# block 1

### Wire density map, block 1

Scale bar: 20 microns. The die is cut into 16 by 16 equal tiles; black is low, pale yellow is high, scaled to the fullest tile. Values are wire area over tile area, all layers added.
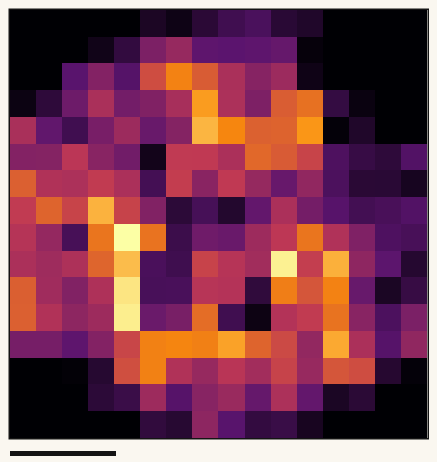

### config.mk
export PLATFORM = sky130hd
export DESIGN_NAME = pipeline_ctrl
export DESIGN_NICKNAME = d
export VERILOG_FILES = /design/src/rtl/pipeline_ctrl.sv
export SDC_FILE = /design/constraint.sdc
export NUM_CORES = 1
export LEC_CHECK = 0
export ABC_AREA = 0
export CELL_PAD_IN_SITES_DETAIL_PLACEMENT = 1
export CELL_PAD_IN_SITES_GLOBAL_PLACEMENT = 1
export CORE_AREA = 2 2 77 79
export CTS_CLUSTER_SIZE = 12
export DETAILED_ROUTE_END_ITERATION = 16
export DIE_AREA = 0 0 79 81
export HOLD_SLACK_MARGIN = 0.08
export PLACE_DENSITY = 0.75
export SYNTH_ARGS = -nofsm -noshare
export SYNTH_HDL_FRONTEND = slang
export SYNTH_SLANG_ARGS = --single-unit
export TNS_END_PERCENT = 10
### constraint.sdc
create_clock -name clk -period 3.3 [get_ports clk]
set_input_delay 0.66 -clock clk [delete_from_list [all_inputs] [get_ports clk]]
set_output_delay 0.66 -clock clk [all_outputs]
set_load 0.005 [all_outputs]
### src/rtl/pipeline_ctrl.sv
// Pipeline hazard/stall controller: derives PC and pipeline-latch load enables,
// bubble injection, branch redirect and fetch squash, plus stall/flush counters.
module pipeline_ctrl (
    input  logic        clk,
    input  logic        reset,
    input  logic        imem_read,
    input  logic        imem_resp,
    input  logic        dmem_req,
    input  logic        dmem_resp,
    input  logic        idex_is_load,
    input  logic [2:0]  idex_dest,
    input  logic [2:0]  ifid_sr1,
    input  logic [2:0]  ifid_sr2,
    input  logic        ifid_use_sr1,
    input  logic        ifid_use_sr2,
    input  logic        br_taken,
    output logic        load_pc,
    output logic        load_ifid,
    output logic        load_idex,
    output logic        load_exmem,
    output logic        load_memwb,
    output logic        bubble_ifid,
    output logic        bubble_idex,
    output logic        bubble_exmem,
    output logic        pc_redirect,
    output logic        imem_squash,
    output logic [15:0] stall_cnt,
    output logic [15:0] flush_cnt,
    output logic        state_dbg
);

    typedef enum logic {RUN = 1'b0, SQUASH = 1'b1} state_t;

    state_t      state_q, state_d;
    logic [15:0] stall_cnt_q, stall_cnt_d;
    logic [15:0] flush_cnt_q, flush_cnt_d;
    logic        dstall, istall, hazard;

    // Memory handshakes: a request (imem_read / dmem_req) stays high until the
    // cycle its response (imem_resp / dmem_resp) is high; that cycle completes it.
    assign dstall = dmem_req & ~dmem_resp;
    assign istall = imem_read & ~imem_resp;
    assign hazard = idex_is_load &
                    ((ifid_use_sr1 & (ifid_sr1 == idex_dest)) |
                     (ifid_use_sr2 & (ifid_sr2 == idex_dest)));

    always_comb begin
        load_pc      = 1'b1;
        load_ifid    = 1'b1;
        load_idex    = 1'b1;
        load_exmem   = 1'b1;
        load_memwb   = 1'b1;
        bubble_ifid  = 1'b0;
        bubble_idex  = 1'b0;
        bubble_exmem = 1'b0;
        pc_redirect  = 1'b0;
        imem_squash  = 1'b0;
        state_d      = state_q;
        flush_cnt_d  = flush_cnt_q;

        if (reset) begin
            bubble_ifid  = 1'b1;
            bubble_idex  = 1'b1;
            bubble_exmem = 1'b1;
            state_d      = RUN;
        end else if (dstall) begin
            // Whole pipe freezes; a pending squash keeps discarding fetch data.
            load_pc     = 1'b0;
            load_ifid   = 1'b0;
            load_idex   = 1'b0;
            load_exmem  = 1'b0;
            load_memwb  = 1'b0;
            imem_squash = (state_q == SQUASH);
        end else if (br_taken) begin
            bubble_ifid  = 1'b1;
            bubble_idex  = 1'b1;
            bubble_exmem = 1'b1;
            pc_redirect  = 1'b1;
            flush_cnt_d  = flush_cnt_q + 16'd1;
            state_d      = istall ? SQUASH : RUN;
        end else if (state_q == SQUASH) begin
            // Wrong-path fetch still in flight: drop its response when it lands.
            imem_squash = 1'b1;
            load_pc     = 1'b0;
            bubble_ifid = 1'b1;
            state_d     = imem_resp ? RUN : SQUASH;
        end else if (istall) begin
            load_pc     = 1'b0;
            bubble_ifid = 1'b1;
        end else if (hazard) begin
            load_pc     = 1'b0;
            load_ifid   = 1'b0;
            bubble_idex = 1'b1;
        end

        stall_cnt_d = stall_cnt_q + {15'd0, ~load_pc};
    end

    always_ff @(posedge clk) begin
        if (reset) begin
            state_q     <= RUN;
            stall_cnt_q <= 16'd0;
            flush_cnt_q <= 16'd0;
        end else begin
            state_q     <= state_d;
            stall_cnt_q <= stall_cnt_d;
            flush_cnt_q <= flush_cnt_d;
        end
    end

    assign stall_cnt = stall_cnt_q;
    assign flush_cnt = flush_cnt_q;
    assign state_dbg = (state_q == SQUASH);

endmodule

# block 2

## src/rtl/fractal_sync_pkg.sv

```systemverilog
// Shared types and helpers for the fractal synchronization request front-end.
package fractal_sync_pkg;

    typedef enum logic [1:0] {
        IDLE,
        CHECK,
        RESP
    } fsync_port_state_e;

    typedef enum logic {
        RSP_STORED,
        RSP_MATCH
    } fsync_rsp_e;

    // Signature is {level, id}; callers truncate the result to their SIG_WIDTH.
    function automatic logic [31:0] fsync_pack_sig(input logic [31:0] level,
                                                   input logic [31:0] id,
                                                   input int unsigned id_width);
        return (level << id_width) | id;
    endfunction

endpackage

```

## src/rtl/fractal_sync_mp_port_fsm.sv

```systemverilog
// One requester port: IDLE/CHECK/RESP sequencer with its request and response registers.
module fractal_sync_mp_port_fsm
    import fractal_sync_pkg::*;
#(
    parameter int unsigned LVL_WIDTH = 2,
    parameter int unsigned ID_WIDTH  = 4,
    localparam int unsigned SIG_WIDTH = LVL_WIDTH + ID_WIDTH
) (
    input  logic                 clk_i,
    input  logic                 rst_ni,
    input  logic                 req_valid_i,
    output logic                 req_ready_o,
    input  logic [LVL_WIDTH-1:0] req_level_i,
    input  logic [ID_WIDTH-1:0]  req_id_i,
    input  logic                 stall_i,
    output logic                 in_check_o,
    output logic                 cam_check_o,
    output logic                 cam_sig_valid_o,
    output logic [SIG_WIDTH-1:0] cam_sig_o,
    input  logic                 cam_present_i,
    output logic                 rsp_valid_o,
    input  logic                 rsp_ready_i,
    output logic                 rsp_match_o,
    output logic [LVL_WIDTH-1:0] rsp_level_o,
    output logic [ID_WIDTH-1:0]  rsp_id_o
);

    fsync_port_state_e    state_q;
    logic [LVL_WIDTH-1:0] req_level_p0;
    logic [ID_WIDTH-1:0]  req_id_p0;
    fsync_rsp_e           rsp_match_p1;
    logic [LVL_WIDTH-1:0] rsp_level_p1;
    logic [ID_WIDTH-1:0]  rsp_id_p1;
    logic                 req_hs;

    assign in_check_o      = (state_q == CHECK);
    assign cam_check_o     = in_check_o && !stall_i;
    assign cam_sig_valid_o = cam_check_o;
    assign req_ready_o     = (state_q == IDLE) || ((state_q == RESP) && rsp_ready_i);
    assign req_hs          = req_valid_i && req_ready_o;
    assign cam_sig_o       = SIG_WIDTH'(fsync_pack_sig(32'(req_level_p0), 32'(req_id_p0), ID_WIDTH));
    assign rsp_valid_o     = (state_q == RESP);
    assign rsp_match_o     = (rsp_match_p1 == RSP_MATCH);
    assign rsp_level_o     = rsp_level_p1;
    assign rsp_id_o        = rsp_id_p1;

    always_ff @(posedge clk_i or negedge rst_ni) begin
        if (!rst_ni) begin
            state_q      <= IDLE;
            req_level_p0 <= '0;
            req_id_p0    <= '0;
            rsp_match_p1 <= RSP_STORED;
            rsp_level_p1 <= '0;
            rsp_id_p1    <= '0;
        end else begin
            // p0: request register, loaded on every accepted request
            if (req_hs) begin
                req_level_p0 <= req_level_i;
                req_id_p0    <= req_id_i;
            end
            case (state_q)
                IDLE: begin
                    if (req_valid_i) state_q <= CHECK;
                end
                CHECK: begin
                    // p1: response register, loaded on the same edge the CAM updates its line
                    if (!stall_i) begin
                        state_q      <= RESP;
                        rsp_match_p1 <= cam_present_i ? RSP_MATCH : RSP_STORED;
                        rsp_level_p1 <= req_level_p0;
                        rsp_id_p1    <= req_id_p0;
                    end
                end
                RESP: begin
                    if (rsp_ready_i) state_q <= req_valid_i ? CHECK : IDLE;
                end
                default: state_q <= IDLE;
            endcase
        end
    end

endmodule

```

## src/rtl/fractal_sync_mp_port_ctrl.sv

```systemverilog
// Multi-port request front-end: per-port FSMs plus the same-signature collision stall network.
module fractal_sync_mp_port_ctrl
    import fractal_sync_pkg::*;
#(
    parameter int unsigned N_PORTS   = 2,
    parameter int unsigned LVL_WIDTH = 2,
    parameter int unsigned ID_WIDTH  = 4,
    localparam int unsigned SIG_WIDTH = LVL_WIDTH + ID_WIDTH
) (
    input  logic                                clk_i,
    input  logic                                rst_ni,
    input  logic [N_PORTS-1:0]                  req_valid_i,
    output logic [N_PORTS-1:0]                  req_ready_o,
    input  logic [N_PORTS-1:0][LVL_WIDTH-1:0]   req_level_i,
    input  logic [N_PORTS-1:0][ID_WIDTH-1:0]    req_id_i,
    output logic [N_PORTS-1:0]                  cam_check_o,
    output logic [N_PORTS-1:0][SIG_WIDTH-1:0]   cam_sig_o,
    output logic [N_PORTS-1:0]                  cam_sig_valid_o,
    input  logic [N_PORTS-1:0]                  cam_present_i,
    output logic [N_PORTS-1:0]                  rsp_valid_o,
    input  logic [N_PORTS-1:0]                  rsp_ready_i,
    output logic [N_PORTS-1:0]                  rsp_match_o,
    output logic [N_PORTS-1:0][LVL_WIDTH-1:0]   rsp_level_o,
    output logic [N_PORTS-1:0][ID_WIDTH-1:0]    rsp_id_o
);

    logic [N_PORTS-1:0] in_check;
    logic [N_PORTS-1:0] stall;

    // A port yields to any lower-index port that is checking the same signature this cycle;
    // the winner itself must be unstalled, so equal signatures drain one per cycle in port order.
    always_comb begin
        logic [N_PORTS-1:0] blk;
        blk = '0;
        for (int j = 1; j < N_PORTS; j++) begin
            for (int i = 0; i < j; i++) begin
                if (in_check[i] && !blk[i] && (cam_sig_o[i] == cam_sig_o[j])) blk[j] = 1'b1;
            end
        end
        stall = blk;
    end

    for (genvar g = 0; g < N_PORTS; g++) begin : g_port
        fractal_sync_mp_port_fsm #(
            .LVL_WIDTH (LVL_WIDTH),
            .ID_WIDTH  (ID_WIDTH)
        ) u_fsm (
            .clk_i           (clk_i),
            .rst_ni          (rst_ni),
            .req_valid_i     (req_valid_i[g]),
            .req_ready_o     (req_ready_o[g]),
            .req_level_i     (req_level_i[g]),
            .req_id_i        (req_id_i[g]),
            .stall_i         (stall[g]),
            .in_check_o      (in_check[g]),
            .cam_check_o     (cam_check_o[g]),
            .cam_sig_valid_o (cam_sig_valid_o[g]),
            .cam_sig_o       (cam_sig_o[g]),
            .cam_present_i   (cam_present_i[g]),
            .rsp_valid_o     (rsp_valid_o[g]),
            .rsp_ready_i     (rsp_ready_i[g]),
            .rsp_match_o     (rsp_match_o[g]),
            .rsp_level_o     (rsp_level_o[g]),
            .rsp_id_o        (rsp_id_o[g])
        );
    end

endmodule

```

## config.mk

```make
export PLATFORM = sky130hd
export DESIGN_NAME = fractal_sync_mp_port_ctrl
export DESIGN_NICKNAME = d
export VERILOG_FILES = /design/src/rtl/fractal_sync_pkg.sv /design/src/rtl/fractal_sync_mp_port_fsm.sv /design/src/rtl/fractal_sync_mp_port_ctrl.sv
export SDC_FILE = /design/constraint.sdc
export NUM_CORES = 1
export LEC_CHECK = 0
export CAP_MARGIN = 0
export CORE_MARGIN = 10
export CORE_UTILIZATION = 25
export DETAILED_ROUTE_END_ITERATION = 10
export PLACE_DENSITY = 0.5
export SLEW_MARGIN = 20
export SYNTH_ARGS = -nofsm -noshare
export SYNTH_HDL_FRONTEND = slang
export SYNTH_SLANG_ARGS = --single-unit
```

## constraint.sdc

```tcl
create_clock -name clk_i -period 2.01 [get_ports clk_i]
set_input_delay 0.3015 -clock clk_i [delete_from_list [all_inputs] [get_ports clk_i]]
set_output_delay 0.3015 -clock clk_i [all_outputs]
set_load 0.1 [all_outputs]
```

# block 3

[config.mk]
export PLATFORM = sky130hd
export DESIGN_NAME = multi_cycle_ctrl
export DESIGN_NICKNAME = d
export VERILOG_FILES = /design/src/rtl/multi_cycle_ctrl_pkg.sv /design/src/rtl/multi_cycle_ctrl_alu_op_decode.sv /design/src/rtl/multi_cycle_ctrl.sv
export SDC_FILE = /design/constraint.sdc
export NUM_CORES = 1
export LEC_CHECK = 0
export CORE_MARGIN = 2
export CORE_UTILIZATION = 35
export CTS_CLUSTER_SIZE = 24
export DETAILED_ROUTE_END_ITERATION = 8
export MAX_ROUTING_LAYER = met4
export PLACE_DENSITY = 0.71
export SYNTH_ARGS = -nofsm -noshare
export SYNTH_HDL_FRONTEND = slang
export SYNTH_SLANG_ARGS = --single-unit
[constraint.sdc]
create_clock -name clk -period 2.3 [get_ports clk]
set_input_delay 0.46 -clock clk [delete_from_list [all_inputs] [get_ports clk]]
set_output_delay 0.46 -clock clk [all_outputs]
set_load 0.02 [all_outputs]
[src/rtl/multi_cycle_ctrl_pkg.sv]
// Shared encodings for the multi-cycle control path: opcodes, functs,
// FSM state codes, ALU/PC selects and the per-state control bundle.
package multi_cycle_ctrl_pkg;

  localparam logic [5:0] OP_RTYPE = 6'b000000;
  localparam logic [5:0] OP_LW    = 6'b100011;
  localparam logic [5:0] OP_SW    = 6'b101011;
  localparam logic [5:0] OP_BEQ   = 6'b000100;
  localparam logic [5:0] OP_BGTZ  = 6'b000111;
  localparam logic [5:0] OP_J     = 6'b000010;
  localparam logic [5:0] OP_ADDI  = 6'b001000;

  localparam logic [5:0] FN_ADD = 6'b100000;
  localparam logic [5:0] FN_SUB = 6'b100010;
  localparam logic [5:0] FN_AND = 6'b100100;
  localparam logic [5:0] FN_OR  = 6'b100101;
  localparam logic [5:0] FN_SLT = 6'b101010;

  localparam logic [1:0] ASB_REG  = 2'b00;
  localparam logic [1:0] ASB_FOUR = 2'b01;
  localparam logic [1:0] ASB_IMM  = 2'b10;
  localparam logic [1:0] ASB_IMM2 = 2'b11;

  typedef enum logic [3:0] {
    S_FETCH    = 4'd0,
    S_DECODE   = 4'd1,
    S_MEM_ADDR = 4'd2,
    S_MEM_RD   = 4'd3,
    S_MEM_WB   = 4'd4,
    S_MEM_WR   = 4'd5,
    S_EXEC     = 4'd6,
    S_ALU_WB   = 4'd7,
    S_BRANCH   = 4'd8,
    S_JUMP     = 4'd9,
    S_ADDI_EX  = 4'd10,
    S_ADDI_WB  = 4'd11,
    S_HALT     = 4'd15
  } state_t;

  typedef enum logic [2:0] {
    ALU_ADD = 3'd0,
    ALU_SUB = 3'd1,
    ALU_AND = 3'd2,
    ALU_OR  = 3'd3,
    ALU_SLT = 3'd4,
    ALU_GTZ = 3'd5
  } alu_op_t;

  typedef enum logic [1:0] {
    PC_ALU  = 2'b00,
    PC_JUMP = 2'b01,
    PC_BEQ  = 2'b10,
    PC_BGTZ = 2'b11
  } pc_src_t;

  typedef struct packed {
    logic       pc_write;
    logic       branch;
    pc_src_t    pc_src;
    logic       ir_write;
    logic       mem_read;
    logic       mem_write;
    logic       i_or_d;
    logic       reg_write;
    logic       reg_dst;
    logic       mem_to_reg;
    logic       alu_src_a;
    logic [1:0] alu_src_b;
  } ctrl_t;

  function automatic logic op_legal(logic [5:0] op);
    return op == OP_RTYPE || op == OP_LW ||
           op == OP_SW    || op == OP_BEQ ||
           op == OP_BGTZ  || op == OP_J ||
           op == OP_ADDI;
  endfunction

  // Opcode only matters for BRANCH, where it picks the target mux.
  function automatic ctrl_t ctrl_for(state_t s,
                                     logic [5:0] op);
    ctrl_t c;
    c = '0;
    case (s)
      S_FETCH: begin
        c.mem_read  = 1'b1;
        c.ir_write  = 1'b1;
        c.alu_src_b = ASB_FOUR;
        c.pc_write  = 1'b1;
      end
      S_DECODE:   c.alu_src_b = ASB_IMM2;
      S_MEM_ADDR: begin
        c.alu_src_a = 1'b1;
        c.alu_src_b = ASB_IMM;
      end
      S_MEM_RD: begin
        c.mem_read = 1'b1;
        c.i_or_d   = 1'b1;
      end
      S_MEM_WB: begin
        c.reg_write  = 1'b1;
        c.mem_to_reg = 1'b1;
      end
      S_MEM_WR: begin
        c.mem_write = 1'b1;
        c.i_or_d    = 1'b1;
      end
      S_EXEC:     c.alu_src_a = 1'b1;
      S_ALU_WB: begin
        c.reg_write = 1'b1;
        c.reg_dst   = 1'b1;
      end
      S_BRANCH: begin
        c.branch    = 1'b1;
        c.alu_src_a = 1'b1;
        c.pc_src    = (op == OP_BGTZ) ? PC_BGTZ
                                      : PC_BEQ;
      end
      S_JUMP: begin
        c.pc_write = 1'b1;
        c.pc_src   = PC_JUMP;
      end
      S_ADDI_EX: begin
        c.alu_src_a = 1'b1;
        c.alu_src_b = ASB_IMM;
      end
      S_ADDI_WB:  c.reg_write = 1'b1;
      default:    c = '0;
    endcase
    return c;
  endfunction

endpackage

[src/rtl/multi_cycle_ctrl_alu_op_decode.sv]
// ALU operation decode: funct-driven in EXEC, opcode-driven in BRANCH,
// plain add everywhere else; flags unsupported functs in EXEC.
module alu_op_decode
  import multi_cycle_ctrl_pkg::*;
(
  input  state_t     state,
  input  logic [5:0] opcode,
  input  logic [5:0] funct,
  output alu_op_t    alu_op,
  output logic       bad_funct
);

  always_comb begin
    alu_op    = ALU_ADD;
    bad_funct = 1'b0;
    if (state == S_EXEC) begin
      case (funct)
        FN_ADD:  alu_op = ALU_ADD;
        FN_SUB:  alu_op = ALU_SUB;
        FN_AND:  alu_op = ALU_AND;
        FN_OR:   alu_op = ALU_OR;
        FN_SLT:  alu_op = ALU_SLT;
        default: bad_funct = 1'b1;
      endcase
    end else if (state == S_BRANCH) begin
      alu_op = (opcode == OP_BGTZ) ? ALU_GTZ
                                   : ALU_SUB;
    end
  end

endmodule

[src/rtl/multi_cycle_ctrl.sv]
// Multi-cycle MIPS-style control FSM with registered Moore controls;
// alu_op and the illegal pulse come from the current state decode.
module multi_cycle_ctrl
  import multi_cycle_ctrl_pkg::*;
#(
  parameter bit ILLEGAL_TRAP = 1'b0
) (
  input  logic       clk,
  input  logic       rst_n,
  input  logic [5:0] opcode,
  input  logic [5:0] funct,
  output logic       pc_write,
  output logic       branch,
  output logic [1:0] pc_src,
  output logic       ir_write,
  output logic       mem_read,
  output logic       mem_write,
  output logic       i_or_d,
  output logic       reg_write,
  output logic       reg_dst,
  output logic       mem_to_reg,
  output logic       alu_src_a,
  output logic [1:0] alu_src_b,
  output logic [2:0] alu_op,
  output logic       illegal,
  output logic [3:0] state
);

  state_t  cur, nxt;
  ctrl_t   ctrl_q, ctrl_o;
  alu_op_t dec_op;
  logic    bad_funct, bad_op, trap;

  alu_op_decode u_dec (
    .state     (cur),
    .opcode    (opcode),
    .funct     (funct),
    .alu_op    (dec_op),
    .bad_funct (bad_funct)
  );

  assign bad_op = (cur == S_DECODE) && !op_legal(opcode);
  assign trap   = bad_op | bad_funct;

  always_comb begin
    nxt = S_FETCH;
    case (cur)
      S_FETCH: nxt = S_DECODE;
      S_DECODE: begin
        case (opcode)
          OP_LW, OP_SW:    nxt = S_MEM_ADDR;
          OP_RTYPE:        nxt = S_EXEC;
          OP_BEQ, OP_BGTZ: nxt = S_BRANCH;
          OP_J:            nxt = S_JUMP;
          OP_ADDI:         nxt = S_ADDI_EX;
          default:         nxt = S_FETCH;
        endcase
      end
      S_MEM_ADDR:
        nxt = (opcode == OP_LW) ? S_MEM_RD : S_MEM_WR;
      S_MEM_RD:  nxt = S_MEM_WB;
      S_EXEC:    nxt = S_ALU_WB;
      S_ADDI_EX: nxt = S_ADDI_WB;
      S_HALT:    nxt = S_HALT;
      default:   nxt = S_FETCH;
    endcase
    if (trap)
      nxt = ILLEGAL_TRAP ? S_HALT : S_FETCH;
  end

  // Controls are preloaded with the target state's values so they are
  // valid for the whole state; FETCH values wait behind rst_n.
  always_ff @(posedge clk or negedge rst_n) begin
    if (!rst_n) begin
      cur    <= S_FETCH;
      ctrl_q <= ctrl_for(S_FETCH, OP_RTYPE);
    end else begin
      cur    <= nxt;
      ctrl_q <= ctrl_for(nxt, opcode);
    end
  end

  assign ctrl_o     = rst_n ? ctrl_q : '0;
  assign pc_write   = ctrl_o.pc_write;
  assign branch     = ctrl_o.branch;
  assign pc_src     = ctrl_o.pc_src;
  assign ir_write   = ctrl_o.ir_write;
  assign mem_read   = ctrl_o.mem_read;
  assign mem_write  = ctrl_o.mem_write;
  assign i_or_d     = ctrl_o.i_or_d;
  assign reg_write  = ctrl_o.reg_write;
  assign reg_dst    = ctrl_o.reg_dst;
  assign mem_to_reg = ctrl_o.mem_to_reg;
  assign alu_src_a  = ctrl_o.alu_src_a;
  assign alu_src_b  = ctrl_o.alu_src_b;
  assign alu_op     = dec_op;
  assign illegal    = rst_n & trap;
  assign state      = cur;

endmodule
### Cell placement, block 3

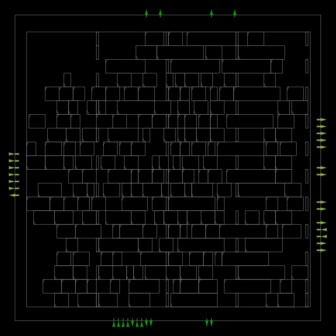
Seq area share: 22.1%
Final Core Density: 63.8%
Finished Layout Cells: 252
Tapcells: 44

==> impl_metrics.py, block 3 <==
# Flow results
metrics = {
    "detailed_routing": {
        "topRoutingLayerUsed": "met4",
        "vias": 1276,
    },
    "synthesis": {
        "edf_count": 0,
        "ys_sh_aoi_pct": 17.8,
        "syn_area_sq_um": 1120,
        "synth.logic.top_family": "simple AND/OR/NAND/NOR gates",
        "ys_sh_simple_pct": 36.3,
    },
    "clock_tree": {
        "postCtsHoldBufs": 0,
        "clkSlewWorstSetupHoldPaths_ns": 0.09,
    },
    "grt": {
        "met1_usage_pct": 22.8,
        "grt_remaining_overflow": 0,
        "top_usage_layer": "met2",
    },
    "timing": {
        "setup_viol": 2,
        "post-route-period-util_pct": 101,
        "setup_ws_ns": -0.0212,
    },
    "layout": {
        "largest_register": "ctrl_q",
        "drive_above_1_share_pct": 36.1,
    },
    "min_path": {
        "hold_class": "input pin to async pin",
    },
    "worst_setup_path": {
        "cp_top_family": "simple AND/OR/NAND/NOR gates",
        "end_kind": "output pin",
        "reg2reg_from": "state[1]",
        "cp_slowest_stage_delay_ns": 0.43,
    },
    "die": {
        "initial_core_util_pct": 36.6,
        "die-area_sq_um": 3660,
    },
    "run_status": {
        "outcome": "finished with violations",
        "violations": "negative setup slack",
    },
    "place": {
        "dpl_cell_area_sq_um": 1820,
    },
}
block 3: what timing repair did:
| action | 4_1_cts | 5_1_grt |
|---|---|---|
| pin swaps | 3 | 8 |
| setup endpoints to repair | 18 | 4 |
| gates resized | 51 | 13 |
| buffers inserted | 3 | 2 |
block 3: cells in the mapped netlist, types with 5 or more instances:
master | number | area [sq um]
nand2b_1 | 5 | 31.3
nor2_1 | 12 | 45.0
nor3_1 | 5 | 25.0
nand2_1 | 6 | 22.5
a21oi_1 | 9 | 45.0
and2_1 | 13 | 81.3
dfrtp_1 | 13 | 325
block 3: worst reg2reg max path, delay by kind of cell, from the launching register on:
| kind | cells | cell delay, ns |
|---|---|---|
| AOI/OAI and AO/OA | 2 | 0.77 |
| and+or+nand+nor | 2 | 0.64 |
| DFF | 1 | 0.40 |
| buffers and inverters | 2 | 0.32 |
block 3: final cells by class:
cell class / instances / area [sq um] / share of cell area [%]
Multi-Input combinational cell: 104 / 741 / 38.0
Timing Repair Buffer: 81 / 688 / 35.3
Sequential cell: 17 / 430 / 22.1
Tap cell: 44 / 55.1 / 2.83
Clock buffer: 4 / 26.3 / 1.35
Inverter: 2 / 7.51 / 0.385
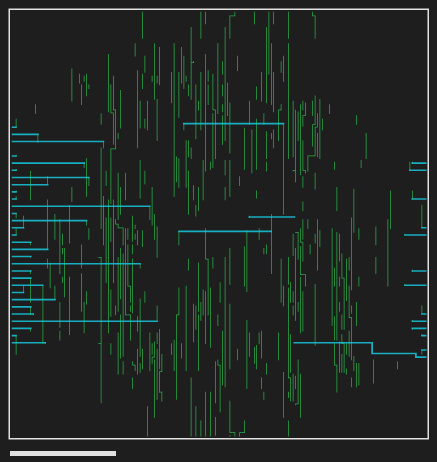
*Signal wires by layer, block 1*
Scale bar: 20 microns. Two of the layers only.
M3: marked cyan, wire length 308 microns. M2: marked green, wire length 2000 microns.
WL per Instance: 12.9 microns
Vias: 1662
gr usage total: 14.8%
total wire length: 4390 microns

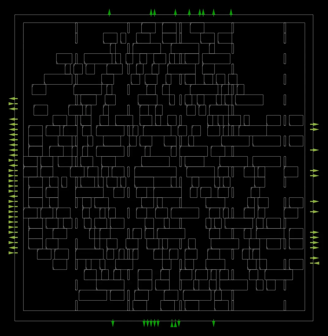
*Cell placement, block 1*
number of fill cells in the layout: 702
Finished Layout Cells: 340
Final Core Density: 43.7%

About 'Wire density map' of block 1:
The densest ninth of the die: west. 23% of the tiles are over half the peak. 18% of the tiles are nearly empty. The fullest tile reaches 0.35. The emptiest ninth of the die: north-east. The mean over all tiles is 0.11.

==> impl_metrics.py, block 1 <==
# Flow results
metrics = {
    "synthesis": {
        "ys_area_sq_um": 1670,
        "synthXorXnorAreaFrac_pct": 11.0,
        "synth_area_per_cell_sq_um": 8.37,
    },
    "worst_setup_path": {
        "cp.depth": 6,
        "regToRegSetupSlack_ns": 0.98,
        "cp_slowest_stage_delay_ns": 0.45,
    },
    "timing": {
        "finalSetupTns_ns": 0,
        "slew_violations": 0,
        "post-route-period-util_pct": 90.7,
        "slew_headroom_pct": 77.4,
        "setup_viol": 0,
    },
    "layout": {
        "drive_above_1_share_pct": 7.92,
        "clock_buffers": 7,
        "num_antenna_cells": 0,
    },
    "detailed_routing": {
        "met1_length_microns": 2060,
    },
    "min_path": {
        "worstHoldStart": "flush_cnt[15]",
    },
    "run_status": {
        "outcome": "completed",
    },
    "die": {
        "die_h_microns": 81,
        "die-area_sq_um": 6400,
        "initial_core_util_pct": 29.3,
    },
    "clock_tree": {
        "root_buffer": "clkbuf_8",
    },
}
==> block 1: per-stage QoR <==
stage	hold WS, ns	cells
6_report	0.494	340
2_1_floorplan	0.468	199
3_3_place_gp	0.466	332
4_1_cts	0.495	340
3_5_place_dp	0.486	332
5_1_grt	0.512	340
==> block 1: cells in the mapped netlist (2+ instances only) <==
master,count,area (sq um)
a21oi_1,12,60.1
or3_2,2,15.0
xor2_1,8,70.1
nor3b_1,2,15.0
nor2_1,23,86.3
o21ai_0,9,45.0
xnor2_1,13,114
mux2_2,3,33.8
buf_4,2,15.0
nand2_1,13,48.8
or3_1,6,37.5
or4_1,4,30.0
nand4_1,9,56.3
o31ai_1,4,30.0
nor4_1,3,18.8
dfxtp_1,33,661
buf_1,2,7.51
nand3_1,10,50.1
nor2b_1,6,37.5
nor3_1,5,25.0
and3_1,4,25.0
ha_1,3,37.5
clkbuf_1,3,11.3
inv_1,6,22.5
==> block 1: state kept, by name (all words and copies together) (netlist names) <==
register	flops
flush_cnt	16
stall_cnt	16
state_dbg	1
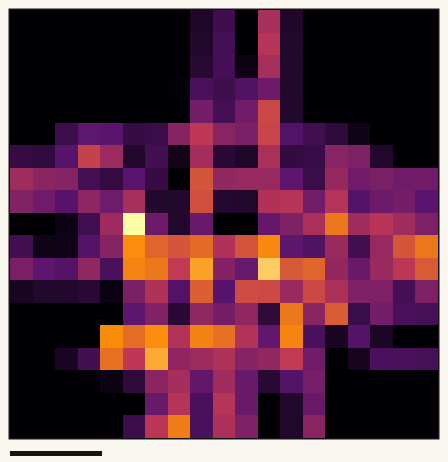
*Wire density map, block 2*
Scale bar: 20 microns. The die is cut into 19 by 19 equal tiles; black is low, pale yellow is high, scaled to the fullest tile. Values are wire area over tile area, all layers added.
The mean over all tiles is 0.063. 36% of the tiles are nearly empty. The emptiest ninth of the die: north-east. 11% of the tiles are over half the peak. The fullest tile reaches 0.30.
Vias: 902
WL per Instance: 15.6 microns
gr usage total: 8.31%
total wire length: 3460 microns

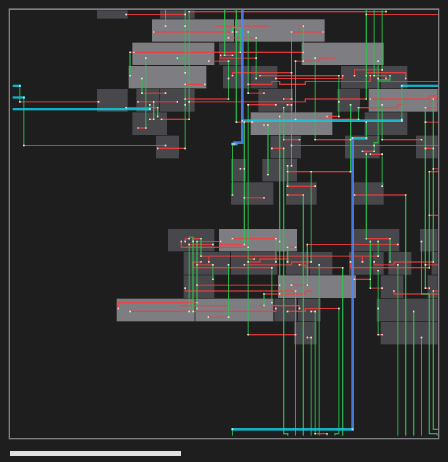
*Layout detail, block 2*
Scale bar: 20 microns. Region (0, 0) to (50, 50) microns. Cells in grey, sequential cells in the stronger grey; small squares are vias.
M4: marked blue. M1: marked red. M2: marked green. M3: marked cyan.
Netlist names of flops here include g_port.u_fsm.req_id_p0 (5), g_port.u_fsm.rsp_id_o (4). 49 logic cells have their middle in the window. Sequential cells in the window: 11. Most frequent: buf_4 (12), mux2_2 (6), clkdlybuf4s50_1 (6).

==> impl_metrics.py, block 2 <==
# Flow results
metrics = {
    "run_status": {
        "outcome": "completed",
    },
    "timing": {
        "clock.fmax_mhz": 514,
        "rsz0062_at_grt": "yes",
        "slew_headroom_pct": 74.0,
    },
    "clock_tree": {
        "clk_latency_ns": 0.28,
        "numCtsBuffers": 5,
        "cts-htree-levels": 2,
        "postCtsHoldBufs": 0,
    },
    "detailed_routing": {
        "met3WireLength_microns": 232,
        "drcViolationCount": 0,
    },
    "synthesis": {
        "top_cells_by_area": "dfrtp_1 56%, mux2_2 16%, mux2_4 7.8%",
        "syn_area_sq_um": 1340,
        "yosys.area.top_type_share_pct": 55.9,
        "yosys_warnings": 0,
        "netlist_instances": 95,
        "edf_count": 0,
    },
    "die": {
        "pin_count": 54,
        "core_area_sq_um": 5170,
        "tap_cells": 70,
        "initial_core_util_pct": 26.0,
        "die-area_sq_um": 8700,
        "rows": 26,
    },
    "grt": {
        "grt_max_degree": 31,
        "grt_pass1_vias": 991,
        "grt_remaining_overflow": 0,
        "grtUsageMet3_pct": 3.12,
    },
    "place": {
        "dpl_cell_area_sq_um": 1920,
        "io_buffers": 53,
    },
    "layout": {
        "buffers_excl_clock": 63,
        "clock_buffers": 7,
        "clkCellAreaFrac_pct": 4.45,
        "seq_share_pct": 37.5,
        "sh_comb_area_pct": 23.6,
    },
    "worst_setup_path": {
        "startpoint": "g_port[1].u_fsm.req_id_p0[1]",
        "cp.arrival_ns": 1.64,
        "cp.depth": 5,
        "critPathLaunchType": "flip-flop",
    },
    "run": {
        "warnings": 28,
    },
}
-- block 2: kinds of logic (layout without fill, tap and decap cells) --
family,Yosys count,count (layout),synth area share [%]
AOI/OAI and AO/OA,5,5,2.52
and+or+nand+nor,11,11,5.31
muxes,26,26,23.8
xor gates and xnor gates,6,6,3.91
DFF,30,30,55.9
buffers and inverters,17,74,8.57
-- block 2: through the flow --
stage | std cells | util (%) | hold WS, ns | setup TNS (ns) | worst slack (ns)
6_report | 222 | 39.6 | 0.413 | 0 | 0.0646
5_1_grt | 222 | 39.6 | 0.459 | -0.0509 | -0.0257
4_1_cts | 220 | 39.4 | 0.428 | 0 | 0.0164
3_5_place_dp | 210 | 37.2 | 0.495 | 0 | 0.129
3_3_place_gp | 210 | 37.2 | 0.495 | 0 | 0.140
2_1_floorplan | 95 | - | 0.00591 | -0.0711 | -0.0355
-- block 2: state kept, by name (all words and copies together), names as in the netlist --
signal	flops
g_port.u_fsm.rsp_id_o	8
g_port.u_fsm.req_level_p0	4
g_port.u_fsm.rsp_level_o	4
g_port.u_fsm.state_q	4
g_port.u_fsm.req_id_p0	8
g_port.u_fsm.rsp_match_o	2

# block 4

[config.mk]
export PLATFORM = sky130hd
export DESIGN_NAME = lsu_split
export DESIGN_NICKNAME = d
export VERILOG_FILES = /design/src/rtl/lsu_split.sv
export SDC_FILE = /design/constraint.sdc
export NUM_CORES = 1
export LEC_CHECK = 0
export CAP_MARGIN = 20
export CELL_PAD_IN_SITES_DETAIL_PLACEMENT = 1
export CELL_PAD_IN_SITES_GLOBAL_PLACEMENT = 1
export CORE_MARGIN = 5
export CORE_UTILIZATION = 39
export CTS_BUF_LIST = sky130_fd_sc_hd__clkbuf_4
export DETAILED_ROUTE_END_ITERATION = 12
export PLACE_DENSITY = 0.95
export SLEW_MARGIN = 20
export SYNTH_ARGS = -nofsm -noshare
export SYNTH_HDL_FRONTEND = slang
export SYNTH_SLANG_ARGS = --single-unit
[constraint.sdc]
create_clock -name clk -period 4.34 [get_ports clk]
set_input_delay 0.868 -clock clk [delete_from_list [all_inputs] [get_ports clk]]
set_output_delay 0.868 -clock clk [all_outputs]
set_load 0.02 [all_outputs]
[src/rtl/lsu_split.sv]
// lsu_split -- load/store unit with a handshaked, word-aligned memory port.
//
// Accepts one load or store from the core. It issues one bus beat, or two
// beats when the access crosses an NB-byte word boundary. It returns
// sign/zero-extended load data with a one-cycle completion pulse.
//
// Ports
//   clk, rst                          clock, synchronous active-high reset
//   req_valid/req_ready               core request handshake
//   req_we, req_funct3, req_addr,
//   req_wdata                         request fields (RISC-V funct3 sizing)
//   resp_valid, resp_rdata, resp_err  completion pulse, load data, error flag
//   bus_req_valid/bus_req_ready       bus beat handshake
//   bus_we, bus_addr, bus_be,
//   bus_wdata                         beat attributes (addr NB-aligned)
//   bus_rsp_valid, bus_rsp_rdata,
//   bus_rsp_err                       one response per accepted beat
module lsu_split #(
    parameter int XLEN           = 32,
    parameter int ADDR_W         = 32,
    parameter bit MISALIGN_SPLIT = 1'b1
) (
    input  logic              clk,
    input  logic              rst,
    input  logic              req_valid,
    output logic              req_ready,
    input  logic              req_we,
    input  logic [2:0]        req_funct3,
    input  logic [ADDR_W-1:0] req_addr,
    input  logic [XLEN-1:0]   req_wdata,
    output logic              resp_valid,
    output logic [XLEN-1:0]   resp_rdata,
    output logic              resp_err,
    output logic              bus_req_valid,
    input  logic              bus_req_ready,
    output logic              bus_we,
    output logic [ADDR_W-1:0] bus_addr,
    output logic [XLEN/8-1:0] bus_be,
    output logic [XLEN-1:0]   bus_wdata,
    input  logic              bus_rsp_valid,
    input  logic [XLEN-1:0]   bus_rsp_rdata,
    input  logic              bus_rsp_err
);
    localparam int NB   = XLEN / 8;
    localparam int OB   = $clog2(NB);
    localparam int SW   = OB + 2;        // wide enough for off + size
    localparam bit IS32 = (XLEN == 32);

    typedef enum logic [2:0] {IDLE, ERR, REQ0, WAIT0, REQ1, WAIT1, DONE} state_t;

    state_t            state_reg, state_next;
    logic              we_reg;
    logic [2:0]        funct3_reg;
    logic [ADDR_W-1:0] base_reg;
    logic [OB-1:0]     off_reg;
    logic              cross_reg;
    logic [XLEN-1:0]   wdata_reg;
    logic [XLEN-1:0]   lo_reg;
    logic [XLEN-1:0]   result_reg;
    logic              err_reg;

    // Request decode
    logic [OB-1:0] req_off;
    logic [SW-1:0] req_span;
    logic          req_cross;
    logic          req_illegal;
    logic          req_fire;

    assign req_off     = req_addr[OB-1:0];
    assign req_span    = SW'(req_off) + (SW'(1) << req_funct3[1:0]);
    assign req_cross   = req_span > SW'(NB);
    assign req_illegal = (req_funct3 == 3'b111)
                       || (req_we && req_funct3[2])
                       || (IS32 && (req_funct3[1:0] == 2'b11))
                       || (IS32 && !req_we && (req_funct3 == 3'b110));
    assign req_fire    = req_valid && (state_reg == IDLE);

    // Byte mask of the access size, LSB-justified
    logic [NB-1:0]   size_be;
    logic [XLEN-1:0] data_mask;

    always_comb begin
        size_be = '0;
        case (funct3_reg[1:0])
            2'd0:    size_be = NB'(1);
            2'd1:    size_be = NB'(3);
            2'd2:    size_be = NB'(15);
            default: size_be = '1;
        endcase
    end

    genvar gi;
    generate
        for (gi = 0; gi < NB; gi++) begin : g_mask
            assign data_mask[8*gi +: 8] = {8{size_be[gi]}};
        end
    endgenerate

    // Shifting into a double-width window yields both beats at once:
    // the low half is beat 0 and the high half is the spill into beat 1.
    logic [2*NB-1:0]   be_wide;
    logic [2*XLEN-1:0] wdata_wide;

    assign be_wide    = (2*NB)'(size_be) << off_reg;
    assign wdata_wide = (2*XLEN)'(wdata_reg & data_mask) << {off_reg, 3'b000};

    // Load assembly: beat 0 lands in the low half, beat 1 in the high half.
    // Shift right by the offset to LSB-justify the access.
    logic [2*XLEN-1:0] rd_wide;
    logic [XLEN-1:0]   rd_raw;
    logic [XLEN-1:0]   rd_ext;
    logic              rd_sign;

    assign rd_wide = (state_reg == WAIT1) ? {bus_rsp_rdata, lo_reg}
                                          : {{XLEN{1'b0}}, bus_rsp_rdata};
    assign rd_raw  = XLEN'(rd_wide >> {off_reg, 3'b000});

    always_comb begin
        rd_sign = 1'b0;
        case (funct3_reg[1:0])
            2'd0:    rd_sign = rd_raw[7];
            2'd1:    rd_sign = rd_raw[15];
            2'd2:    rd_sign = rd_raw[31];
            default: rd_sign = rd_raw[XLEN-1];
        endcase
    end

    assign rd_ext = (rd_raw & data_mask)
                  | ((rd_sign && !funct3_reg[2]) ? ~data_mask : '0);

    // Next-state logic
    always_comb begin
        state_next = state_reg;
        case (state_reg)
            IDLE: if (req_valid) begin
                if (req_illegal || (req_cross && !MISALIGN_SPLIT))
                    state_next = ERR;
                else
                    state_next = REQ0;
            end
            ERR:   state_next = IDLE;
            REQ0:  if (bus_req_ready) state_next = WAIT0;
            WAIT0: if (bus_rsp_valid) begin
                if (bus_rsp_err || !cross_reg)
                    state_next = DONE;
                else
                    state_next = REQ1;
            end
            REQ1:  if (bus_req_ready) state_next = WAIT1;
            WAIT1: if (bus_rsp_valid) state_next = DONE;
            DONE:  state_next = IDLE;
            default: state_next = IDLE;
        endcase
    end

    always_ff @(posedge clk) begin
        if (rst) begin
            state_reg  <= IDLE;
            we_reg     <= 1'b0;
            funct3_reg <= 3'b000;
            base_reg   <= '0;
            off_reg    <= '0;
            cross_reg  <= 1'b0;
            wdata_reg  <= '0;
            lo_reg     <= '0;
            result_reg <= '0;
            err_reg    <= 1'b0;
        end else begin
            state_reg <= state_next;
            if (req_fire) begin
                we_reg     <= req_we;
                funct3_reg <= req_funct3;
                base_reg   <= {req_addr[ADDR_W-1:OB], {OB{1'b0}}};
                off_reg    <= req_off;
                cross_reg  <= req_cross;
                wdata_reg  <= req_wdata;
                result_reg <= '0;
                err_reg    <= 1'b0;
            end
            // An intermediate beat-0 result is overwritten by the beat-1 merge
            if (((state_reg == WAIT0) || (state_reg == WAIT1)) && bus_rsp_valid) begin
                lo_reg     <= bus_rsp_rdata;
                err_reg    <= bus_rsp_err;
                result_reg <= (we_reg || bus_rsp_err) ? '0 : rd_ext;
            end
        end
    end

    // Outputs are decoded from state, so reset forces them all idle
    always_comb begin
        req_ready     = (state_reg == IDLE);
        resp_valid    = (state_reg == ERR) || (state_reg == DONE);
        resp_err      = (state_reg == ERR) || ((state_reg == DONE) && err_reg);
        resp_rdata    = (state_reg == DONE) ? result_reg : '0;
        bus_req_valid = 1'b0;
        bus_we        = 1'b0;
        bus_addr      = '0;
        bus_be        = '0;
        bus_wdata     = '0;
        if (state_reg == REQ0) begin
            bus_req_valid = 1'b1;
            bus_we        = we_reg;
            bus_addr      = base_reg;
            bus_be        = be_wide[NB-1:0];
            bus_wdata     = we_reg ? wdata_wide[XLEN-1:0] : '0;
        end else if (state_reg == REQ1) begin
            bus_req_valid = 1'b1;
            bus_we        = we_reg;
            bus_addr      = base_reg + ADDR_W'(NB);
            bus_be        = be_wide[2*NB-1:NB];
            bus_wdata     = we_reg ? wdata_wide[2*XLEN-1:XLEN] : '0;
        end
    end
endmodule

# block 5

### src/rtl/fetch_unit.sv
// fetch_unit: instruction prefetch unit with a small FIFO of {instr, pc} pairs.
// Issues one outstanding fetch at a time to instruction memory, queues returned
// words, and flushes and refetches on a redirect. A request that is already in
// flight when a redirect arrives cannot be withdrawn; its response is dropped.
//
// Ports
//   clk, reset        : clock, async active-low reset
//   imem_req/addr     : fetch request, held until imem_ack
//   imem_ack/data     : one-cycle response pulse with the fetched word
//   instr_valid/instr/instr_pc : queue head toward the consumer
//   instr_ready       : consumer pops the head this cycle
//   redirect/_addr    : flush queue and restart fetching at redirect_addr
//   count             : queue occupancy
module fetch_unit #(
  parameter int WORD_SIZE = 19,
  parameter int ADDR_SIZE = 19,
  parameter int DEPTH     = 4
) (
  input  logic                     clk,
  input  logic                     reset,
  output logic                     imem_req,
  output logic [ADDR_SIZE-1:0]     imem_addr,
  input  logic                     imem_ack,
  input  logic [WORD_SIZE-1:0]     imem_data,
  output logic                     instr_valid,
  output logic [WORD_SIZE-1:0]     instr,
  output logic [ADDR_SIZE-1:0]     instr_pc,
  input  logic                     instr_ready,
  input  logic                     redirect,
  input  logic [ADDR_SIZE-1:0]     redirect_addr,
  output logic [$clog2(DEPTH):0]   count
);

  localparam int PW = $clog2(DEPTH);
  localparam int CW = PW + 1;

  localparam logic [1:0] S_IDLE = 2'd0;
  localparam logic [1:0] S_WAIT = 2'd1;
  localparam logic [1:0] S_DROP = 2'd2;

  typedef struct packed {
    logic [WORD_SIZE-1:0] instr;
    logic [ADDR_SIZE-1:0] pc;
  } entry_t;

  entry_t                 q_mem_q [DEPTH];
  logic [1:0]             state_q, state_d;
  logic [ADDR_SIZE-1:0]   fetch_pc_q, fetch_pc_d;
  logic [ADDR_SIZE-1:0]   drop_addr_q, drop_addr_d;
  logic [PW-1:0]          wr_ptr_q, wr_ptr_d, rd_ptr_q, rd_ptr_d;
  logic [CW-1:0]          count_q, count_d;
  logic                   push, pop, space;
  entry_t                 head;

  assign instr_valid = (count_q != '0);
  assign count       = count_q;
  assign head        = q_mem_q[rd_ptr_q];
  // Gate the head so an empty queue presents zeros instead of stale entries.
  assign instr       = instr_valid ? head.instr : '0;
  assign instr_pc    = instr_valid ? head.pc    : '0;
  assign imem_req    = (state_q != S_IDLE);
  // While dropping, the in-flight address stays on the bus; fetch_pc already
  // holds the redirect target for the next request.
  assign imem_addr   = (state_q == S_DROP) ? drop_addr_q : fetch_pc_q;

  // Queue bookkeeping. A redirect wins over any push or pop in the same cycle.
  always_comb begin
    pop      = instr_valid & instr_ready & ~redirect;
    push     = (state_q == S_WAIT) & imem_ack & ~redirect;
    count_d  = count_q;
    wr_ptr_d = wr_ptr_q;
    rd_ptr_d = rd_ptr_q;
    if (redirect) begin
      count_d  = '0;
      wr_ptr_d = '0;
      rd_ptr_d = '0;
    end else begin
      if (push) wr_ptr_d = wr_ptr_q + PW'(1);
      if (pop)  rd_ptr_d = rd_ptr_q + PW'(1);
      case ({push, pop})
        2'b10:   count_d = count_q + CW'(1);
        2'b01:   count_d = count_q - CW'(1);
        default: count_d = count_q;
      endcase
    end
    // Space is judged on post-edge occupancy so a full queue never takes a
    // request it could not store.
    space = (count_d < CW'(DEPTH));
  end

  // Fetch FSM.
  always_comb begin
    state_d     = state_q;
    fetch_pc_d  = fetch_pc_q;
    drop_addr_d = drop_addr_q;
    if (redirect) fetch_pc_d = redirect_addr;
    case (state_q)
      S_IDLE: begin
        // A stray imem_ack here is a protocol error and is ignored.
        if (space) state_d = S_WAIT;
      end
      S_WAIT: begin
        if (imem_ack) begin
          if (redirect) begin
            state_d = S_IDLE;
          end else begin
            fetch_pc_d = fetch_pc_q + ADDR_SIZE'(1);
            state_d    = space ? S_WAIT : S_IDLE;
          end
        end else if (redirect) begin
          state_d     = S_DROP;
          drop_addr_d = fetch_pc_q;
        end
      end
      S_DROP: begin
        if (imem_ack) state_d = S_IDLE;
      end
      default: state_d = S_IDLE;
    endcase
  end

  always_ff @(posedge clk or negedge reset) begin
    if (!reset) begin
      state_q     <= S_IDLE;
      fetch_pc_q  <= '0;
      drop_addr_q <= '0;
      wr_ptr_q    <= '0;
      rd_ptr_q    <= '0;
      count_q     <= '0;
    end else begin
      state_q     <= state_d;
      fetch_pc_q  <= fetch_pc_d;
      drop_addr_q <= drop_addr_d;
      wr_ptr_q    <= wr_ptr_d;
      rd_ptr_q    <= rd_ptr_d;
      count_q     <= count_d;
    end
  end

  always_ff @(posedge clk or negedge reset) begin
    if (!reset) begin
      for (int i = 0; i < DEPTH; i++) q_mem_q[i] <= '0;
    end else if (push) begin
      q_mem_q[wr_ptr_q] <= '{instr: imem_data, pc: fetch_pc_q};
    end
  end

endmodule

### config.mk
export PLATFORM = sky130hd
export DESIGN_NAME = fetch_unit
export DESIGN_NICKNAME = d
export VERILOG_FILES = /design/src/rtl/fetch_unit.sv
export SDC_FILE = /design/constraint.sdc
export NUM_CORES = 1
export LEC_CHECK = 0
export ABC_CLOCK_PERIOD_IN_PS = 4600
export CORE_MARGIN = 4
export CORE_UTILIZATION = 50
export CTS_CLUSTER_SIZE = 30
export DETAILED_ROUTE_END_ITERATION = 7
export GPL_TIMING_DRIVEN = 1
export PLACE_DENSITY = 0.69
export SETUP_SLACK_MARGIN = 0.5
export SLEW_MARGIN = 20
export SYNTH_ARGS = -nofsm -noshare
export SYNTH_HDL_FRONTEND = slang
export SYNTH_SLANG_ARGS = --single-unit
### constraint.sdc
create_clock -name clk -period 4.6 [get_ports clk]
set_clock_uncertainty 0.05 [all_clocks]
set_input_delay 0.92 -clock clk [delete_from_list [all_inputs] [get_ports clk]]
set_output_delay 0.92 -clock clk [all_outputs]
set_load 0.02 [all_outputs]
# block 6

$ cat src/rtl/q4_sweep_ctrl_pkg.sv
// Shared definitions for the q4 exhaustive-sweep self-test: golden ON/OFF
// masks for the q4 function, sweep geometry and controller state encoding.
package q4_sweep_ctrl_pkg;

   localparam int unsigned Q4_NCODES = 16;
   localparam int unsigned CODE_W    = 4;
   localparam int unsigned CNT_W     = 4;
   localparam int unsigned ERR_W     = 5;
   localparam int unsigned Q4_SETTLE = 2;

   // Golden expectation: bit i set means code i must give f=1 / f=0.
   localparam logic [Q4_NCODES-1:0] Q4_ON_MASK  = 16'h058F;
   localparam logic [Q4_NCODES-1:0] Q4_OFF_MASK = 16'h7210;

   typedef enum logic [1:0] {
      ST_IDLE  = 2'd0,
      ST_APPLY = 2'd1,
      ST_DONE  = 2'd2
   } q4_state_e;

   // A code listed in both masks is treated as an ON code.
   function automatic logic q4_mismatch(input logic on, input logic off, input logic f);
      return on ? !f : (off & f);
   endfunction

endpackage

$ cat src/rtl/q4_sweep_ctrl_settle_cnt.sv
// Settle-time counter for the q4 sweep: counts up from 0 each cycle and flags
// the cycle in which the count equals SETTLE.
//   clk, rst : clock, synchronous active-high reset
//   load     : clear the count to 0 at the next edge (has priority over counting)
//   term_c   : combinational, high while count == SETTLE
module q4_sweep_ctrl_settle_cnt
   import q4_sweep_ctrl_pkg::*;
#(
   parameter int unsigned SETTLE = Q4_SETTLE
) (
   input  logic clk,
   input  logic rst,
   input  logic load,
   output logic term_c
);

   logic [CNT_W-1:0] cnt;

   // Free-running up-counter, cleared on load.
   always_ff @(posedge clk) begin
      if (rst) begin
         cnt <= '0;
      end else if (load) begin
         cnt <= '0;
      end else begin
         cnt <= cnt + CNT_W'(1);
      end
   end

   assign term_c = (cnt == CNT_W'(SETTLE));

endmodule

$ cat src/rtl/q4_sweep_ctrl.sv
// Exhaustive self-test sequencer for the 4-input function block q4. Walks all
// 16 input codes, holds each for SETTLE+1 cycles, samples f on the last cycle
// and checks it against ON/OFF masks (don't-care codes are not checked).
//   clk, rst    : clock, synchronous active-high reset
//   start       : begin a sweep (only honoured in IDLE, and only without abort)
//   abort       : stop the running sweep, no done pulse
//   f_in        : f output of q4
//   abcd_out    : {a,b,c,d} driven to q4, bit3 = a
//   busy        : sweep in progress
//   done        : one-cycle pulse after a completed sweep
//   pass        : completed sweep had no mismatches; held until next start
//   err_count   : mismatching checked codes, saturating
//   fail_valid  : at least one mismatch seen
//   fail_idx    : code of the first mismatch
//   captured    : sampled f per code (bit i = code i)
module q4_sweep_ctrl
   import q4_sweep_ctrl_pkg::*;
#(
   parameter logic [Q4_NCODES-1:0] ON_MASK  = Q4_ON_MASK,
   parameter logic [Q4_NCODES-1:0] OFF_MASK = Q4_OFF_MASK,
   parameter int unsigned          SETTLE   = Q4_SETTLE
) (
   input  logic                 clk,
   input  logic                 rst,
   input  logic                 start,
   input  logic                 abort,
   input  logic                 f_in,
   output logic [CODE_W-1:0]    abcd_out,
   output logic                 busy,
   output logic                 done,
   output logic                 pass,
   output logic [ERR_W-1:0]     err_count,
   output logic                 fail_valid,
   output logic [CODE_W-1:0]    fail_idx,
   output logic [Q4_NCODES-1:0] captured
);

   localparam logic [CODE_W-1:0] LAST_CODE = CODE_W'(Q4_NCODES - 1);

   q4_state_e         state;
   logic [CODE_W-1:0] idx;
   logic              term_c;
   logic              cnt_load_c;
   logic              mis_c;

   // Counter restarts at 0 for every code and stays cleared outside APPLY.
   assign cnt_load_c = (state != ST_APPLY) || term_c;

   q4_sweep_ctrl_settle_cnt #(
      .SETTLE (SETTLE)
   ) u_settle_cnt (
      .clk    (clk),
      .rst    (rst),
      .load   (cnt_load_c),
      .term_c (term_c)
   );

   assign mis_c    = q4_mismatch(ON_MASK[idx], OFF_MASK[idx], f_in);
   // The code index register drives q4 directly, so it holds in IDLE/DONE.
   assign abcd_out = idx;

   // Sweep FSM with registered result outputs.
   always_ff @(posedge clk) begin
      if (rst) begin
         state      <= ST_IDLE;
         idx        <= '0;
         busy       <= 1'b0;
         done       <= 1'b0;
         pass       <= 1'b0;
         err_count  <= '0;
         fail_valid <= 1'b0;
         fail_idx   <= '0;
         captured   <= '0;
      end else begin
         done <= 1'b0;
         unique case (state)
            ST_IDLE: begin
               if (start && !abort) begin
                  idx        <= '0;
                  busy       <= 1'b1;
                  pass       <= 1'b0;
                  err_count  <= '0;
                  fail_valid <= 1'b0;
                  fail_idx   <= '0;
                  captured   <= '0;
                  state      <= ST_APPLY;
               end
            end
            ST_APPLY: begin
               if (abort) begin
                  // Partial results stay visible; pass was cleared at start.
                  busy  <= 1'b0;
                  state <= ST_IDLE;
               end else if (term_c) begin
                  captured[idx] <= f_in;
                  if (mis_c) begin
                     if (err_count != '1) begin
                        err_count <= err_count + ERR_W'(1);
                     end
                     if (!fail_valid) begin
                        fail_valid <= 1'b1;
                        fail_idx   <= idx;
                     end
                  end
                  if (idx == LAST_CODE) begin
                     busy  <= 1'b0;
                     state <= ST_DONE;
                  end else begin
                     idx <= idx + CODE_W'(1);
                  end
               end
            end
            ST_DONE: begin
               done  <= 1'b1;
               pass  <= (err_count == '0);
               state <= ST_IDLE;
            end
            default: begin
               state <= ST_IDLE;
            end
         endcase
      end
   end

endmodule

$ cat config.mk
export PLATFORM = sky130hd
export DESIGN_NAME = q4_sweep_ctrl
export DESIGN_NICKNAME = d
export VERILOG_FILES = /design/src/rtl/q4_sweep_ctrl_pkg.sv /design/src/rtl/q4_sweep_ctrl_settle_cnt.sv /design/src/rtl/q4_sweep_ctrl.sv
export SDC_FILE = /design/constraint.sdc
export NUM_CORES = 1
export LEC_CHECK = 0
export CAP_MARGIN = 10
export CORE_UTILIZATION = 40
export CTS_CLUSTER_SIZE = 24
export DETAILED_ROUTE_END_ITERATION = 8
export PLACE_DENSITY = 0.62
export SLEW_MARGIN = 10
export SYNTH_ARGS = -nofsm -noshare
export SYNTH_HDL_FRONTEND = slang
export SYNTH_SLANG_ARGS = --single-unit
$ cat constraint.sdc
create_clock -name clk -period 4.3 [get_ports clk]
set_clock_uncertainty 0.2 [all_clocks]
set_input_delay 0.43 -clock clk [delete_from_list [all_inputs] [get_ports clk]]
set_output_delay 0.43 -clock clk [all_outputs]
set_load 0.02 [all_outputs]
### Wire density map, block 5

Scale bar: 50 microns. The die is cut into 29 by 29 equal tiles; black is low, pale yellow is high, scaled to the fullest tile. Values are wire area over tile area, all layers added.
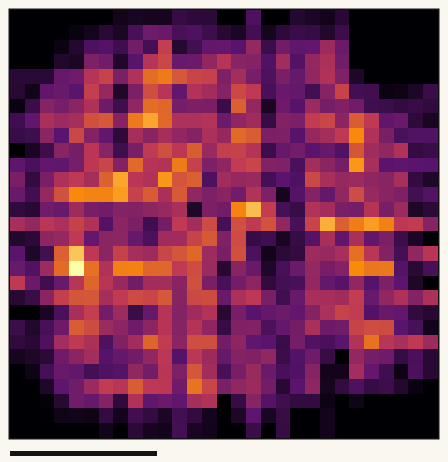
The fullest tile reaches 0.52. 12% of the tiles are nearly empty. 16% of the tiles are over half the peak. The mean over all tiles is 0.15.
total wire length: 20900 microns
WL per Instance: 20.9 microns

==> impl_metrics.py, block 5 <==
# Flow results
metrics = {
    "synthesis": {
        "yosysSeqAreaShare_pct": 53.0,
        "ys_area_sq_um": 9400,
        "synthXorXnorAreaFrac_pct": 1.49,
        "adder_share_pct": 1.20,
        "syn-num-nets": 729,
        "yosys.area.top_type_share_pct": 53.0,
        "ys_cells": 677,
        "synthDistinctLibCells": 39,
        "yosysMostFrequentCell": "dfrtp_1",
        "edf_count": 0,
    },
    "detailed_routing": {
        "vias_per_cell": 5.73,
    },
    "timing": {
        "setup_viol": 0,
        "post-route-min-period_ns": 3.83,
        "worst_pin_slew_ns": 0.771,
    },
    "layout": {
        "inverters": 10,
        "largest_register": "q_mem_q",
        "syn_to_final_growth_pct": 20.3,
        "clock_buffers": 19,
        "fin_util_pct": 62.1,
        "design_area_sq_um": 11300,
    },
    "grt": {
        "gr-usage-all-layers_pct": 20.4,
        "grt_pass1_vias": 6192,
    },
    "die": {
        "core_area_sq_um": 18200,
        "initial_core_util_pct": 51.6,
        "pin_count": 105,
    },
    "worst_setup_path": {
        "cp_data_required_time_ns": 3.63,
        "cp.arrival_ns": 2.86,
        "cp_top_family": "buffers and inverters",
        "critPathKind": "flip-flop to output pin",
        "end_kind": "output pin",
    },
    "place": {
        "dp_hpwl_microns": 13500,
        "io_buffers": 104,
    },
    "run": {
        "warnings": 33,
    },
    "pwr": {
        "p_per_area_nw_per_um2": 467,
    },
    "run_status": {
        "outcome": "completed",
    },
    "clock_tree": {
        "clockBufferDepth": 2,
        "numCtsBuffers": 17,
    },
}
[block 5: cell usage in the layout (no fill, tap or decap), drive strengths merged, types with 9 or more instances in the layout]
cell type      instances
and2                  38
buf                   17
clkbuf                20
clkdlybuf4s50        103
dfrtp                199
ha                     9
inv                   15
mux2                 188
mux4                  38
nand2                 28
nand3                 13
nor2                  14
o21ai                 16
xor2                  10
[block 5: worst max path at each step]
stage	startpoint	to	slack (ns)	cells after the start
floorplan	redirect	state_q[0]	1.84	11
global placement	redirect	state_q[0]	1.07	11
detailed placement	redirect	state_q[0]	0.96	11
CTS	rd_ptr_q[0]	instr[13]	0.68	4
global route	rd_ptr_q[0]	instr[2]	0.58	4
finish	rd_ptr_q[0]	instr[16]	0.77	4
[block 5: metal layers]
| metal | vias up | GRT usage [%] | routed length [microns] |
|---|---|---|---|
| met2 | 130 | 34.2 | 10400 |
| met5 | - | 0 | 0 |
| met1 | 3001 | 27.8 | 9300 |
| li1 | 2601 | - | - |
| met3 | 14 | 4.65 | 985 |
| met4 | 0 | 4.27 | 218 |
[block 5: power by group]
group	internal (mW)	leakage (nW)	switching (mW)
sequential	2.25	2.54	0.295
clock	1.01	0.325	0.675
combinational	0.689	2.09	0.361
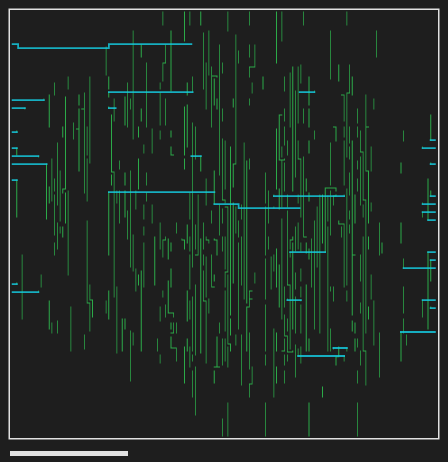
*Signal wires by layer, block 6*
Scale bar: 20 microns. Two of the layers only.
M3: marked cyan, wire length 164 microns. M2: marked green, wire length 2030 microns.
WL per Instance: 13.5 microns
Vias: 1750

==> impl_metrics.py, block 6 <==
# Flow results
metrics = {
    "run_status": {
        "outcome": "completed",
    },
    "worst_setup_path": {
        "end_kind": "flip-flop",
        "regToRegSetupSlack_ns": 1.72,
        "crit_path_end": "captured[9]",
        "cp_data_required_time_ns": 4.28,
        "critPathKind": "flip-flop to flip-flop",
        "critPathBufInv": 1,
    },
    "synthesis": {
        "yosysSeqAreaShare_pct": 41.0,
        "synthDistinctLibCells": 47,
        "syn-num-nets": 250,
        "synthFlopType": "dfxtp_1",
        "synth.cells.most_frequent": "41 x dfxtp_1, 32 x nor2_1, 25 x a21oi_1, 18 x nand2_1, 16 x nand3_1",
    },
    "pwr": {
        "p_comb_mw": 0.0532,
        "p_per_area_nw_per_um2": 284,
        "finalPower_mw": 0.695,
        "p_seq_share_pct": 55.5,
    },
    "place": {
        "io_buffers": 37,
        "dpl_cell_area_sq_um": 2360,
    },
    "layout": {
        "num_antenna_cells": 0,
        "clock_buffers": 7,
        "fin_util_pct": 51.1,
        "seq_area_sq_um": 821,
        "syn_to_final_growth_pct": 22.1,
    },
    "detailed_routing": {
        "vias_per_cell": 5.24,
        "drcViolationCount": 0,
    },
    "die": {
        "rows": 25,
    },
    "grt": {
        "top_usage_layer": "met2",
        "grt_max_degree": 28,
    },
    "min_path": {
        "hold_class": "flip-flop to flip-flop",
    },
    "clock_tree": {
        "postCtsHoldBufs": 0,
    },
}
block 6: worst reg2reg max path, cell delays in order, from the launching register on:
cell and delay (ns):
dfxtp_1 0.34, inv_1 0.06, ha_1 0.15, or3b_1 0.50, a211oi_4 0.56, and3b_2 0.37
a21oi_1 0.09, a31oi_1 0.16, nor2_1 0.05
block 6: cells by family after synthesis:
kind of cell | count (synthesis) | share of synthesized area (%)
flip-flops | 41 | 41.0
multiplexers | 1 | 1.12
XOR/XNOR | 5 | 2.19
adder cells (fa/ha/maj) | 9 | 5.62
AND/OR/NAND/NOR | 100 | 25.2
buffers and inverters | 20 | 6.37
AND-OR/OR-AND | 60 | 18.5
block 6: per-layer routing:
| metal | routed length (microns) | share of wire, % |
|---|---|---|
| met5 | 0 | 0 |
| met4 | 53 | 1.2 |
| met3 | 164 | 3.6 |
| met2 | 2030 | 45 |
| met1 | 2270 | 50 |
block 6: flip-flops by register name, indices dropped and copies added, names as in the netlist, named ones only:
name	count
abcd_out	4
busy	1
captured	16
done	1
err_count	5
fail_idx	4
fail_valid	1
pass	1
state	2
u_settle_cnt.cnt	4
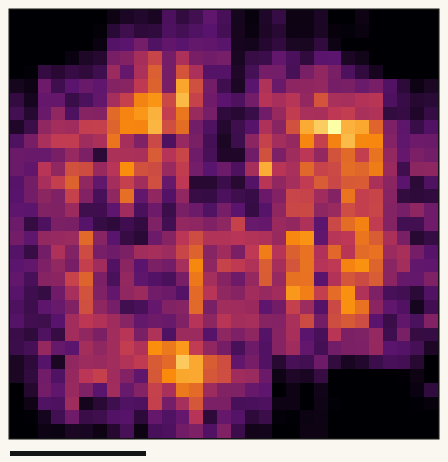
*Wire density map, block 4*
Scale bar: 50 microns. The die is cut into 31 by 31 equal tiles; black is low, pale yellow is high, scaled to the fullest tile. Values are wire area over tile area, all layers added.
18% of the tiles are over half the peak. The densest ninth of the die: east. The fullest tile reaches 0.74.
WL per Instance: 21.3 microns
Vias: 9692
gr usage total: 27.3%
total wire length: 34400 microns

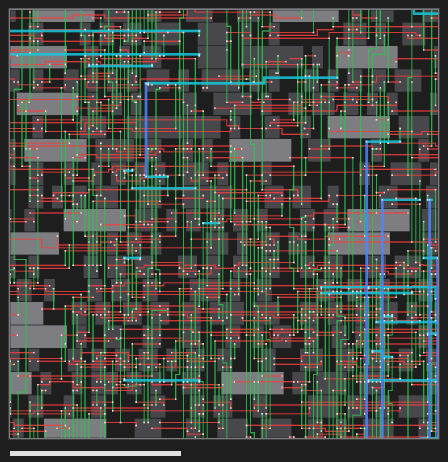
*Layout detail, block 4*
Scale bar: 20 microns. Region (14, 14) to (64, 64) microns. Cells in grey, sequential cells in the stronger grey; small squares are vias.
M2: marked green. M4: marked blue. M1: marked red. M3: marked cyan.
214 logic cells have their middle in the window. Most frequent: nand2_1 (50), o21ai_0 (31), a21oi_1 (20). Netlist names of flops here include base_reg (13). Sequential cells in the window: 16.

==> impl_metrics.py, block 4 <==
# Flow results
metrics = {
    "synthesis": {
        "synth.logic.top_family": "simple AND/OR/NAND/NOR gates",
        "ys_sh_simple_pct": 28.3,
        "adder_share_pct": 0.680,
    },
    "pwr": {
        "power_switching_share_pct": 39.4,
        "finalPower_mw": 3.66,
    },
    "timing": {
        "clock.fmax_mhz": 237,
        "setup_ws_ns": 0.125,
        "clock_skew_ns": 0.0266,
    },
    "clock_tree": {
        "clockBufferDepth": 2,
        "postCtsHoldBufs": 0,
        "tritoncts": "yes",
    },
    "layout": {
        "layout_top_cell": "nand2_1",
        "lay_top_cells": "328 x nand2_1, 207 x clkdlybuf4s50_1, 134 x dfxtp_1",
    },
    "grt": {
        "grt_pass1_wl_microns": 53700,
    },
    "worst_setup_path": {
        "worstRegToRegCells": 6,
        "cp_slowest_cell": "or3b_2",
        "reg2reg_from": "state_reg[1]",
    },
    "die": {
        "initial_core_util_pct": 39.9,
    },
    "detailed_routing": {
        "drt_iter0_drc": 686,
    },
    "run_status": {
        "outcome": "completed",
    },
}
==> block 4: synthesized netlist by cell type (all sizes together), types with 2 or more instances <==
cell type / n
dfxtp: 137
a22oi: 18
and4: 3
inv: 15
a21oi: 126
a41oi: 3
nand3b: 2
a22o: 19
or3: 3
nand2: 329
or4: 4
a2111oi: 2
nand2b: 12
o22ai: 7
nor2b: 4
nor2: 53
nand4: 21
and2: 38
clkbuf: 80
and4b: 2
o2bb2ai: 7
a211o: 3
ha: 3
o311ai: 5
o221ai: 14
a221o: 8
or3b: 2
a32oi: 22
mux4: 8
o21ai: 69
mux2i: 28
or4b: 2
buf: 26
o211ai: 5
xor2: 2
a211oi: 2
and3: 10
o31ai: 4
a31oi: 8
nor3: 7
nand3: 30
mux2: 15
nor4: 2
==> block 4: metrics by stage <==
step	util (%)	hold WS, ns
floorplan	-	0.435
global placement	50.2	0.441
detailed placement	50.2	0.447
CTS	51.6	0.465
global route	51.7	0.491
finish	51.7	0.467
==> block 4: routing by layer <==
layer	vias up	global-route usage [%]	part of all wire, %
li1	4461	-	-
met1	4689	34.1	41
met2	457	46.3	49
met3	85	5.25	7.5
met4	0	10.9	3.2
met5	-	0	0

## Gallery

Placement by cell class.
Fill, decap, tap and diode cells in grey.
image #1
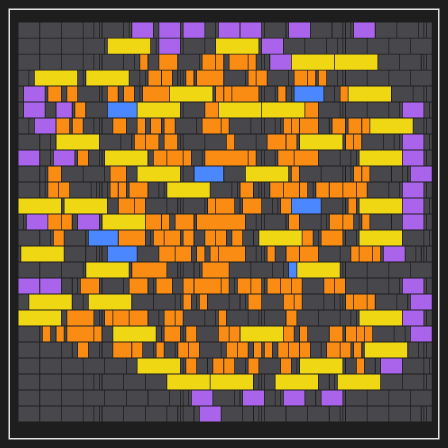
image #2
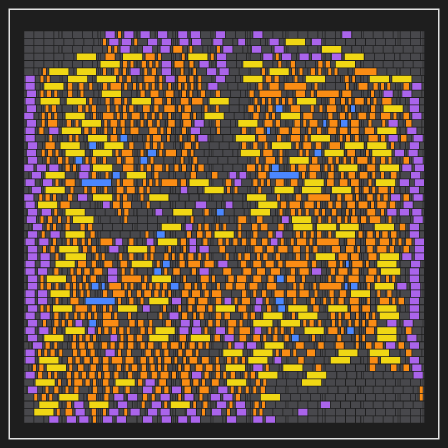
image #3
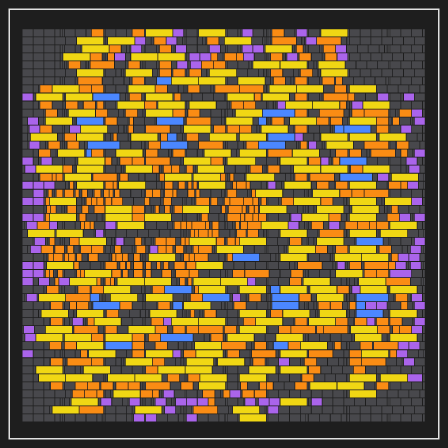
Of these, fewest cells: image #1
Of these, fewest sequential cells: image #1
- block 6 = image #1
- block 5 = image #3
- block 4 = image #2

Key to image #2:
registers: marked yellow, cells 137, share of their area 26%. remaining logic cells: marked orange, cells 934, share of their area 50%. remaining buffers and delay cells: marked purple, cells 234, share of their area 21%. clock drivers and dummy loads: marked blue, cells 32, share of their area 2.7%.


# block 7

### Signal wires by layer, block 7

Scale bar: 10 microns. Two of the layers only.
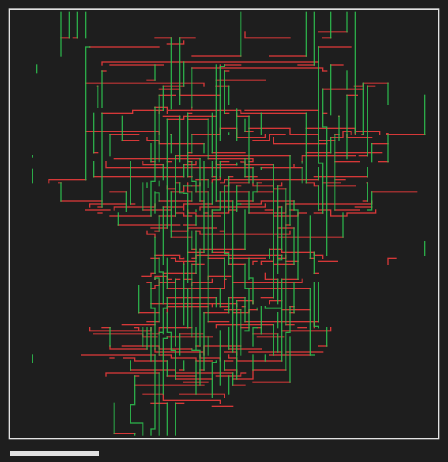

`config.mk`:
```
export PLATFORM = sky130hd
export DESIGN_NAME = taillight_decoder
export DESIGN_NICKNAME = d
export VERILOG_FILES = /design/src/rtl/taillight_pkg.sv /design/src/rtl/tl_pattern_classify.sv /design/src/rtl/taillight_decoder.sv
export SDC_FILE = /design/constraint.sdc
export NUM_CORES = 1
export LEC_CHECK = 0
export CAP_MARGIN = 20
export CORE_UTILIZATION = 40
export CTS_CLUSTER_SIZE = 24
export DETAILED_ROUTE_END_ITERATION = 6
export PLACE_DENSITY = 0.67
export SKIP_LAST_GASP = 1
export SLEW_MARGIN = 20
export SYNTH_ARGS = -nofsm -noshare
export SYNTH_HDL_FRONTEND = slang
export SYNTH_SLANG_ARGS = --single-unit
```
`constraint.sdc`:
```
create_clock -name CLOCK_50 -period 4.15 [get_ports CLOCK_50]
set_input_delay 0.83 -clock CLOCK_50 [delete_from_list [all_inputs] [get_ports CLOCK_50]]
set_output_delay 0.83 -clock CLOCK_50 [all_outputs]
set_load 0.01 [all_outputs]
```
`src/rtl/taillight_pkg.sv`:
```
`default_nettype none
// ============================================================================
//  Module   : taillight_pkg
//  Purpose  : Shared types and constants for the tail-light sequence decoder:
//             decoded mode, FSM state, lamp pattern class and lamp patterns.
//  Ports    : none (package)
//  Revision : 1.0  initial release
// ============================================================================
package taillight_pkg;

    typedef enum logic [1:0] {
        MODE_IDLE   = 2'd0,
        MODE_LEFT   = 2'd1,
        MODE_RIGHT  = 2'd2,
        MODE_HAZARD = 2'd3
    } mode_t;

    typedef enum logic [3:0] {
        S_IDLE = 4'd0,
        S_L1   = 4'd1,
        S_L2   = 4'd2,
        S_L3   = 4'd3,
        S_R1   = 4'd4,
        S_R2   = 4'd5,
        S_R3   = 4'd6,
        S_HZ   = 4'd7,
        S_ERR  = 4'd8
    } state_t;

    typedef enum logic [3:0] {
        PC_OFF = 4'd0,
        PC_L1  = 4'd1,
        PC_L2  = 4'd2,
        PC_L3  = 4'd3,
        PC_R1  = 4'd4,
        PC_R2  = 4'd5,
        PC_R3  = 4'd6,
        PC_HZ  = 4'd7,
        PC_BAD = 4'd8
    } pclass_t;

    localparam logic [2:0] P_OFF = 3'b000;
    localparam logic [2:0] P_1   = 3'b001;
    localparam logic [2:0] P_2   = 3'b011;
    localparam logic [2:0] P_3   = 3'b111;

    localparam logic [7:0] ERR_COUNT_MAX = 8'hFF;

    // Where the FSM lands after an illegal step: a pattern that is itself the
    // first step of a chain restarts that chain, all-off goes idle, anything
    // else parks in the error state until the lamps go dark.
    function automatic state_t resync_state(input pclass_t pc);
        case (pc)
            PC_OFF:  return S_IDLE;
            PC_L1:   return S_L1;
            PC_R1:   return S_R1;
            PC_HZ:   return S_HZ;
            default: return S_ERR;
        endcase
    endfunction

endpackage
`default_nettype wire

```
`src/rtl/tl_pattern_classify.sv`:
```
`default_nettype none
// ============================================================================
//  Module   : tl_pattern_classify
//  Purpose  : Combinational map of the two lamp banks onto a pattern class.
//  Ports    : LL     in  [2:0]  left lamp pattern, bit0 innermost
//             RL     in  [2:0]  right lamp pattern, bit0 innermost
//             pclass out        OFF, L1..L3, R1..R3, HZ or BAD
//  Revision : 1.0  initial release
// ============================================================================
module tl_pattern_classify
    import taillight_pkg::*;
(
    input  logic [2:0] LL,
    input  logic [2:0] RL,
    output pclass_t    pclass
);

    always_comb begin
        pclass = PC_BAD;
        if (LL == P_OFF) begin
            case (RL)
                P_OFF:   pclass = PC_OFF;
                P_1:     pclass = PC_R1;
                P_2:     pclass = PC_R2;
                P_3:     pclass = PC_R3;
                default: pclass = PC_BAD;
            endcase
        end else if (RL == P_OFF) begin
            case (LL)
                P_1:     pclass = PC_L1;
                P_2:     pclass = PC_L2;
                P_3:     pclass = PC_L3;
                default: pclass = PC_BAD;
            endcase
        end else if ((LL == P_3) && (RL == P_3)) begin
            pclass = PC_HZ;
        end
    end

endmodule
`default_nettype wire

```
`src/rtl/taillight_decoder.sv`:
```
`default_nettype none
// ============================================================================
//  Module   : taillight_decoder
//  Purpose  : Tracks tail-light lamp patterns sampled on tick strobes, decodes
//             the signalling mode and flags completed / illegal sequences.
//  Ports    : CLOCK_50  in        system clock (rising edge)
//             reset_n   in        synchronous active-low reset
//             tick      in        one-cycle sampling strobe
//             LL, RL    in  [2:0] left / right lamp patterns
//             mode      out [1:0] IDLE=0 LEFT=1 RIGHT=2 HAZARD=3
//             seq_done  out       pulse: legal sequence completed
//             err       out       pulse: illegal step
//             err_count out [7:0] saturating illegal-step count
//  Config   : TLDEC_ERRCOUNT_EN - when defined, err_count is a live
//             saturating counter; otherwise it is tied to zero.
//  Revision : 1.0  initial release
// ============================================================================
module taillight_decoder
    import taillight_pkg::*;
(
    input  logic       CLOCK_50,
    input  logic       reset_n,
    input  logic       tick,
    input  logic [2:0] LL,
    input  logic [2:0] RL,
    output logic [1:0] mode,
    output logic       seq_done,
    output logic       err,
    output logic [7:0] err_count
);

    pclass_t    w_pclass;
    state_t     r_state;
    state_t     w_next_state;
    mode_t      r_mode;
    mode_t      w_next_mode;
    logic [1:0] r_idle_run;
    logic [1:0] w_idle_run_next;
    logic       r_seq_done;
    logic       w_seq_done;
    logic       r_err;
    logic       w_err;
    logic       w_illegal;

    tl_pattern_classify u_classify (
        .LL     (LL),
        .RL     (RL),
        .pclass (w_pclass)
    );

    always_ff @(posedge CLOCK_50) begin
        if (!reset_n) begin
            r_state    <= S_IDLE;
            r_mode     <= MODE_IDLE;
            r_idle_run <= 2'd0;
            r_seq_done <= 1'b0;
            r_err      <= 1'b0;
        end else begin
            r_state    <= w_next_state;
            r_mode     <= w_next_mode;
            r_idle_run <= w_idle_run_next;
            r_seq_done <= w_seq_done;
            r_err      <= w_err;
        end
    end

    always_comb begin
        w_next_state    = r_state;
        w_next_mode     = r_mode;
        w_idle_run_next = r_idle_run;
        w_seq_done      = 1'b0;
        w_err           = 1'b0;
        w_illegal       = 1'b0;

        if (tick) begin
            // Consecutive all-off samples, saturating at two.
            if (w_pclass == PC_OFF) begin
                w_idle_run_next = (r_idle_run == 2'd2) ? 2'd2 : r_idle_run + 2'd1;
            end else begin
                w_idle_run_next = 2'd0;
            end

            case (r_state)
                S_IDLE: begin
                    case (w_pclass)
                        PC_OFF:  w_next_state = S_IDLE;
                        PC_L1:   w_next_state = S_L1;
                        PC_R1:   w_next_state = S_R1;
                        PC_HZ:   w_next_state = S_HZ;
                        default: w_illegal    = 1'b1;
                    endcase
                end
                S_L1: if (w_pclass == PC_L2) w_next_state = S_L2; else w_illegal = 1'b1;
                S_L2: if (w_pclass == PC_L3) w_next_state = S_L3; else w_illegal = 1'b1;
                S_R1: if (w_pclass == PC_R2) w_next_state = S_R2; else w_illegal = 1'b1;
                S_R2: if (w_pclass == PC_R3) w_next_state = S_R3; else w_illegal = 1'b1;
                S_L3, S_R3, S_HZ: begin
                    if (w_pclass == PC_OFF) begin
                        w_next_state = S_IDLE;
                        w_seq_done   = 1'b1;
                    end else begin
                        w_illegal = 1'b1;
                    end
                end
                S_ERR: begin
                    // Only a dark lamp set leaves the error state; nothing
                    // here resyncs onto a chain start.
                    if (w_pclass == PC_OFF) begin
                        w_next_state = S_IDLE;
                    end else begin
                        w_next_state = S_ERR;
                        w_err        = 1'b1;
                    end
                end
                default: w_illegal = 1'b1;
            endcase

            if (w_illegal) begin
                w_err        = 1'b1;
                w_next_state = resync_state(w_pclass);
            end

            // Mode changes only on chain entry, on entering the error state,
            // or after the lamps have been dark for two samples in a row.
            case (w_next_state)
                S_L1:  w_next_mode = MODE_LEFT;
                S_R1:  w_next_mode = MODE_RIGHT;
                S_HZ:  w_next_mode = MODE_HAZARD;
                S_ERR: w_next_mode = MODE_IDLE;
                default: begin
                    if (w_idle_run_next == 2'd2) begin
                        w_next_mode = MODE_IDLE;
                    end
                end
            endcase
        end
    end

    assign mode     = r_mode;
    assign seq_done = r_seq_done;
    assign err      = r_err;

`ifdef TLDEC_ERRCOUNT_EN
    logic [7:0] r_err_count;

    always_ff @(posedge CLOCK_50) begin
        if (!reset_n) begin
            r_err_count <= 8'd0;
        end else if (w_err && (r_err_count != ERR_COUNT_MAX)) begin
            r_err_count <= r_err_count + 8'd1;
        end
    end

    assign err_count = r_err_count;
`else
    assign err_count = 8'd0;
`endif

endmodule
`default_nettype wire

```
# block 8

`src/rtl/core_pkg.sv`:
```
// Shared core definitions: datapath width, reset vector, NOP encoding and
// the fetch FSM state type.
package core_pkg;

    localparam int unsigned XLEN      = 32;
    localparam logic [31:0] RESET_PC  = 32'h0000_0000;
    localparam logic [31:0] NOP_INSTR = 32'h0000_0013;

    typedef enum logic [1:0] {
        BOOT,
        FETCH,
        HALTED
    } fetch_state_e;

endpackage

```
`src/rtl/fetch_queue.sv`:
```
// Two-entry instruction/PC FIFO with flush. The head entry is always slot 0,
// so the head outputs come straight from flops.
module fetch_queue
    import core_pkg::*;
#(
    parameter int unsigned XLEN = 32
) (
    input  logic            clk,
    input  logic            rst_n,
    input  logic            flush_i,
    input  logic            push_i,
    input  logic [31:0]     push_instr_i,
    input  logic [XLEN-1:0] push_pc_i,
    input  logic            pop_i,
    output logic            head_valid_o,
    output logic [31:0]     head_instr_o,
    output logic [XLEN-1:0] head_pc_o,
    output logic [1:0]      count_o
);

    logic [31:0]     instr_q [2];
    logic [31:0]     instr_d [2];
    logic [XLEN-1:0] pc_q    [2];
    logic [XLEN-1:0] pc_d    [2];
    logic [1:0]      count_q;
    logic [1:0]      count_d;

    always_comb begin
        instr_d = instr_q;
        pc_d    = pc_q;
        count_d = count_q;
        if (flush_i) begin
            count_d = '0;
        end else begin
            unique case (count_q)
                2'd0: begin
                    if (push_i) begin
                        instr_d[0] = push_instr_i;
                        pc_d[0]    = push_pc_i;
                        count_d    = 2'd1;
                    end
                end
                2'd1: begin
                    if (push_i && pop_i) begin
                        instr_d[0] = push_instr_i;
                        pc_d[0]    = push_pc_i;
                    end else if (push_i) begin
                        instr_d[1] = push_instr_i;
                        pc_d[1]    = push_pc_i;
                        count_d    = 2'd2;
                    end else if (pop_i) begin
                        count_d = 2'd0;
                    end
                end
                2'd2: begin
                    // A push into a full queue is only legal alongside a pop.
                    if (pop_i) begin
                        instr_d[0] = instr_q[1];
                        pc_d[0]    = pc_q[1];
                        if (push_i) begin
                            instr_d[1] = push_instr_i;
                            pc_d[1]    = push_pc_i;
                        end else begin
                            count_d = 2'd1;
                        end
                    end
                end
                default: count_d = '0;
            endcase
        end
    end

    always_ff @(posedge clk or negedge rst_n) begin
        if (!rst_n) begin
            for (int unsigned i = 0; i < 2; i++) begin
                instr_q[i] <= '0;
                pc_q[i]    <= '0;
            end
            count_q <= '0;
        end else begin
            instr_q <= instr_d;
            pc_q    <= pc_d;
            count_q <= count_d;
        end
    end

    assign head_valid_o = (count_q != 2'd0);
    assign head_instr_o = instr_q[0];
    assign head_pc_o    = pc_q[0];
    assign count_o      = count_q;

endmodule

```
`src/rtl/fetch_unit.sv`:
```
// Instruction fetch stage: owns the PC, issues single-cycle word reads and
// hands instructions to decode through a 2-entry queue.
module fetch_unit #(
    parameter int unsigned     XLEN     = core_pkg::XLEN,
    parameter logic [XLEN-1:0] RESET_PC = core_pkg::RESET_PC,
    parameter int unsigned     QDEPTH   = 2
) (
    input  logic            clk,
    input  logic            rst_n,
    output logic            imem_req_o,
    output logic [XLEN-1:0] imem_addr_o,
    input  logic [31:0]     imem_rdata_i,
    output logic            if_valid_o,
    output logic [31:0]     if_instr_o,
    output logic [XLEN-1:0] if_pc_o,
    input  logic            id_ready_i,
    input  logic            redirect_i,
    input  logic [XLEN-1:0] redirect_pc_i,
    input  logic            halt_i,
    output logic            misaligned_o,
    output logic            halted_o
);

    import core_pkg::*;

    fetch_state_e    state_q, state_d;
    logic [XLEN-1:0] pc_q, pc_d;
    logic            infl_q, infl_d;
    logic [XLEN-1:0] infl_pc_q, infl_pc_d;
    logic            infl_epoch_q, infl_epoch_d;
    logic            epoch_q, epoch_d;
    logic            mis_q, mis_d;

    logic            req;
    logic [2:0]      occ_after;
    logic            q_valid;
    logic            q_push;
    logic            q_pop;
    logic            q_flush;
    logic [1:0]      q_count;

    assign q_pop   = q_valid && id_ready_i;
    assign q_flush = redirect_i;
    // Responses tagged with a stale epoch belong to a redirected-away path.
    assign q_push  = infl_q && (infl_epoch_q == epoch_q);

    fetch_queue #(
        .XLEN(XLEN)
    ) u_queue (
        .clk          (clk),
        .rst_n        (rst_n),
        .flush_i      (q_flush),
        .push_i       (q_push),
        .push_instr_i (imem_rdata_i),
        .push_pc_i    (infl_pc_q),
        .pop_i        (q_pop),
        .head_valid_o (q_valid),
        .head_instr_o (if_instr_o),
        .head_pc_o    (if_pc_o),
        .count_o      (q_count)
    );

    always_ff @(posedge clk or negedge rst_n) begin
        if (!rst_n) begin
            state_q <= BOOT;
        end else begin
            state_q <= state_d;
        end
    end

    always_comb begin
        state_d = state_q;
        unique case (state_q)
            BOOT:    state_d = halt_i ? HALTED : FETCH;
            FETCH:   state_d = halt_i ? HALTED : FETCH;
            HALTED:  state_d = HALTED;
            default: state_d = BOOT;
        endcase
    end

    always_comb begin
        occ_after = {1'b0, q_count} - {2'b00, q_pop} + {2'b00, infl_q};
        req       = (state_q == FETCH) && (occ_after < 3'(QDEPTH));
    end

    always_comb begin
        pc_d         = pc_q;
        infl_d       = req;
        infl_pc_d    = pc_q;
        infl_epoch_d = epoch_q;
        epoch_d      = epoch_q;
        mis_d        = 1'b0;
        if (redirect_i) begin
            // A request issued this cycle still used the old pc; the epoch
            // flip drops its response.
            pc_d    = {redirect_pc_i[XLEN-1:2], 2'b00};
            epoch_d = ~epoch_q;
            mis_d   = |redirect_pc_i[1:0];
        end else if (req) begin
            pc_d = pc_q + XLEN'(4);
        end
    end

    always_ff @(posedge clk or negedge rst_n) begin
        if (!rst_n) begin
            pc_q         <= RESET_PC;
            infl_q       <= 1'b0;
            infl_pc_q    <= '0;
            infl_epoch_q <= 1'b0;
            epoch_q      <= 1'b0;
            mis_q        <= 1'b0;
        end else begin
            pc_q         <= pc_d;
            infl_q       <= infl_d;
            infl_pc_q    <= infl_pc_d;
            infl_epoch_q <= infl_epoch_d;
            epoch_q      <= epoch_d;
            mis_q        <= mis_d;
        end
    end

    assign imem_req_o   = req;
    assign imem_addr_o  = req ? pc_q : '0;
    assign if_valid_o   = q_valid;
    assign misaligned_o = mis_q;
    assign halted_o     = (state_q == HALTED);

endmodule

```
`config.mk`:
```
export PLATFORM = sky130hd
export DESIGN_NAME = fetch_unit
export DESIGN_NICKNAME = d
export VERILOG_FILES = /design/src/rtl/core_pkg.sv /design/src/rtl/fetch_queue.sv /design/src/rtl/fetch_unit.sv
export SDC_FILE = /design/constraint.sdc
export NUM_CORES = 1
export LEC_CHECK = 0
export ABC_AREA = 1
export CORE_UTILIZATION = 30
export DETAILED_ROUTE_END_ITERATION = 12
export GPL_ROUTABILITY_DRIVEN = 0
export GPL_TIMING_DRIVEN = 1
export SLEW_MARGIN = 10
export SYNTH_ARGS = -nofsm -noshare
export SYNTH_HDL_FRONTEND = slang
export SYNTH_SLANG_ARGS = --single-unit
```
`constraint.sdc`:
```
create_clock -name clk -period 3.3 [get_ports clk]
set_clock_uncertainty 0.05 [all_clocks]
set_input_delay 0.66 -clock clk [delete_from_list [all_inputs] [get_ports clk]]
set_output_delay 0.66 -clock clk [all_outputs]
set_load 0.005 [all_outputs]
```
### Register map, names as in the netlist, block 7

Other sequential cells in the stronger grey, the rest of the logic in the fainter grey.
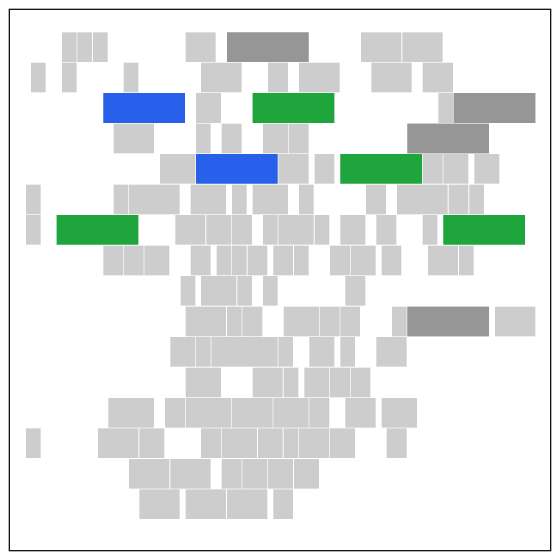
mode: marked blue, placed flops 2. r_state: marked green, placed flops 4.
Seq area share: 20.6%
register area: 200 sq um
Final Core Density: 48.9%
seq pwr: 0.107 mW

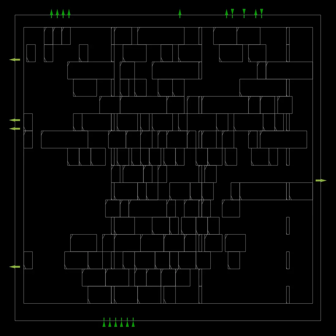
*Cell placement, block 7*
Tapcells: 27
Finished Layout Cells: 153

## Picture notes: 'Signal wires by layer' of block 7
M2: marked green, wire length 860 microns. M1: marked red, wire length 932 microns.
WL per Instance: 12.3 microns
gr usage total: 19.0%
Vias: 863
total wire length: 1880 microns

==> impl_metrics.py, block 7 <==
# Flow results
metrics = {
    "pwr": {
        "p_per_area_nw_per_um2": 245,
        "maxPowerGroup": "sequential cells",
        "p_clk_mw": 0.0656,
        "p_leak_nw": 0.335,
    },
    "worst_setup_path": {
        "reg2reg_from": "r_state[1]",
        "crit_chain": "clkdlybuf4s50_1 -> nor4_1 -> a211o_1 -> o31ai_1 -> or3_1 -> and2_1 -> nor2_1 -> a21oi_1",
        "cp_data_required_time_ns": 4.28,
        "cp.depth": 8,
    },
    "place": {
        "io_buffers": 12,
        "gp_congestion": 0.845,
    },
    "synthesis": {
        "top_cells_by_area": "dfxtp_1 23%, a21oi_1 7.0%, buf_4 7.0%",
        "synthFlopType": "dfxtp_1",
        "synthXorXnorAreaFrac_pct": 0,
        "syn_area_sq_um": 853,
        "synth.logic.top_family": "simple AND/OR/NAND/NOR gates",
        "yosysSeqAreaShare_pct": 23.5,
        "synthDistinctLibCells": 43,
        "ys_sh_simple_pct": 35.3,
        "yosys.area.top_type_share_pct": 23.5,
    },
    "die": {
        "die_x_microns": 48.2,
        "rows": 16,
        "core_area_sq_um": 1980,
    },
    "detailed_routing": {
        "wl_met2_microns": 859,
        "met3WireLength_microns": 91,
        "antenna_left": 0,
    },
    "grt": {
        "top_usage_layer": "met2",
    },
    "run_status": {
        "outcome": "completed",
    },
    "run": {
        "drv_cap": 0,
    },
    "clock_tree": {
        "postCtsHoldBufs": 0,
        "numCtsBuffers": 3,
        "clkSlewWorstSetupHoldPaths_ns": 0.06,
    },
    "min_path": {
        "hold_class": "flip-flop to flip-flop",
    },
    "timing": {
        "rsz0062_at_grt": "no",
    },
    "layout": {
        "num_antenna_cells": 0,
    },
}
## block 7: final cells by class
class,instances,area share (%)
clock buffers,3,2.32
multi-input cells,97,59.6
flip-flops and latches,10,20.6
repair buffers,12,12.4
inverters,4,1.55
well taps,27,3.48
## block 7: through the flow
| stage | hold WS [ns] | worst slack [ns] | cells |
|---|---|---|---|
| 4_1_cts | 0.468 | 1.21 | 153 |
| 3_5_place_dp | 0.459 | 0.933 | 150 |
| 2_1_floorplan | 0.444 | 1.66 | 126 |
| 5_1_grt | 0.480 | 1.01 | 153 |
| 3_3_place_gp | 0.453 | 0.928 | 150 |
| 6_report | 0.464 | 1.20 | 153 |
## block 7: synth_stat cells, types with 2 or more instances
cell type	number
a211oi_1	2
a21oi_1	12
a31oi_1	2
and2_1	2
and3_1	2
buf_4	8
clkbuf_1	6
dfxtp_1	10
inv_1	4
nand2_1	9
nand2b_1	3
nand3_1	6
nand4_1	2
nor2_1	11
nor3_1	5
o21ai_0	5
o2bb2ai_1	2
or3_1	2
or3b_2	2
## block 7: sequential cells by signal, indices dropped and copies added (netlist names)
name        count
err             1
mode            2
r_idle_run      2
r_state         4
seq_done        1
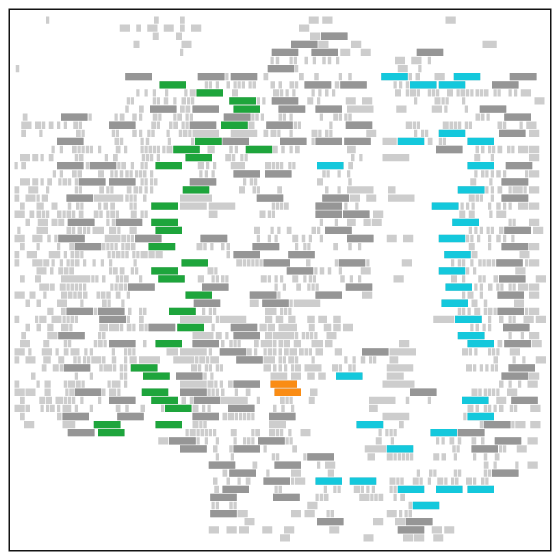
*Register map, names as in the netlist, block 8*
Other sequential cells in the stronger grey, the rest of the logic in the fainter grey.
u_queue.instr_q: marked cyan, placed flops 32, where a vertical strip on the right. state_q: marked orange, placed flops 2. infl_pc_q: marked green, placed flops 30.
Another 128 sequential cells are not coloured.
Seq area share: 39.9%
seq pwr: 2.98 mW

==> impl_metrics.py, block 8 <==
# Flow results
metrics = {
    "run_status": {
        "outcome": "completed",
    },
    "detailed_routing": {
        "drt_iter0_drc": 516,
        "wl_microns": 27100,
        "dr.pass1.iters": 5,
    },
    "layout": {
        "clock_buffers": 20,
        "syn_to_final_growth_pct": 24.7,
        "num-multi-input-gates": 901,
        "fin_util_pct": 38.1,
        "largestClassByArea": "sequential cells",
        "inverters": 63,
    },
    "worst_setup_path": {
        "crit_top_cell": "nand2_1",
        "worstRegToRegCells": 15,
        "critPathBufInv": 5,
    },
    "grt": {
        "grtUsageMet3_pct": 2.77,
        "grt_pass1_wl_microns": 44600,
    },
    "synthesis": {
        "ys_area_sq_um": 9670,
        "yosys.area.top_type_share_pct": 49.7,
        "ys_cells": 1287,
    },
    "place": {
        "dpl_worst_slack_ns": -0.437,
    },
}
## block 8: cell usage in the layout, fill, tap and decap left out, types with 3 or more instances in the layout
master,netlist,final
buf_6,0,4
nor2_4,1,3
conb_1,1,4
clkdlybuf4s50_1,0,131
nor2_2,1,26
nand3_1,112,112
nand2_1,591,589
inv_6,0,4
o21ai_0,26,25
xor2_1,5,5
nand2_2,2,3
nor2_1,77,50
clkbuf_16,0,17
o211ai_1,4,4
nand4_1,64,64
inv_2,3,4
clkbuf_8,0,3
inv_1,60,59
a21oi_1,4,4
dfrtp_1,192,192
buf_12,0,5
bufinv_16,0,3
buf_4,66,30
buf_2,36,29
## block 8: per-stage QoR
stage	instances	TNS [ns]	hold slack, ns	power (mW)
final	1796	0	0.197	6.49
after CTS	1793	-0.0341	0.213	6.58
after global routing	1796	-0.551	0.234	6.88
after floorplan	1290	0	0.314	3.78
after global placement	1751	-13.40	0.348	4.30
after detailed placement	1751	-12.75	0.347	4.32
## block 8: repair_timing
action | 4_1_cts | 5_1_grt
endpoints found under the setup margin | 31 | 31
setup buffers | 8 | 3
cloned | 2 | 0
hold endpoints to repair | 0 | 0
resized | 135 | 28
pin swaps | 4 | 1

==> layout pictures side by side <==
Wire density map.
Plate I
Scale bar: 50 microns. The die is cut into 36 by 36 equal tiles; black is low, pale yellow is high, scaled to the fullest tile. Values are wire area over tile area, all layers added.
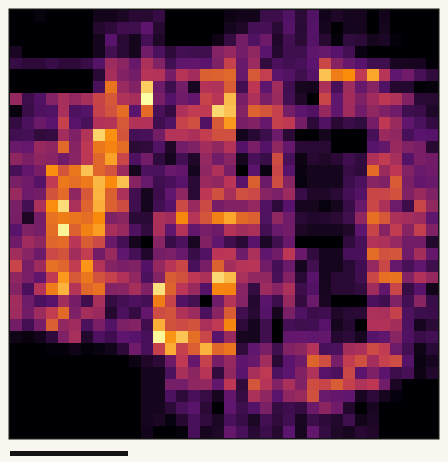
Plate II
Scale bar: 10 microns. The die is cut into 10 by 10 equal tiles; black is low, pale yellow is high, scaled to the fullest tile. Values are wire area over tile area, all layers added.
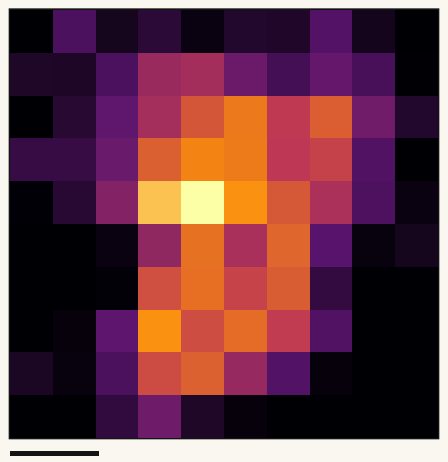
Of these, largest die: Plate I
Block 8 is Plate I.
Block 7 is Plate II.


# block 9

### Wire density map, block 9

Scale bar: 50 microns. The die is cut into 30 by 30 equal tiles; black is low, pale yellow is high, scaled to the fullest tile. Values are wire area over tile area, all layers added.
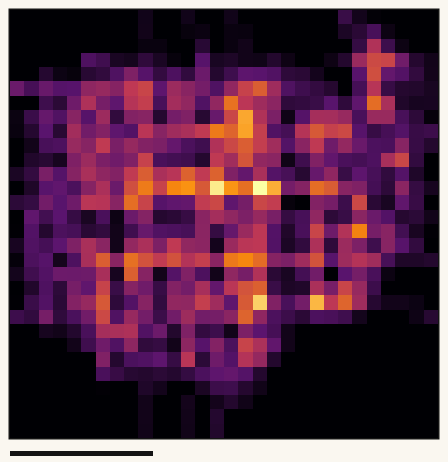

**config.mk**
```make
export PLATFORM = sky130hd
export DESIGN_NAME = i2s_audio_transmitter
export DESIGN_NICKNAME = d
export VERILOG_FILES = /design/src/rtl/hearing_aid_pkg.sv /design/src/rtl/audio_sample_fifo.sv /design/src/rtl/i2s_audio_transmitter.sv
export SDC_FILE = /design/constraint.sdc
export NUM_CORES = 1
export LEC_CHECK = 0
export ABC_AREA = 1
export CAP_MARGIN = 40
export CORE_MARGIN = 1.5
export CORE_UTILIZATION = 35
export CTS_CLUSTER_SIZE = 10
export DETAILED_ROUTE_END_ITERATION = 7
export PLACE_DENSITY = 0.57
export SLEW_MARGIN = 20
export SYNTH_ARGS = -nofsm -noshare
export SYNTH_HDL_FRONTEND = slang
export SYNTH_SLANG_ARGS = --single-unit
```
**constraint.sdc**
```tcl
create_clock -name clk -period 6.8 [get_ports clk]
set_input_delay 1.02 -clock clk [delete_from_list [all_inputs] [get_ports clk]]
set_output_delay 1.02 -clock clk [all_outputs]
set_load 0.005 [all_outputs]
```
**src/rtl/hearing_aid_pkg.sv**
```systemverilog
// hearing_aid_pkg: constants and types shared across the hearing-aid audio datapath.
// Latency: n/a (declarations only).
// Backpressure: n/a.
// Contents: AUDIO_W sample width, signed sample_t, I2S_FRAME_BITS stereo frame length.
package hearing_aid_pkg;

  localparam int AUDIO_W        = 16;
  localparam int I2S_FRAME_BITS = 32;

  typedef logic signed [AUDIO_W-1:0] sample_t;

endpackage

```
**src/rtl/audio_sample_fifo.sv**
```systemverilog
// audio_sample_fifo: small register-based sample FIFO with a separate occupancy counter.
// Latency: a pushed word is readable on dout the cycle after the push; dout is the head, read combinationally.
// Backpressure: none internally; the caller must not push when full unless it pops in the same cycle.
// Ports: clk, rst_n (async active-low); push/din write side; pop/dout read side; level, full, empty status.
module audio_sample_fifo #(
  parameter int DEPTH = 8,
  parameter int WIDTH = 16
) (
  input  logic                       clk,
  input  logic                       rst_n,
  input  logic                       push,
  input  logic                       pop,
  input  logic [WIDTH-1:0]           din,
  output logic [WIDTH-1:0]           dout,
  output logic [$clog2(DEPTH+1)-1:0] level,
  output logic                       full,
  output logic                       empty
);

  localparam int AW    = (DEPTH > 1) ? $clog2(DEPTH) : 1;
  localparam int LVL_W = $clog2(DEPTH + 1);

  logic [WIDTH-1:0] mem [DEPTH];
  logic [AW-1:0]    wr_ptr;
  logic [AW-1:0]    rd_ptr;
  logic [LVL_W-1:0] count;

  assign dout  = mem[rd_ptr];
  assign level = count;
  assign empty = (count == '0);
  assign full  = (count == LVL_W'(DEPTH));

  // Storage needs no reset; pointers and count define what is valid.
  always_ff @(posedge clk) begin
    if (push) mem[wr_ptr] <= din;
  end

  // Pointers are exactly log2(DEPTH) bits so they wrap on their own.
  always_ff @(posedge clk or negedge rst_n) begin
    if (!rst_n) begin
      wr_ptr <= '0;
      rd_ptr <= '0;
      count  <= '0;
    end else begin
      if (push) wr_ptr <= wr_ptr + 1'b1;
      if (pop)  rd_ptr <= rd_ptr + 1'b1;
      case ({push, pop})
        2'b10:   count <= count + 1'b1;
        2'b01:   count <= count - 1'b1;
        default: count <= count;
      endcase
    end
  end

endmodule

```
**src/rtl/i2s_audio_transmitter.sv**
```systemverilog
// i2s_audio_transmitter: I2S master serializer; each mono sample is sent on both left and right slots.
// Latency: the FIFO head appears on i2s_sdata in the pop-tick cycle (bclk fall entering slot 1).
// Backpressure: none; samples arriving with the FIFO full and no pop are dropped and flagged on overflow.
// Ports: clk, rst_n (async active-low); audio_in/audio_valid sample input; i2s_bclk/i2s_lrclk/i2s_sdata
//        serial output; fifo_level occupancy; overflow/underrun one-cycle status pulses.
// Build option: define I2S_TX_UNDERRUN_HOLD_EN to re-send the last popped sample on underrun (else silence).
module i2s_audio_transmitter
  import hearing_aid_pkg::*;
#(
  parameter int CLK_DIV    = 4,
  parameter int FIFO_DEPTH = 8
) (
  input  logic                            clk,
  input  logic                            rst_n,
  input  logic [AUDIO_W-1:0]              audio_in,
  input  logic                            audio_valid,
  output logic                            i2s_bclk,
  output logic                            i2s_lrclk,
  output logic                            i2s_sdata,
  output logic [$clog2(FIFO_DEPTH+1)-1:0] fifo_level,
  output logic                            overflow,
  output logic                            underrun
);

  localparam int DIV_W  = (CLK_DIV > 1) ? $clog2(CLK_DIV) : 1;
  localparam int SLOT_W = $clog2(I2S_FRAME_BITS);

  logic [DIV_W-1:0]          div_cnt;
  logic [SLOT_W-1:0]         bit_cnt;
  logic [I2S_FRAME_BITS-1:0] shifter;
  logic                      bclk_q;
  logic                      lrclk_q;
  logic                      sdata_q;
  logic                      overflow_q;
  logic                      underrun_q;

  logic                      div_wrap;
  logic                      fall_tick;
  logic                      pop_tick;
  logic                      fifo_push;
  logic                      fifo_pop;
  logic                      fifo_full;
  logic                      fifo_empty;
  logic [AUDIO_W-1:0]        fifo_dout;
  sample_t                   tx_sample;
  logic [I2S_FRAME_BITS-1:0] frame;

  assign div_wrap  = (div_cnt == DIV_W'(CLK_DIV - 1));
  assign fall_tick = div_wrap & bclk_q;
  // Fall edge entering slot 1: the slot-0 bit (previous LSB) has gone out, start the new word.
  assign pop_tick  = fall_tick & (bit_cnt == '0);
  assign fifo_pop  = pop_tick & ~fifo_empty;
  // A same-cycle pop frees a slot, so a full FIFO still accepts the sample.
  assign fifo_push = audio_valid & (~fifo_full | fifo_pop);

  audio_sample_fifo #(
    .DEPTH (FIFO_DEPTH),
    .WIDTH (AUDIO_W)
  ) u_fifo (
    .clk   (clk),
    .rst_n (rst_n),
    .push  (fifo_push),
    .pop   (fifo_pop),
    .din   (audio_in),
    .dout  (fifo_dout),
    .level (fifo_level),
    .full  (fifo_full),
    .empty (fifo_empty)
  );

`ifdef I2S_TX_UNDERRUN_HOLD_EN
  sample_t hold_q;

  always_ff @(posedge clk or negedge rst_n) begin
    if (!rst_n)        hold_q <= '0;
    else if (fifo_pop) hold_q <= sample_t'(fifo_dout);
  end

  always_comb begin
    tx_sample = hold_q;
    if (!fifo_empty) tx_sample = sample_t'(fifo_dout);
  end
`else
  always_comb begin
    tx_sample = '0;
    if (!fifo_empty) tx_sample = sample_t'(fifo_dout);
  end
`endif

  assign frame = {tx_sample, tx_sample};

  always_ff @(posedge clk or negedge rst_n) begin
    if (!rst_n) begin
      div_cnt    <= '0;
      bclk_q     <= 1'b0;
      bit_cnt    <= '1;
      lrclk_q    <= 1'b1;
      shifter    <= '0;
      sdata_q    <= 1'b0;
      overflow_q <= 1'b0;
      underrun_q <= 1'b0;
    end else begin
      overflow_q <= audio_valid & ~fifo_push;
      underrun_q <= pop_tick & fifo_empty;
      if (div_wrap) begin
        div_cnt <= '0;
        bclk_q  <= ~bclk_q;
      end else begin
        div_cnt <= div_cnt + 1'b1;
      end
      if (fall_tick) begin
        bit_cnt <= bit_cnt + 1'b1;
        if (bit_cnt == '1)
          lrclk_q <= 1'b0;
        else if (bit_cnt == SLOT_W'(I2S_FRAME_BITS/2 - 1))
          lrclk_q <= 1'b1;
        if (pop_tick) begin
          shifter <= frame;
          sdata_q <= frame[I2S_FRAME_BITS-1];
        end else begin
          shifter <= shifter << 1;
          sdata_q <= shifter[I2S_FRAME_BITS-2];
        end
      end
    end
  end

  assign i2s_bclk  = bclk_q;
  assign i2s_lrclk = lrclk_q;
  assign i2s_sdata = sdata_q;
  assign overflow  = overflow_q;
  assign underrun  = underrun_q;

endmodule

```
# block 10

### config.mk
export PLATFORM = sky130hd
export DESIGN_NAME = mlp_sequencer_flat
export DESIGN_NICKNAME = d
export VERILOG_FILES = /design/src/rtl/mlp_sequencer_if.sv /design/src/rtl/mlp_sequencer.sv /design/src/flat_wrapper.sv
export SDC_FILE = /design/constraint.sdc
export NUM_CORES = 1
export LEC_CHECK = 0
export CORE_UTILIZATION = 45
export CTS_CLUSTER_DIAMETER = 80
export CTS_CLUSTER_SIZE = 16
export DETAILED_ROUTE_END_ITERATION = 8
export GPL_ROUTABILITY_DRIVEN = 0
export PLACE_DENSITY = 0.86
export REMOVE_ABC_BUFFERS = 1
export SYNTH_ARGS = -nofsm -noshare
export SYNTH_HDL_FRONTEND = slang
export SYNTH_SLANG_ARGS = --single-unit
### constraint.sdc
create_clock -name clk -period 7.2 [get_ports clk]
set_input_delay 1.44 -clock clk [delete_from_list [all_inputs] [get_ports clk]]
set_output_delay 1.44 -clock clk [all_outputs]
set_load 0.01 [all_outputs]
### src/rtl/mlp_sequencer_if.sv
// Handshake bundle between the classifier sequencer and its two dense layers.
//   master : the sequencer (drives layer resets/enables and the result outputs)
//   slave  : the environment (drives start, layer done flags and layer-2 scores)
// Signals:
//   start                 begin one inference
//   l1_reset, l1_enable   layer-1 control        l1_done  layer-1 finished
//   l2_reset, l2_enable   layer-2 control        l2_done  layer-2 finished
//   l2_out                N_CLASSES packed signed DATA_W scores, element i = class i
//   busy, digit, digit_valid, error   sequencer status / result
interface mlp_sequencer_if #(
    parameter int unsigned N_CLASSES = 10,
    parameter int unsigned DATA_W    = 16
);
    logic                                start;
    logic                                l1_reset;
    logic                                l1_enable;
    logic                                l1_done;
    logic                                l2_reset;
    logic                                l2_enable;
    logic                                l2_done;
    logic [N_CLASSES-1:0][DATA_W-1:0]    l2_out;
    logic                                busy;
    logic [3:0]                          digit;
    logic                                digit_valid;
    logic                                error;

    modport master (
        input  start, l1_done, l2_done, l2_out,
        output l1_reset, l1_enable, l2_reset, l2_enable,
               busy, digit, digit_valid, error
    );

    modport slave (
        output start, l1_done, l2_done, l2_out,
        input  l1_reset, l1_enable, l2_reset, l2_enable,
               busy, digit, digit_valid, error
    );
endinterface

### src/rtl/mlp_sequencer.sv
// Top-level controller for the two-stage dense classifier: clears both layers,
// runs layer 1 then layer 2 under a per-layer watchdog, then scans the layer-2
// scores one per cycle and reports the argmax as the recognised digit.
// Ports:
//   clk    rising-edge clock
//   reset  synchronous active-high reset
//   bus    mlp_sequencer_if.master (layer control, scores, result/status)
// All outputs are registered; they are decoded from the next state so they
// line up with the state they describe.
module mlp_sequencer #(
    parameter int unsigned N_CLASSES = 10,
    parameter int unsigned DATA_W    = 16,
    parameter int unsigned TIMEOUT   = 4096
) (
    input  logic            clk,
    input  logic            reset,
    mlp_sequencer_if.master bus
);
    localparam int unsigned CNT_W = $clog2(TIMEOUT);
    localparam int unsigned IDX_W = (N_CLASSES > 1) ? $clog2(N_CLASSES) : 1;
    localparam logic [CNT_W-1:0] WD_LAST  = CNT_W'(TIMEOUT - 1);
    localparam logic [IDX_W-1:0] IDX_LAST = IDX_W'(N_CLASSES - 1);

    typedef enum logic [2:0] {
        S_IDLE, S_CLR, S_RUN1, S_RUN2, S_ARGMAX, S_DONE, S_ERR
    } state_t;

    state_t                     state, state_next;
    logic [CNT_W-1:0]           wd, wd_next;
    logic [IDX_W-1:0]           idx, idx_next;
    logic signed [DATA_W-1:0]   best_val, best_val_next, cur_val;
    logic [IDX_W-1:0]           best_idx, best_idx_next;
    logic [3:0]                 digit_q, digit_next;
    logic                       error_q, error_next;
    logic                       l1_reset_q, l1_reset_next;
    logic                       l2_reset_q, l2_reset_next;
    logic                       l1_enable_q, l1_enable_next;
    logic                       l2_enable_q, l2_enable_next;
    logic                       busy_q, busy_next;
    logic                       digit_valid_q, digit_valid_next;

    // Next-state, watchdog, argmax datapath and registered-output decode.
    always_comb begin
        state_next    = state;
        wd_next       = '0;
        idx_next      = '0;
        best_val_next = best_val;
        best_idx_next = best_idx;
        digit_next    = digit_q;
        error_next    = error_q;
        cur_val       = $signed(bus.l2_out[idx]);

        unique case (state)
            S_IDLE: begin
                if (bus.start) begin
                    state_next = S_CLR;
                    error_next = 1'b0;
                end
            end
            S_CLR: state_next = S_RUN1;
            S_RUN1: begin
                wd_next = wd + CNT_W'(1);
                // done is checked first so a coinciding timeout loses
                if (bus.l1_done) begin
                    state_next = S_RUN2;
                    wd_next    = '0;
                end else if (wd == WD_LAST) begin
                    state_next = S_ERR;
                    error_next = 1'b1;
                end
            end
            S_RUN2: begin
                wd_next = wd + CNT_W'(1);
                if (bus.l2_done) begin
                    state_next = S_ARGMAX;
                end else if (wd == WD_LAST) begin
                    state_next = S_ERR;
                    error_next = 1'b1;
                end
            end
            S_ARGMAX: begin
                idx_next = idx + IDX_W'(1);
                // strict compare keeps the lowest index on ties
                if ((idx == '0) || (cur_val > best_val)) begin
                    best_val_next = cur_val;
                    best_idx_next = idx;
                end
                if (idx == IDX_LAST) begin
                    state_next = S_DONE;
                    digit_next = 4'(best_idx_next);
                end
            end
            S_DONE:  state_next = S_IDLE;
            S_ERR:   state_next = S_IDLE;
            default: state_next = S_IDLE;
        endcase

        l1_reset_next    = (state_next == S_CLR);
        l2_reset_next    = (state_next == S_CLR);
        l1_enable_next   = (state_next == S_RUN1) || (state_next == S_RUN2) ||
                           (state_next == S_ARGMAX);
        l2_enable_next   = (state_next == S_RUN2) || (state_next == S_ARGMAX);
        busy_next        = (state_next != S_IDLE);
        digit_valid_next = (state_next == S_DONE);
    end

    // State and output registers.
    always_ff @(posedge clk) begin
        if (reset) begin
            state         <= S_IDLE;
            wd            <= '0;
            idx           <= '0;
            best_val      <= '0;
            best_idx      <= '0;
            digit_q       <= '0;
            error_q       <= 1'b0;
            l1_reset_q    <= 1'b0;
            l2_reset_q    <= 1'b0;
            l1_enable_q   <= 1'b0;
            l2_enable_q   <= 1'b0;
            busy_q        <= 1'b0;
            digit_valid_q <= 1'b0;
        end else begin
            state         <= state_next;
            wd            <= wd_next;
            idx           <= idx_next;
            best_val      <= best_val_next;
            best_idx      <= best_idx_next;
            digit_q       <= digit_next;
            error_q       <= error_next;
            l1_reset_q    <= l1_reset_next;
            l2_reset_q    <= l2_reset_next;
            l1_enable_q   <= l1_enable_next;
            l2_enable_q   <= l2_enable_next;
            busy_q        <= busy_next;
            digit_valid_q <= digit_valid_next;
        end
    end

    assign bus.l1_reset    = l1_reset_q;
    assign bus.l2_reset    = l2_reset_q;
    assign bus.l1_enable   = l1_enable_q;
    assign bus.l2_enable   = l2_enable_q;
    assign bus.busy        = busy_q;
    assign bus.digit       = digit_q;
    assign bus.digit_valid = digit_valid_q;
    assign bus.error       = error_q;
endmodule

### src/flat_wrapper.sv
// flat-port wrapper written by rule: the top's interface ports become plain ports
module mlp_sequencer_flat 
#(
    parameter int unsigned N_CLASSES = 10,
    parameter int unsigned DATA_W    = 16,
    parameter int unsigned TIMEOUT   = 4096
)
  (clk, reset, bus_start, bus_l1_done, bus_l2_done, bus_l2_out, bus_l1_reset, bus_l1_enable, bus_l2_reset, bus_l2_enable, bus_busy, bus_digit, bus_digit_valid, bus_error);
  mlp_sequencer_if #(.N_CLASSES(N_CLASSES), .DATA_W(DATA_W)) bus_i ();
  input  logic clk;
  input  logic reset;
  input wire logic [$bits(bus_i.start)-1:0] bus_start;
  input wire logic [$bits(bus_i.l1_done)-1:0] bus_l1_done;
  input wire logic [$bits(bus_i.l2_done)-1:0] bus_l2_done;
  input wire logic [$bits(bus_i.l2_out)-1:0] bus_l2_out;
  output wire logic [$bits(bus_i.l1_reset)-1:0] bus_l1_reset;
  output wire logic [$bits(bus_i.l1_enable)-1:0] bus_l1_enable;
  output wire logic [$bits(bus_i.l2_reset)-1:0] bus_l2_reset;
  output wire logic [$bits(bus_i.l2_enable)-1:0] bus_l2_enable;
  output wire logic [$bits(bus_i.busy)-1:0] bus_busy;
  output wire logic [$bits(bus_i.digit)-1:0] bus_digit;
  output wire logic [$bits(bus_i.digit_valid)-1:0] bus_digit_valid;
  output wire logic [$bits(bus_i.error)-1:0] bus_error;
  assign bus_i.start = bus_start;
  assign bus_i.l1_done = bus_l1_done;
  assign bus_i.l2_done = bus_l2_done;
  assign bus_i.l2_out = bus_l2_out;
  assign bus_l1_reset = bus_i.l1_reset;
  assign bus_l1_enable = bus_i.l1_enable;
  assign bus_l2_reset = bus_i.l2_reset;
  assign bus_l2_enable = bus_i.l2_enable;
  assign bus_busy = bus_i.busy;
  assign bus_digit = bus_i.digit;
  assign bus_digit_valid = bus_i.digit_valid;
  assign bus_error = bus_i.error;
  mlp_sequencer #(.N_CLASSES(N_CLASSES), .DATA_W(DATA_W), .TIMEOUT(TIMEOUT)) u_core (.clk(clk), .reset(reset), .bus(bus_i));
endmodule
### Placement by cell class, block 10

Fill, decap, tap and diode cells in grey.
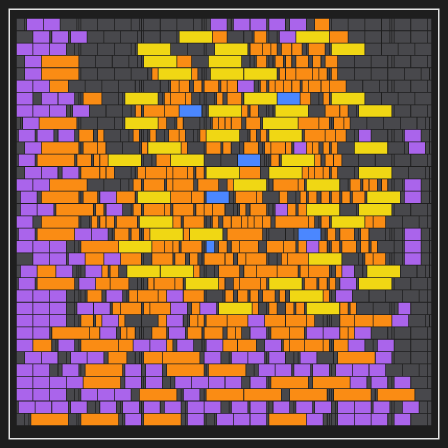
remaining logic cells: marked orange, cells 322, share of their area 48%. registers: marked yellow, cells 49, share of their area 18%. clock drivers and dummy loads: marked blue, cells 6, share of their area 1.3%. remaining buffers and delay cells: marked purple, cells 181, share of their area 33%.
post-route cell area: 5660 sq um
Seq area share: 17.4%
Final Core Density: 68.9%
core area: 8220 sq um

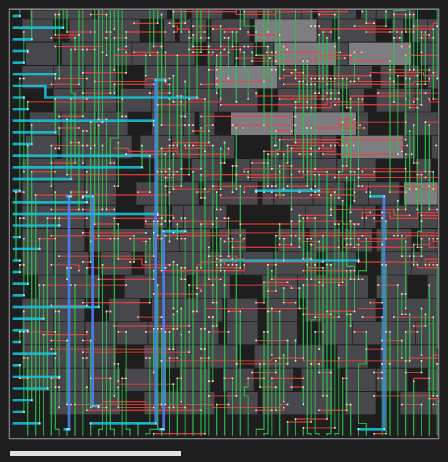
*Layout detail, block 10*
Scale bar: 20 microns. Region (0, 0) to (50, 50) microns. Cells in grey, sequential cells in the stronger grey; small squares are vias.
M4: marked blue. M1: marked red. M3: marked cyan. M2: marked green.
177 logic cells have their middle in the window. Netlist names of flops here include u_core.best_val (8). Most frequent: clkdlybuf4s50_1 (83), a21oi_1 (18), mux4_2 (16). Sequential cells in the window: 8.

==> impl_metrics.py, block 10 <==
# Flow results
metrics = {
    "synthesis": {
        "ys_area_sq_um": 3840,
        "ys_sh_simple_pct": 14.9,
        "synth_top_cell_by_area": "dfxtp_1",
        "ys_ff": 49,
        "yosys_warnings": 0,
    },
    "pwr": {
        "clkPwrFrac_pct": 24.5,
        "switching_power_mw": 0.144,
        "comb_power_share_pct": 29.0,
        "power_switching_share_pct": 23.8,
    },
    "grt": {
        "grt_pass1_wl_microns": 17900,
        "grt_pass1_vias": 4042,
        "antenna_found_initial": 0,
    },
    "min_path": {
        "worstHoldStart": "u_core.wd[0]",
        "hold_class": "flip-flop to flip-flop",
    },
    "layout": {
        "buf_share_pct": 31.7,
        "fillCellCount": 618,
        "syn_to_final_growth_pct": 47.5,
        "clkCellAreaFrac_pct": 1.30,
        "largestClassByArea": "multi-input combinational cells",
        "drive_above_1_share_pct": 14.9,
        "lay_top_cells": "175 x clkdlybuf4s50_1, 48 x dfxtp_1, 45 x a21oi_1",
        "inverters": 23,
    },
    "die": {
        "die_h_microns": 94.3,
        "pin_count": 176,
        "rows": 33,
    },
    "clock_tree": {
        "tritoncts": "yes",
        "root_buffer": "clkbuf_8",
        "postCtsHoldBufs": 0,
    },
    "worst_setup_path": {
        "crit_top_cell": "a21oi_1",
        "critPathBufInv": 2,
        "critPathKind": "input pin to flip-flop",
        "cp_top_family": "simple AND/OR/NAND/NOR gates",
        "cp_slowest_cell": "mux4_2",
    },
    "run_status": {
        "outcome": "completed",
    },
    "detailed_routing": {
        "vias_per_cell": 5.69,
        "wl_microns": 10900,
    },
    "timing": {
        "clock.fmax_mhz": 216,
        "slew_violations": 0,
        "slew_headroom_pct": 40.5,
    },
    "place": {
        "dpl_worst_slack_ns": 2.32,
    },
}
## block 10: Yosys cell counts (all sizes together) (11+ instances only)
cell type and count:
dfxtp 49, mux2 17, a221oi 15, buf 19, a21oi 45, clkbuf 14
inv 22, ha 20, a211oi 22, nor2 33, mux4 32, o21ai 11
nand3 12, nand2 35
## block 10: state kept, by name (all words and copies together), names as in the netlist, 3 cells and up
name and cells:
u_core.bus.digit 4, u_core.state 3, u_core.best_idx 4, u_core.best_val 16
u_core.idx 4, u_core.wd 12
## block 10: routing by layer
layer / global-route usage, % / vias up / share of wire, %
met5: 0 / - / 0
met4: 9.10 / 0 / 2.8
met3: 4.91 / 27 / 5.4
met2: 48.9 / 142 / 54
met1: 27.5 / 1787 / 38
li1: - / 1817 / -
## block 10: stage by stage
stage / hold slack, ns / cell area, sq um / cells
2_1_floorplan: 0.418 / 3660 / 371
3_3_place_gp: 0.427 / 5590 / 657
3_5_place_dp: 0.440 / 5590 / 657
4_1_cts: 0.452 / 5660 / 663
5_1_grt: 0.481 / 5660 / 663
6_report: 0.452 / 5660 / 663
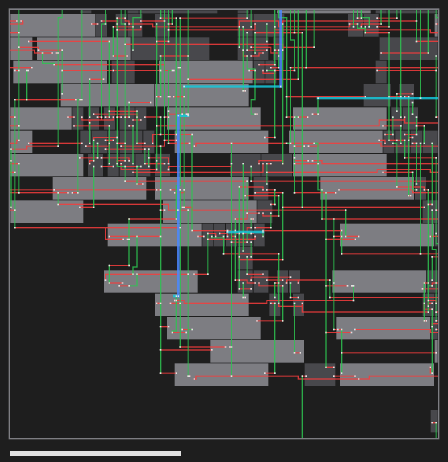
*Layout detail, block 9*
Scale bar: 20 microns. Region (13, 13) to (63, 63) microns. Cells in grey, sequential cells in the stronger grey; small squares are vias.
M1: marked red. M3: marked cyan. M4: marked blue. M2: marked green.
Most frequent: edfxtp_1 (28), nor2_1 (27), o21ai_0 (14). 88 logic cells have their middle in the window. Sequential cells in the window: 28. Netlist names of flops here include u_fifo.mem (28).

Notes on 'Wire density map' of block 9 above:
31% of the tiles are nearly empty. The mean over all tiles is 0.11. The emptiest ninth of the die: south-east. The fullest tile reaches 0.56. 9.1% of the tiles are over half the peak.
Vias: 4779
gr usage total: 15.2%
WL per Instance: 16.2 microns

==> impl_metrics.py, block 9 <==
# Flow results
metrics = {
    "run_status": {
        "outcome": "completed",
    },
    "pwr": {
        "maxPowerGroup": "sequential cells",
        "p_clk_mw": 0.935,
        "p_leak_nw": 3.16,
    },
    "synthesis": {
        "yosys.area.top_type_share_pct": 50.8,
        "yosysSeqAreaShare_pct": 68.4,
        "synth.logic.top_family": "simple AND/OR/NAND/NOR gates",
        "ys_sh_aoi_pct": 8.83,
    },
    "worst_setup_path": {
        "crit_chain": "clkdlybuf4s50_1 -> inv_1 -> nand4_2 -> inv_1 -> ha_1 -> nand2_1 -> nand2_1 -> nor2_1 -> inv_1 -> nand3_2 -> nand3_1 -> nand2_1 -> nand2_1",
    },
    "layout": {
        "clock_buffers": 17,
        "fin_util_pct": 41.1,
        "design_area_sq_um": 8660,
    },
    "clock_tree": {
        "post_cts_buffers": 0,
        "tritoncts": "yes",
    },
    "detailed_routing": {
        "vias_per_cell": 4.94,
    },
    "die": {
        "initial_core_util_pct": 35.9,
    },
    "timing": {
        "post-route-period-util_pct": 37.8,
    },
}
-- block 9: synthesized netlist by cell type, drive strengths merged --
cell    count
or2         1
o21ai     100
nand4       3
and3        1
nor2      179
fa          1
clkbuf     17
a22oi       1
ha          9
dfrtp      47
xor2        5
dfstp       6
nand2      31
a21oi      32
clkinv      2
nand3      53
buf        19
edfxtp    128
inv        19
xnor2       3
-- block 9: worst min path at each step --
| stage | end | depth (start not counted) |
|---|---|---|
| after floorplan | div_cnt[0] | 1 |
| after global placement | div_cnt[0] | 1 |
| after detailed placement | div_cnt[0] | 1 |
| after CTS | div_cnt[0] | 1 |
| after global routing | div_cnt[0] | 1 |
| final | div_cnt[0] | 1 |
-- block 9: critical path, delay by kind of cell --
family | cells | cell delay (ns)
AND/OR/NAND/NOR | 8 | 0.75
buffers and inverters | 4 | 0.80
adder cells (fa/ha/maj) | 1 | 0.33
-- block 9: per-layer routing --
metal	vias to the layer above	wire length [microns]	track usage, %
li1	2319	-	-
met1	2330	7100	19.6
met2	120	7610	24.7
met3	10	856	4.48
met4	0	123	4.17
met5	-	0	0

==> screenshots <==
Register map, names as in the netlist.
Other sequential cells in the stronger grey, the rest of the logic in the fainter grey.
panel A
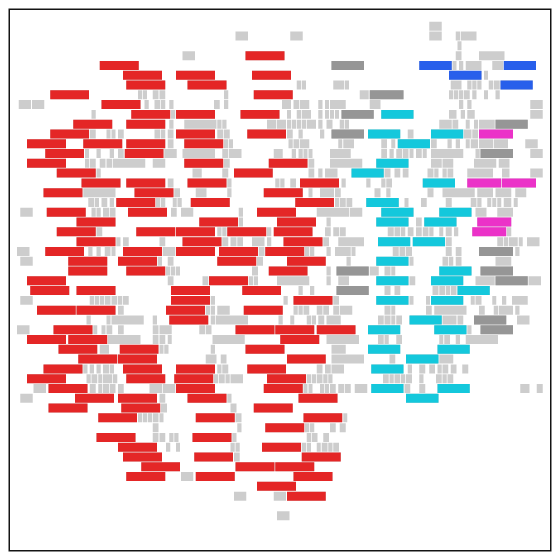
panel B
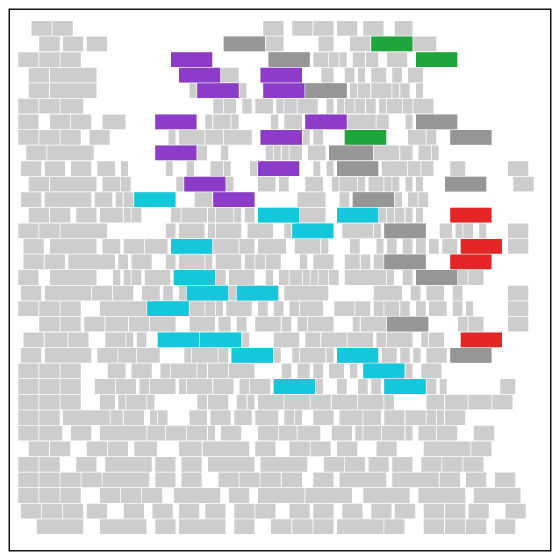
Panel B is block 10.
Panel A is block 9.
The one with the most cells is panel A.

Key to panel A:
u_fifo.level: marked blue, placed flops 4, where north-east. shifter: marked cyan, placed flops 31, where east. bit_cnt: marked magenta, placed flops 5. u_fifo.mem: marked red, placed flops 128.



==> gallery <==
Layout detail.
shot_01.png
Scale bar: 20 microns. Region (0, 0) to (50, 50) microns. Cells in grey, sequential cells in the stronger grey; small squares are vias.
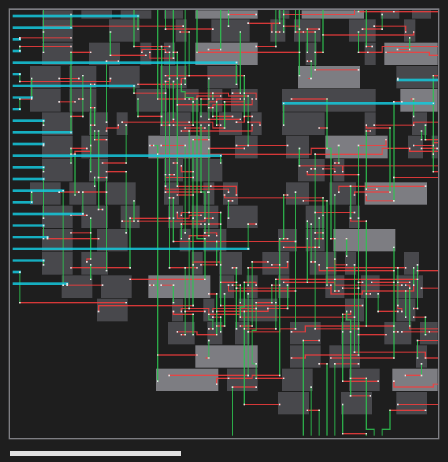
shot_02.png
Scale bar: 20 microns. Region (11, 11) to (61, 61) microns. Cells in grey, sequential cells in the stronger grey; small squares are vias.
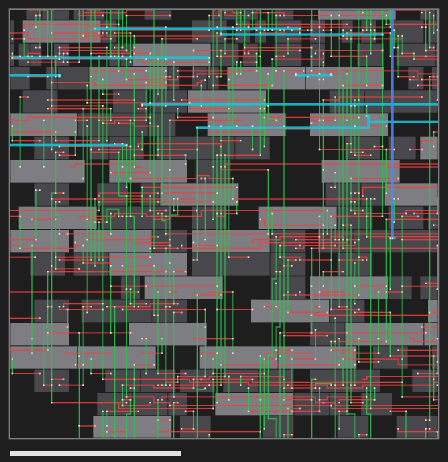
shot_03.png
Scale bar: 20 microns. Region (20, 20) to (70, 70) microns. Cells in grey, sequential cells in the stronger grey; small squares are vias.
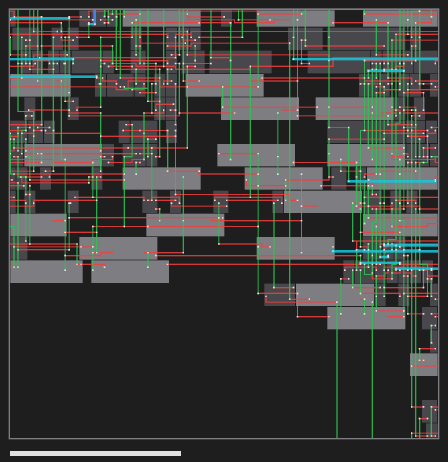
The one with the smallest die is shot_01.png.
shot_03.png -> block 8
shot_01.png -> block 1
shot_02.png -> block 5


## Gallery

Placement by cell class.
Fill, decap, tap and diode cells in grey.
picture 1
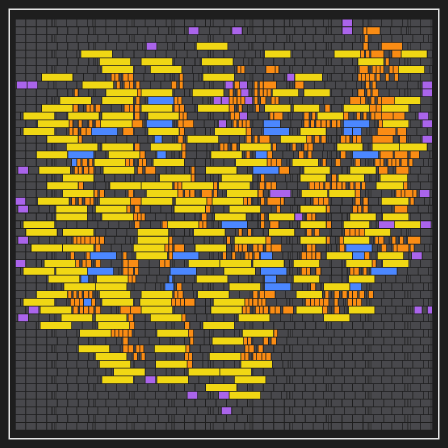
picture 2
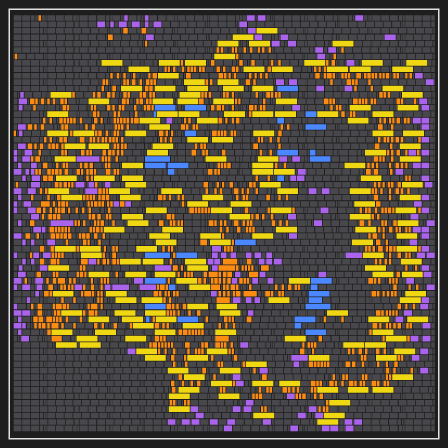
picture 3
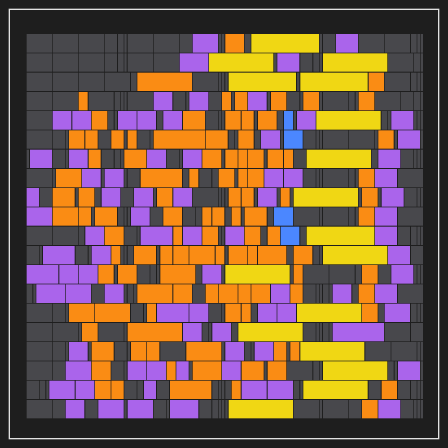
picture 4
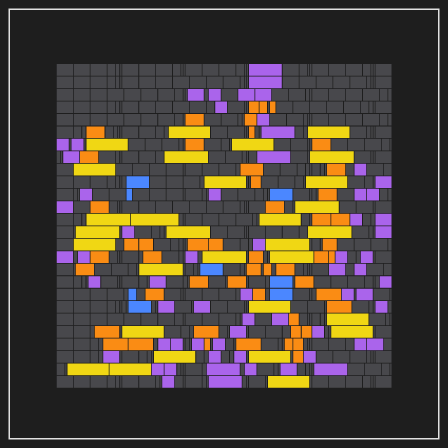
picture 5
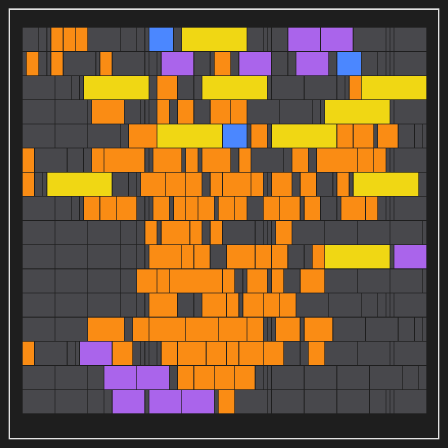
picture 6
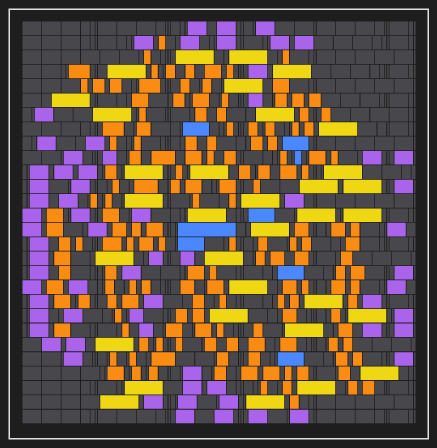
Picture 1 comes from block 9.
Picture 2 comes from block 8.
Picture 4 comes from block 2.
Picture 6 comes from block 1.
Picture 5 comes from block 7.
Picture 3 comes from block 3.
Of these, most cells: picture 2
Of these, fewest sequential cells: picture 5

Power and IR drop assume default switching activity.
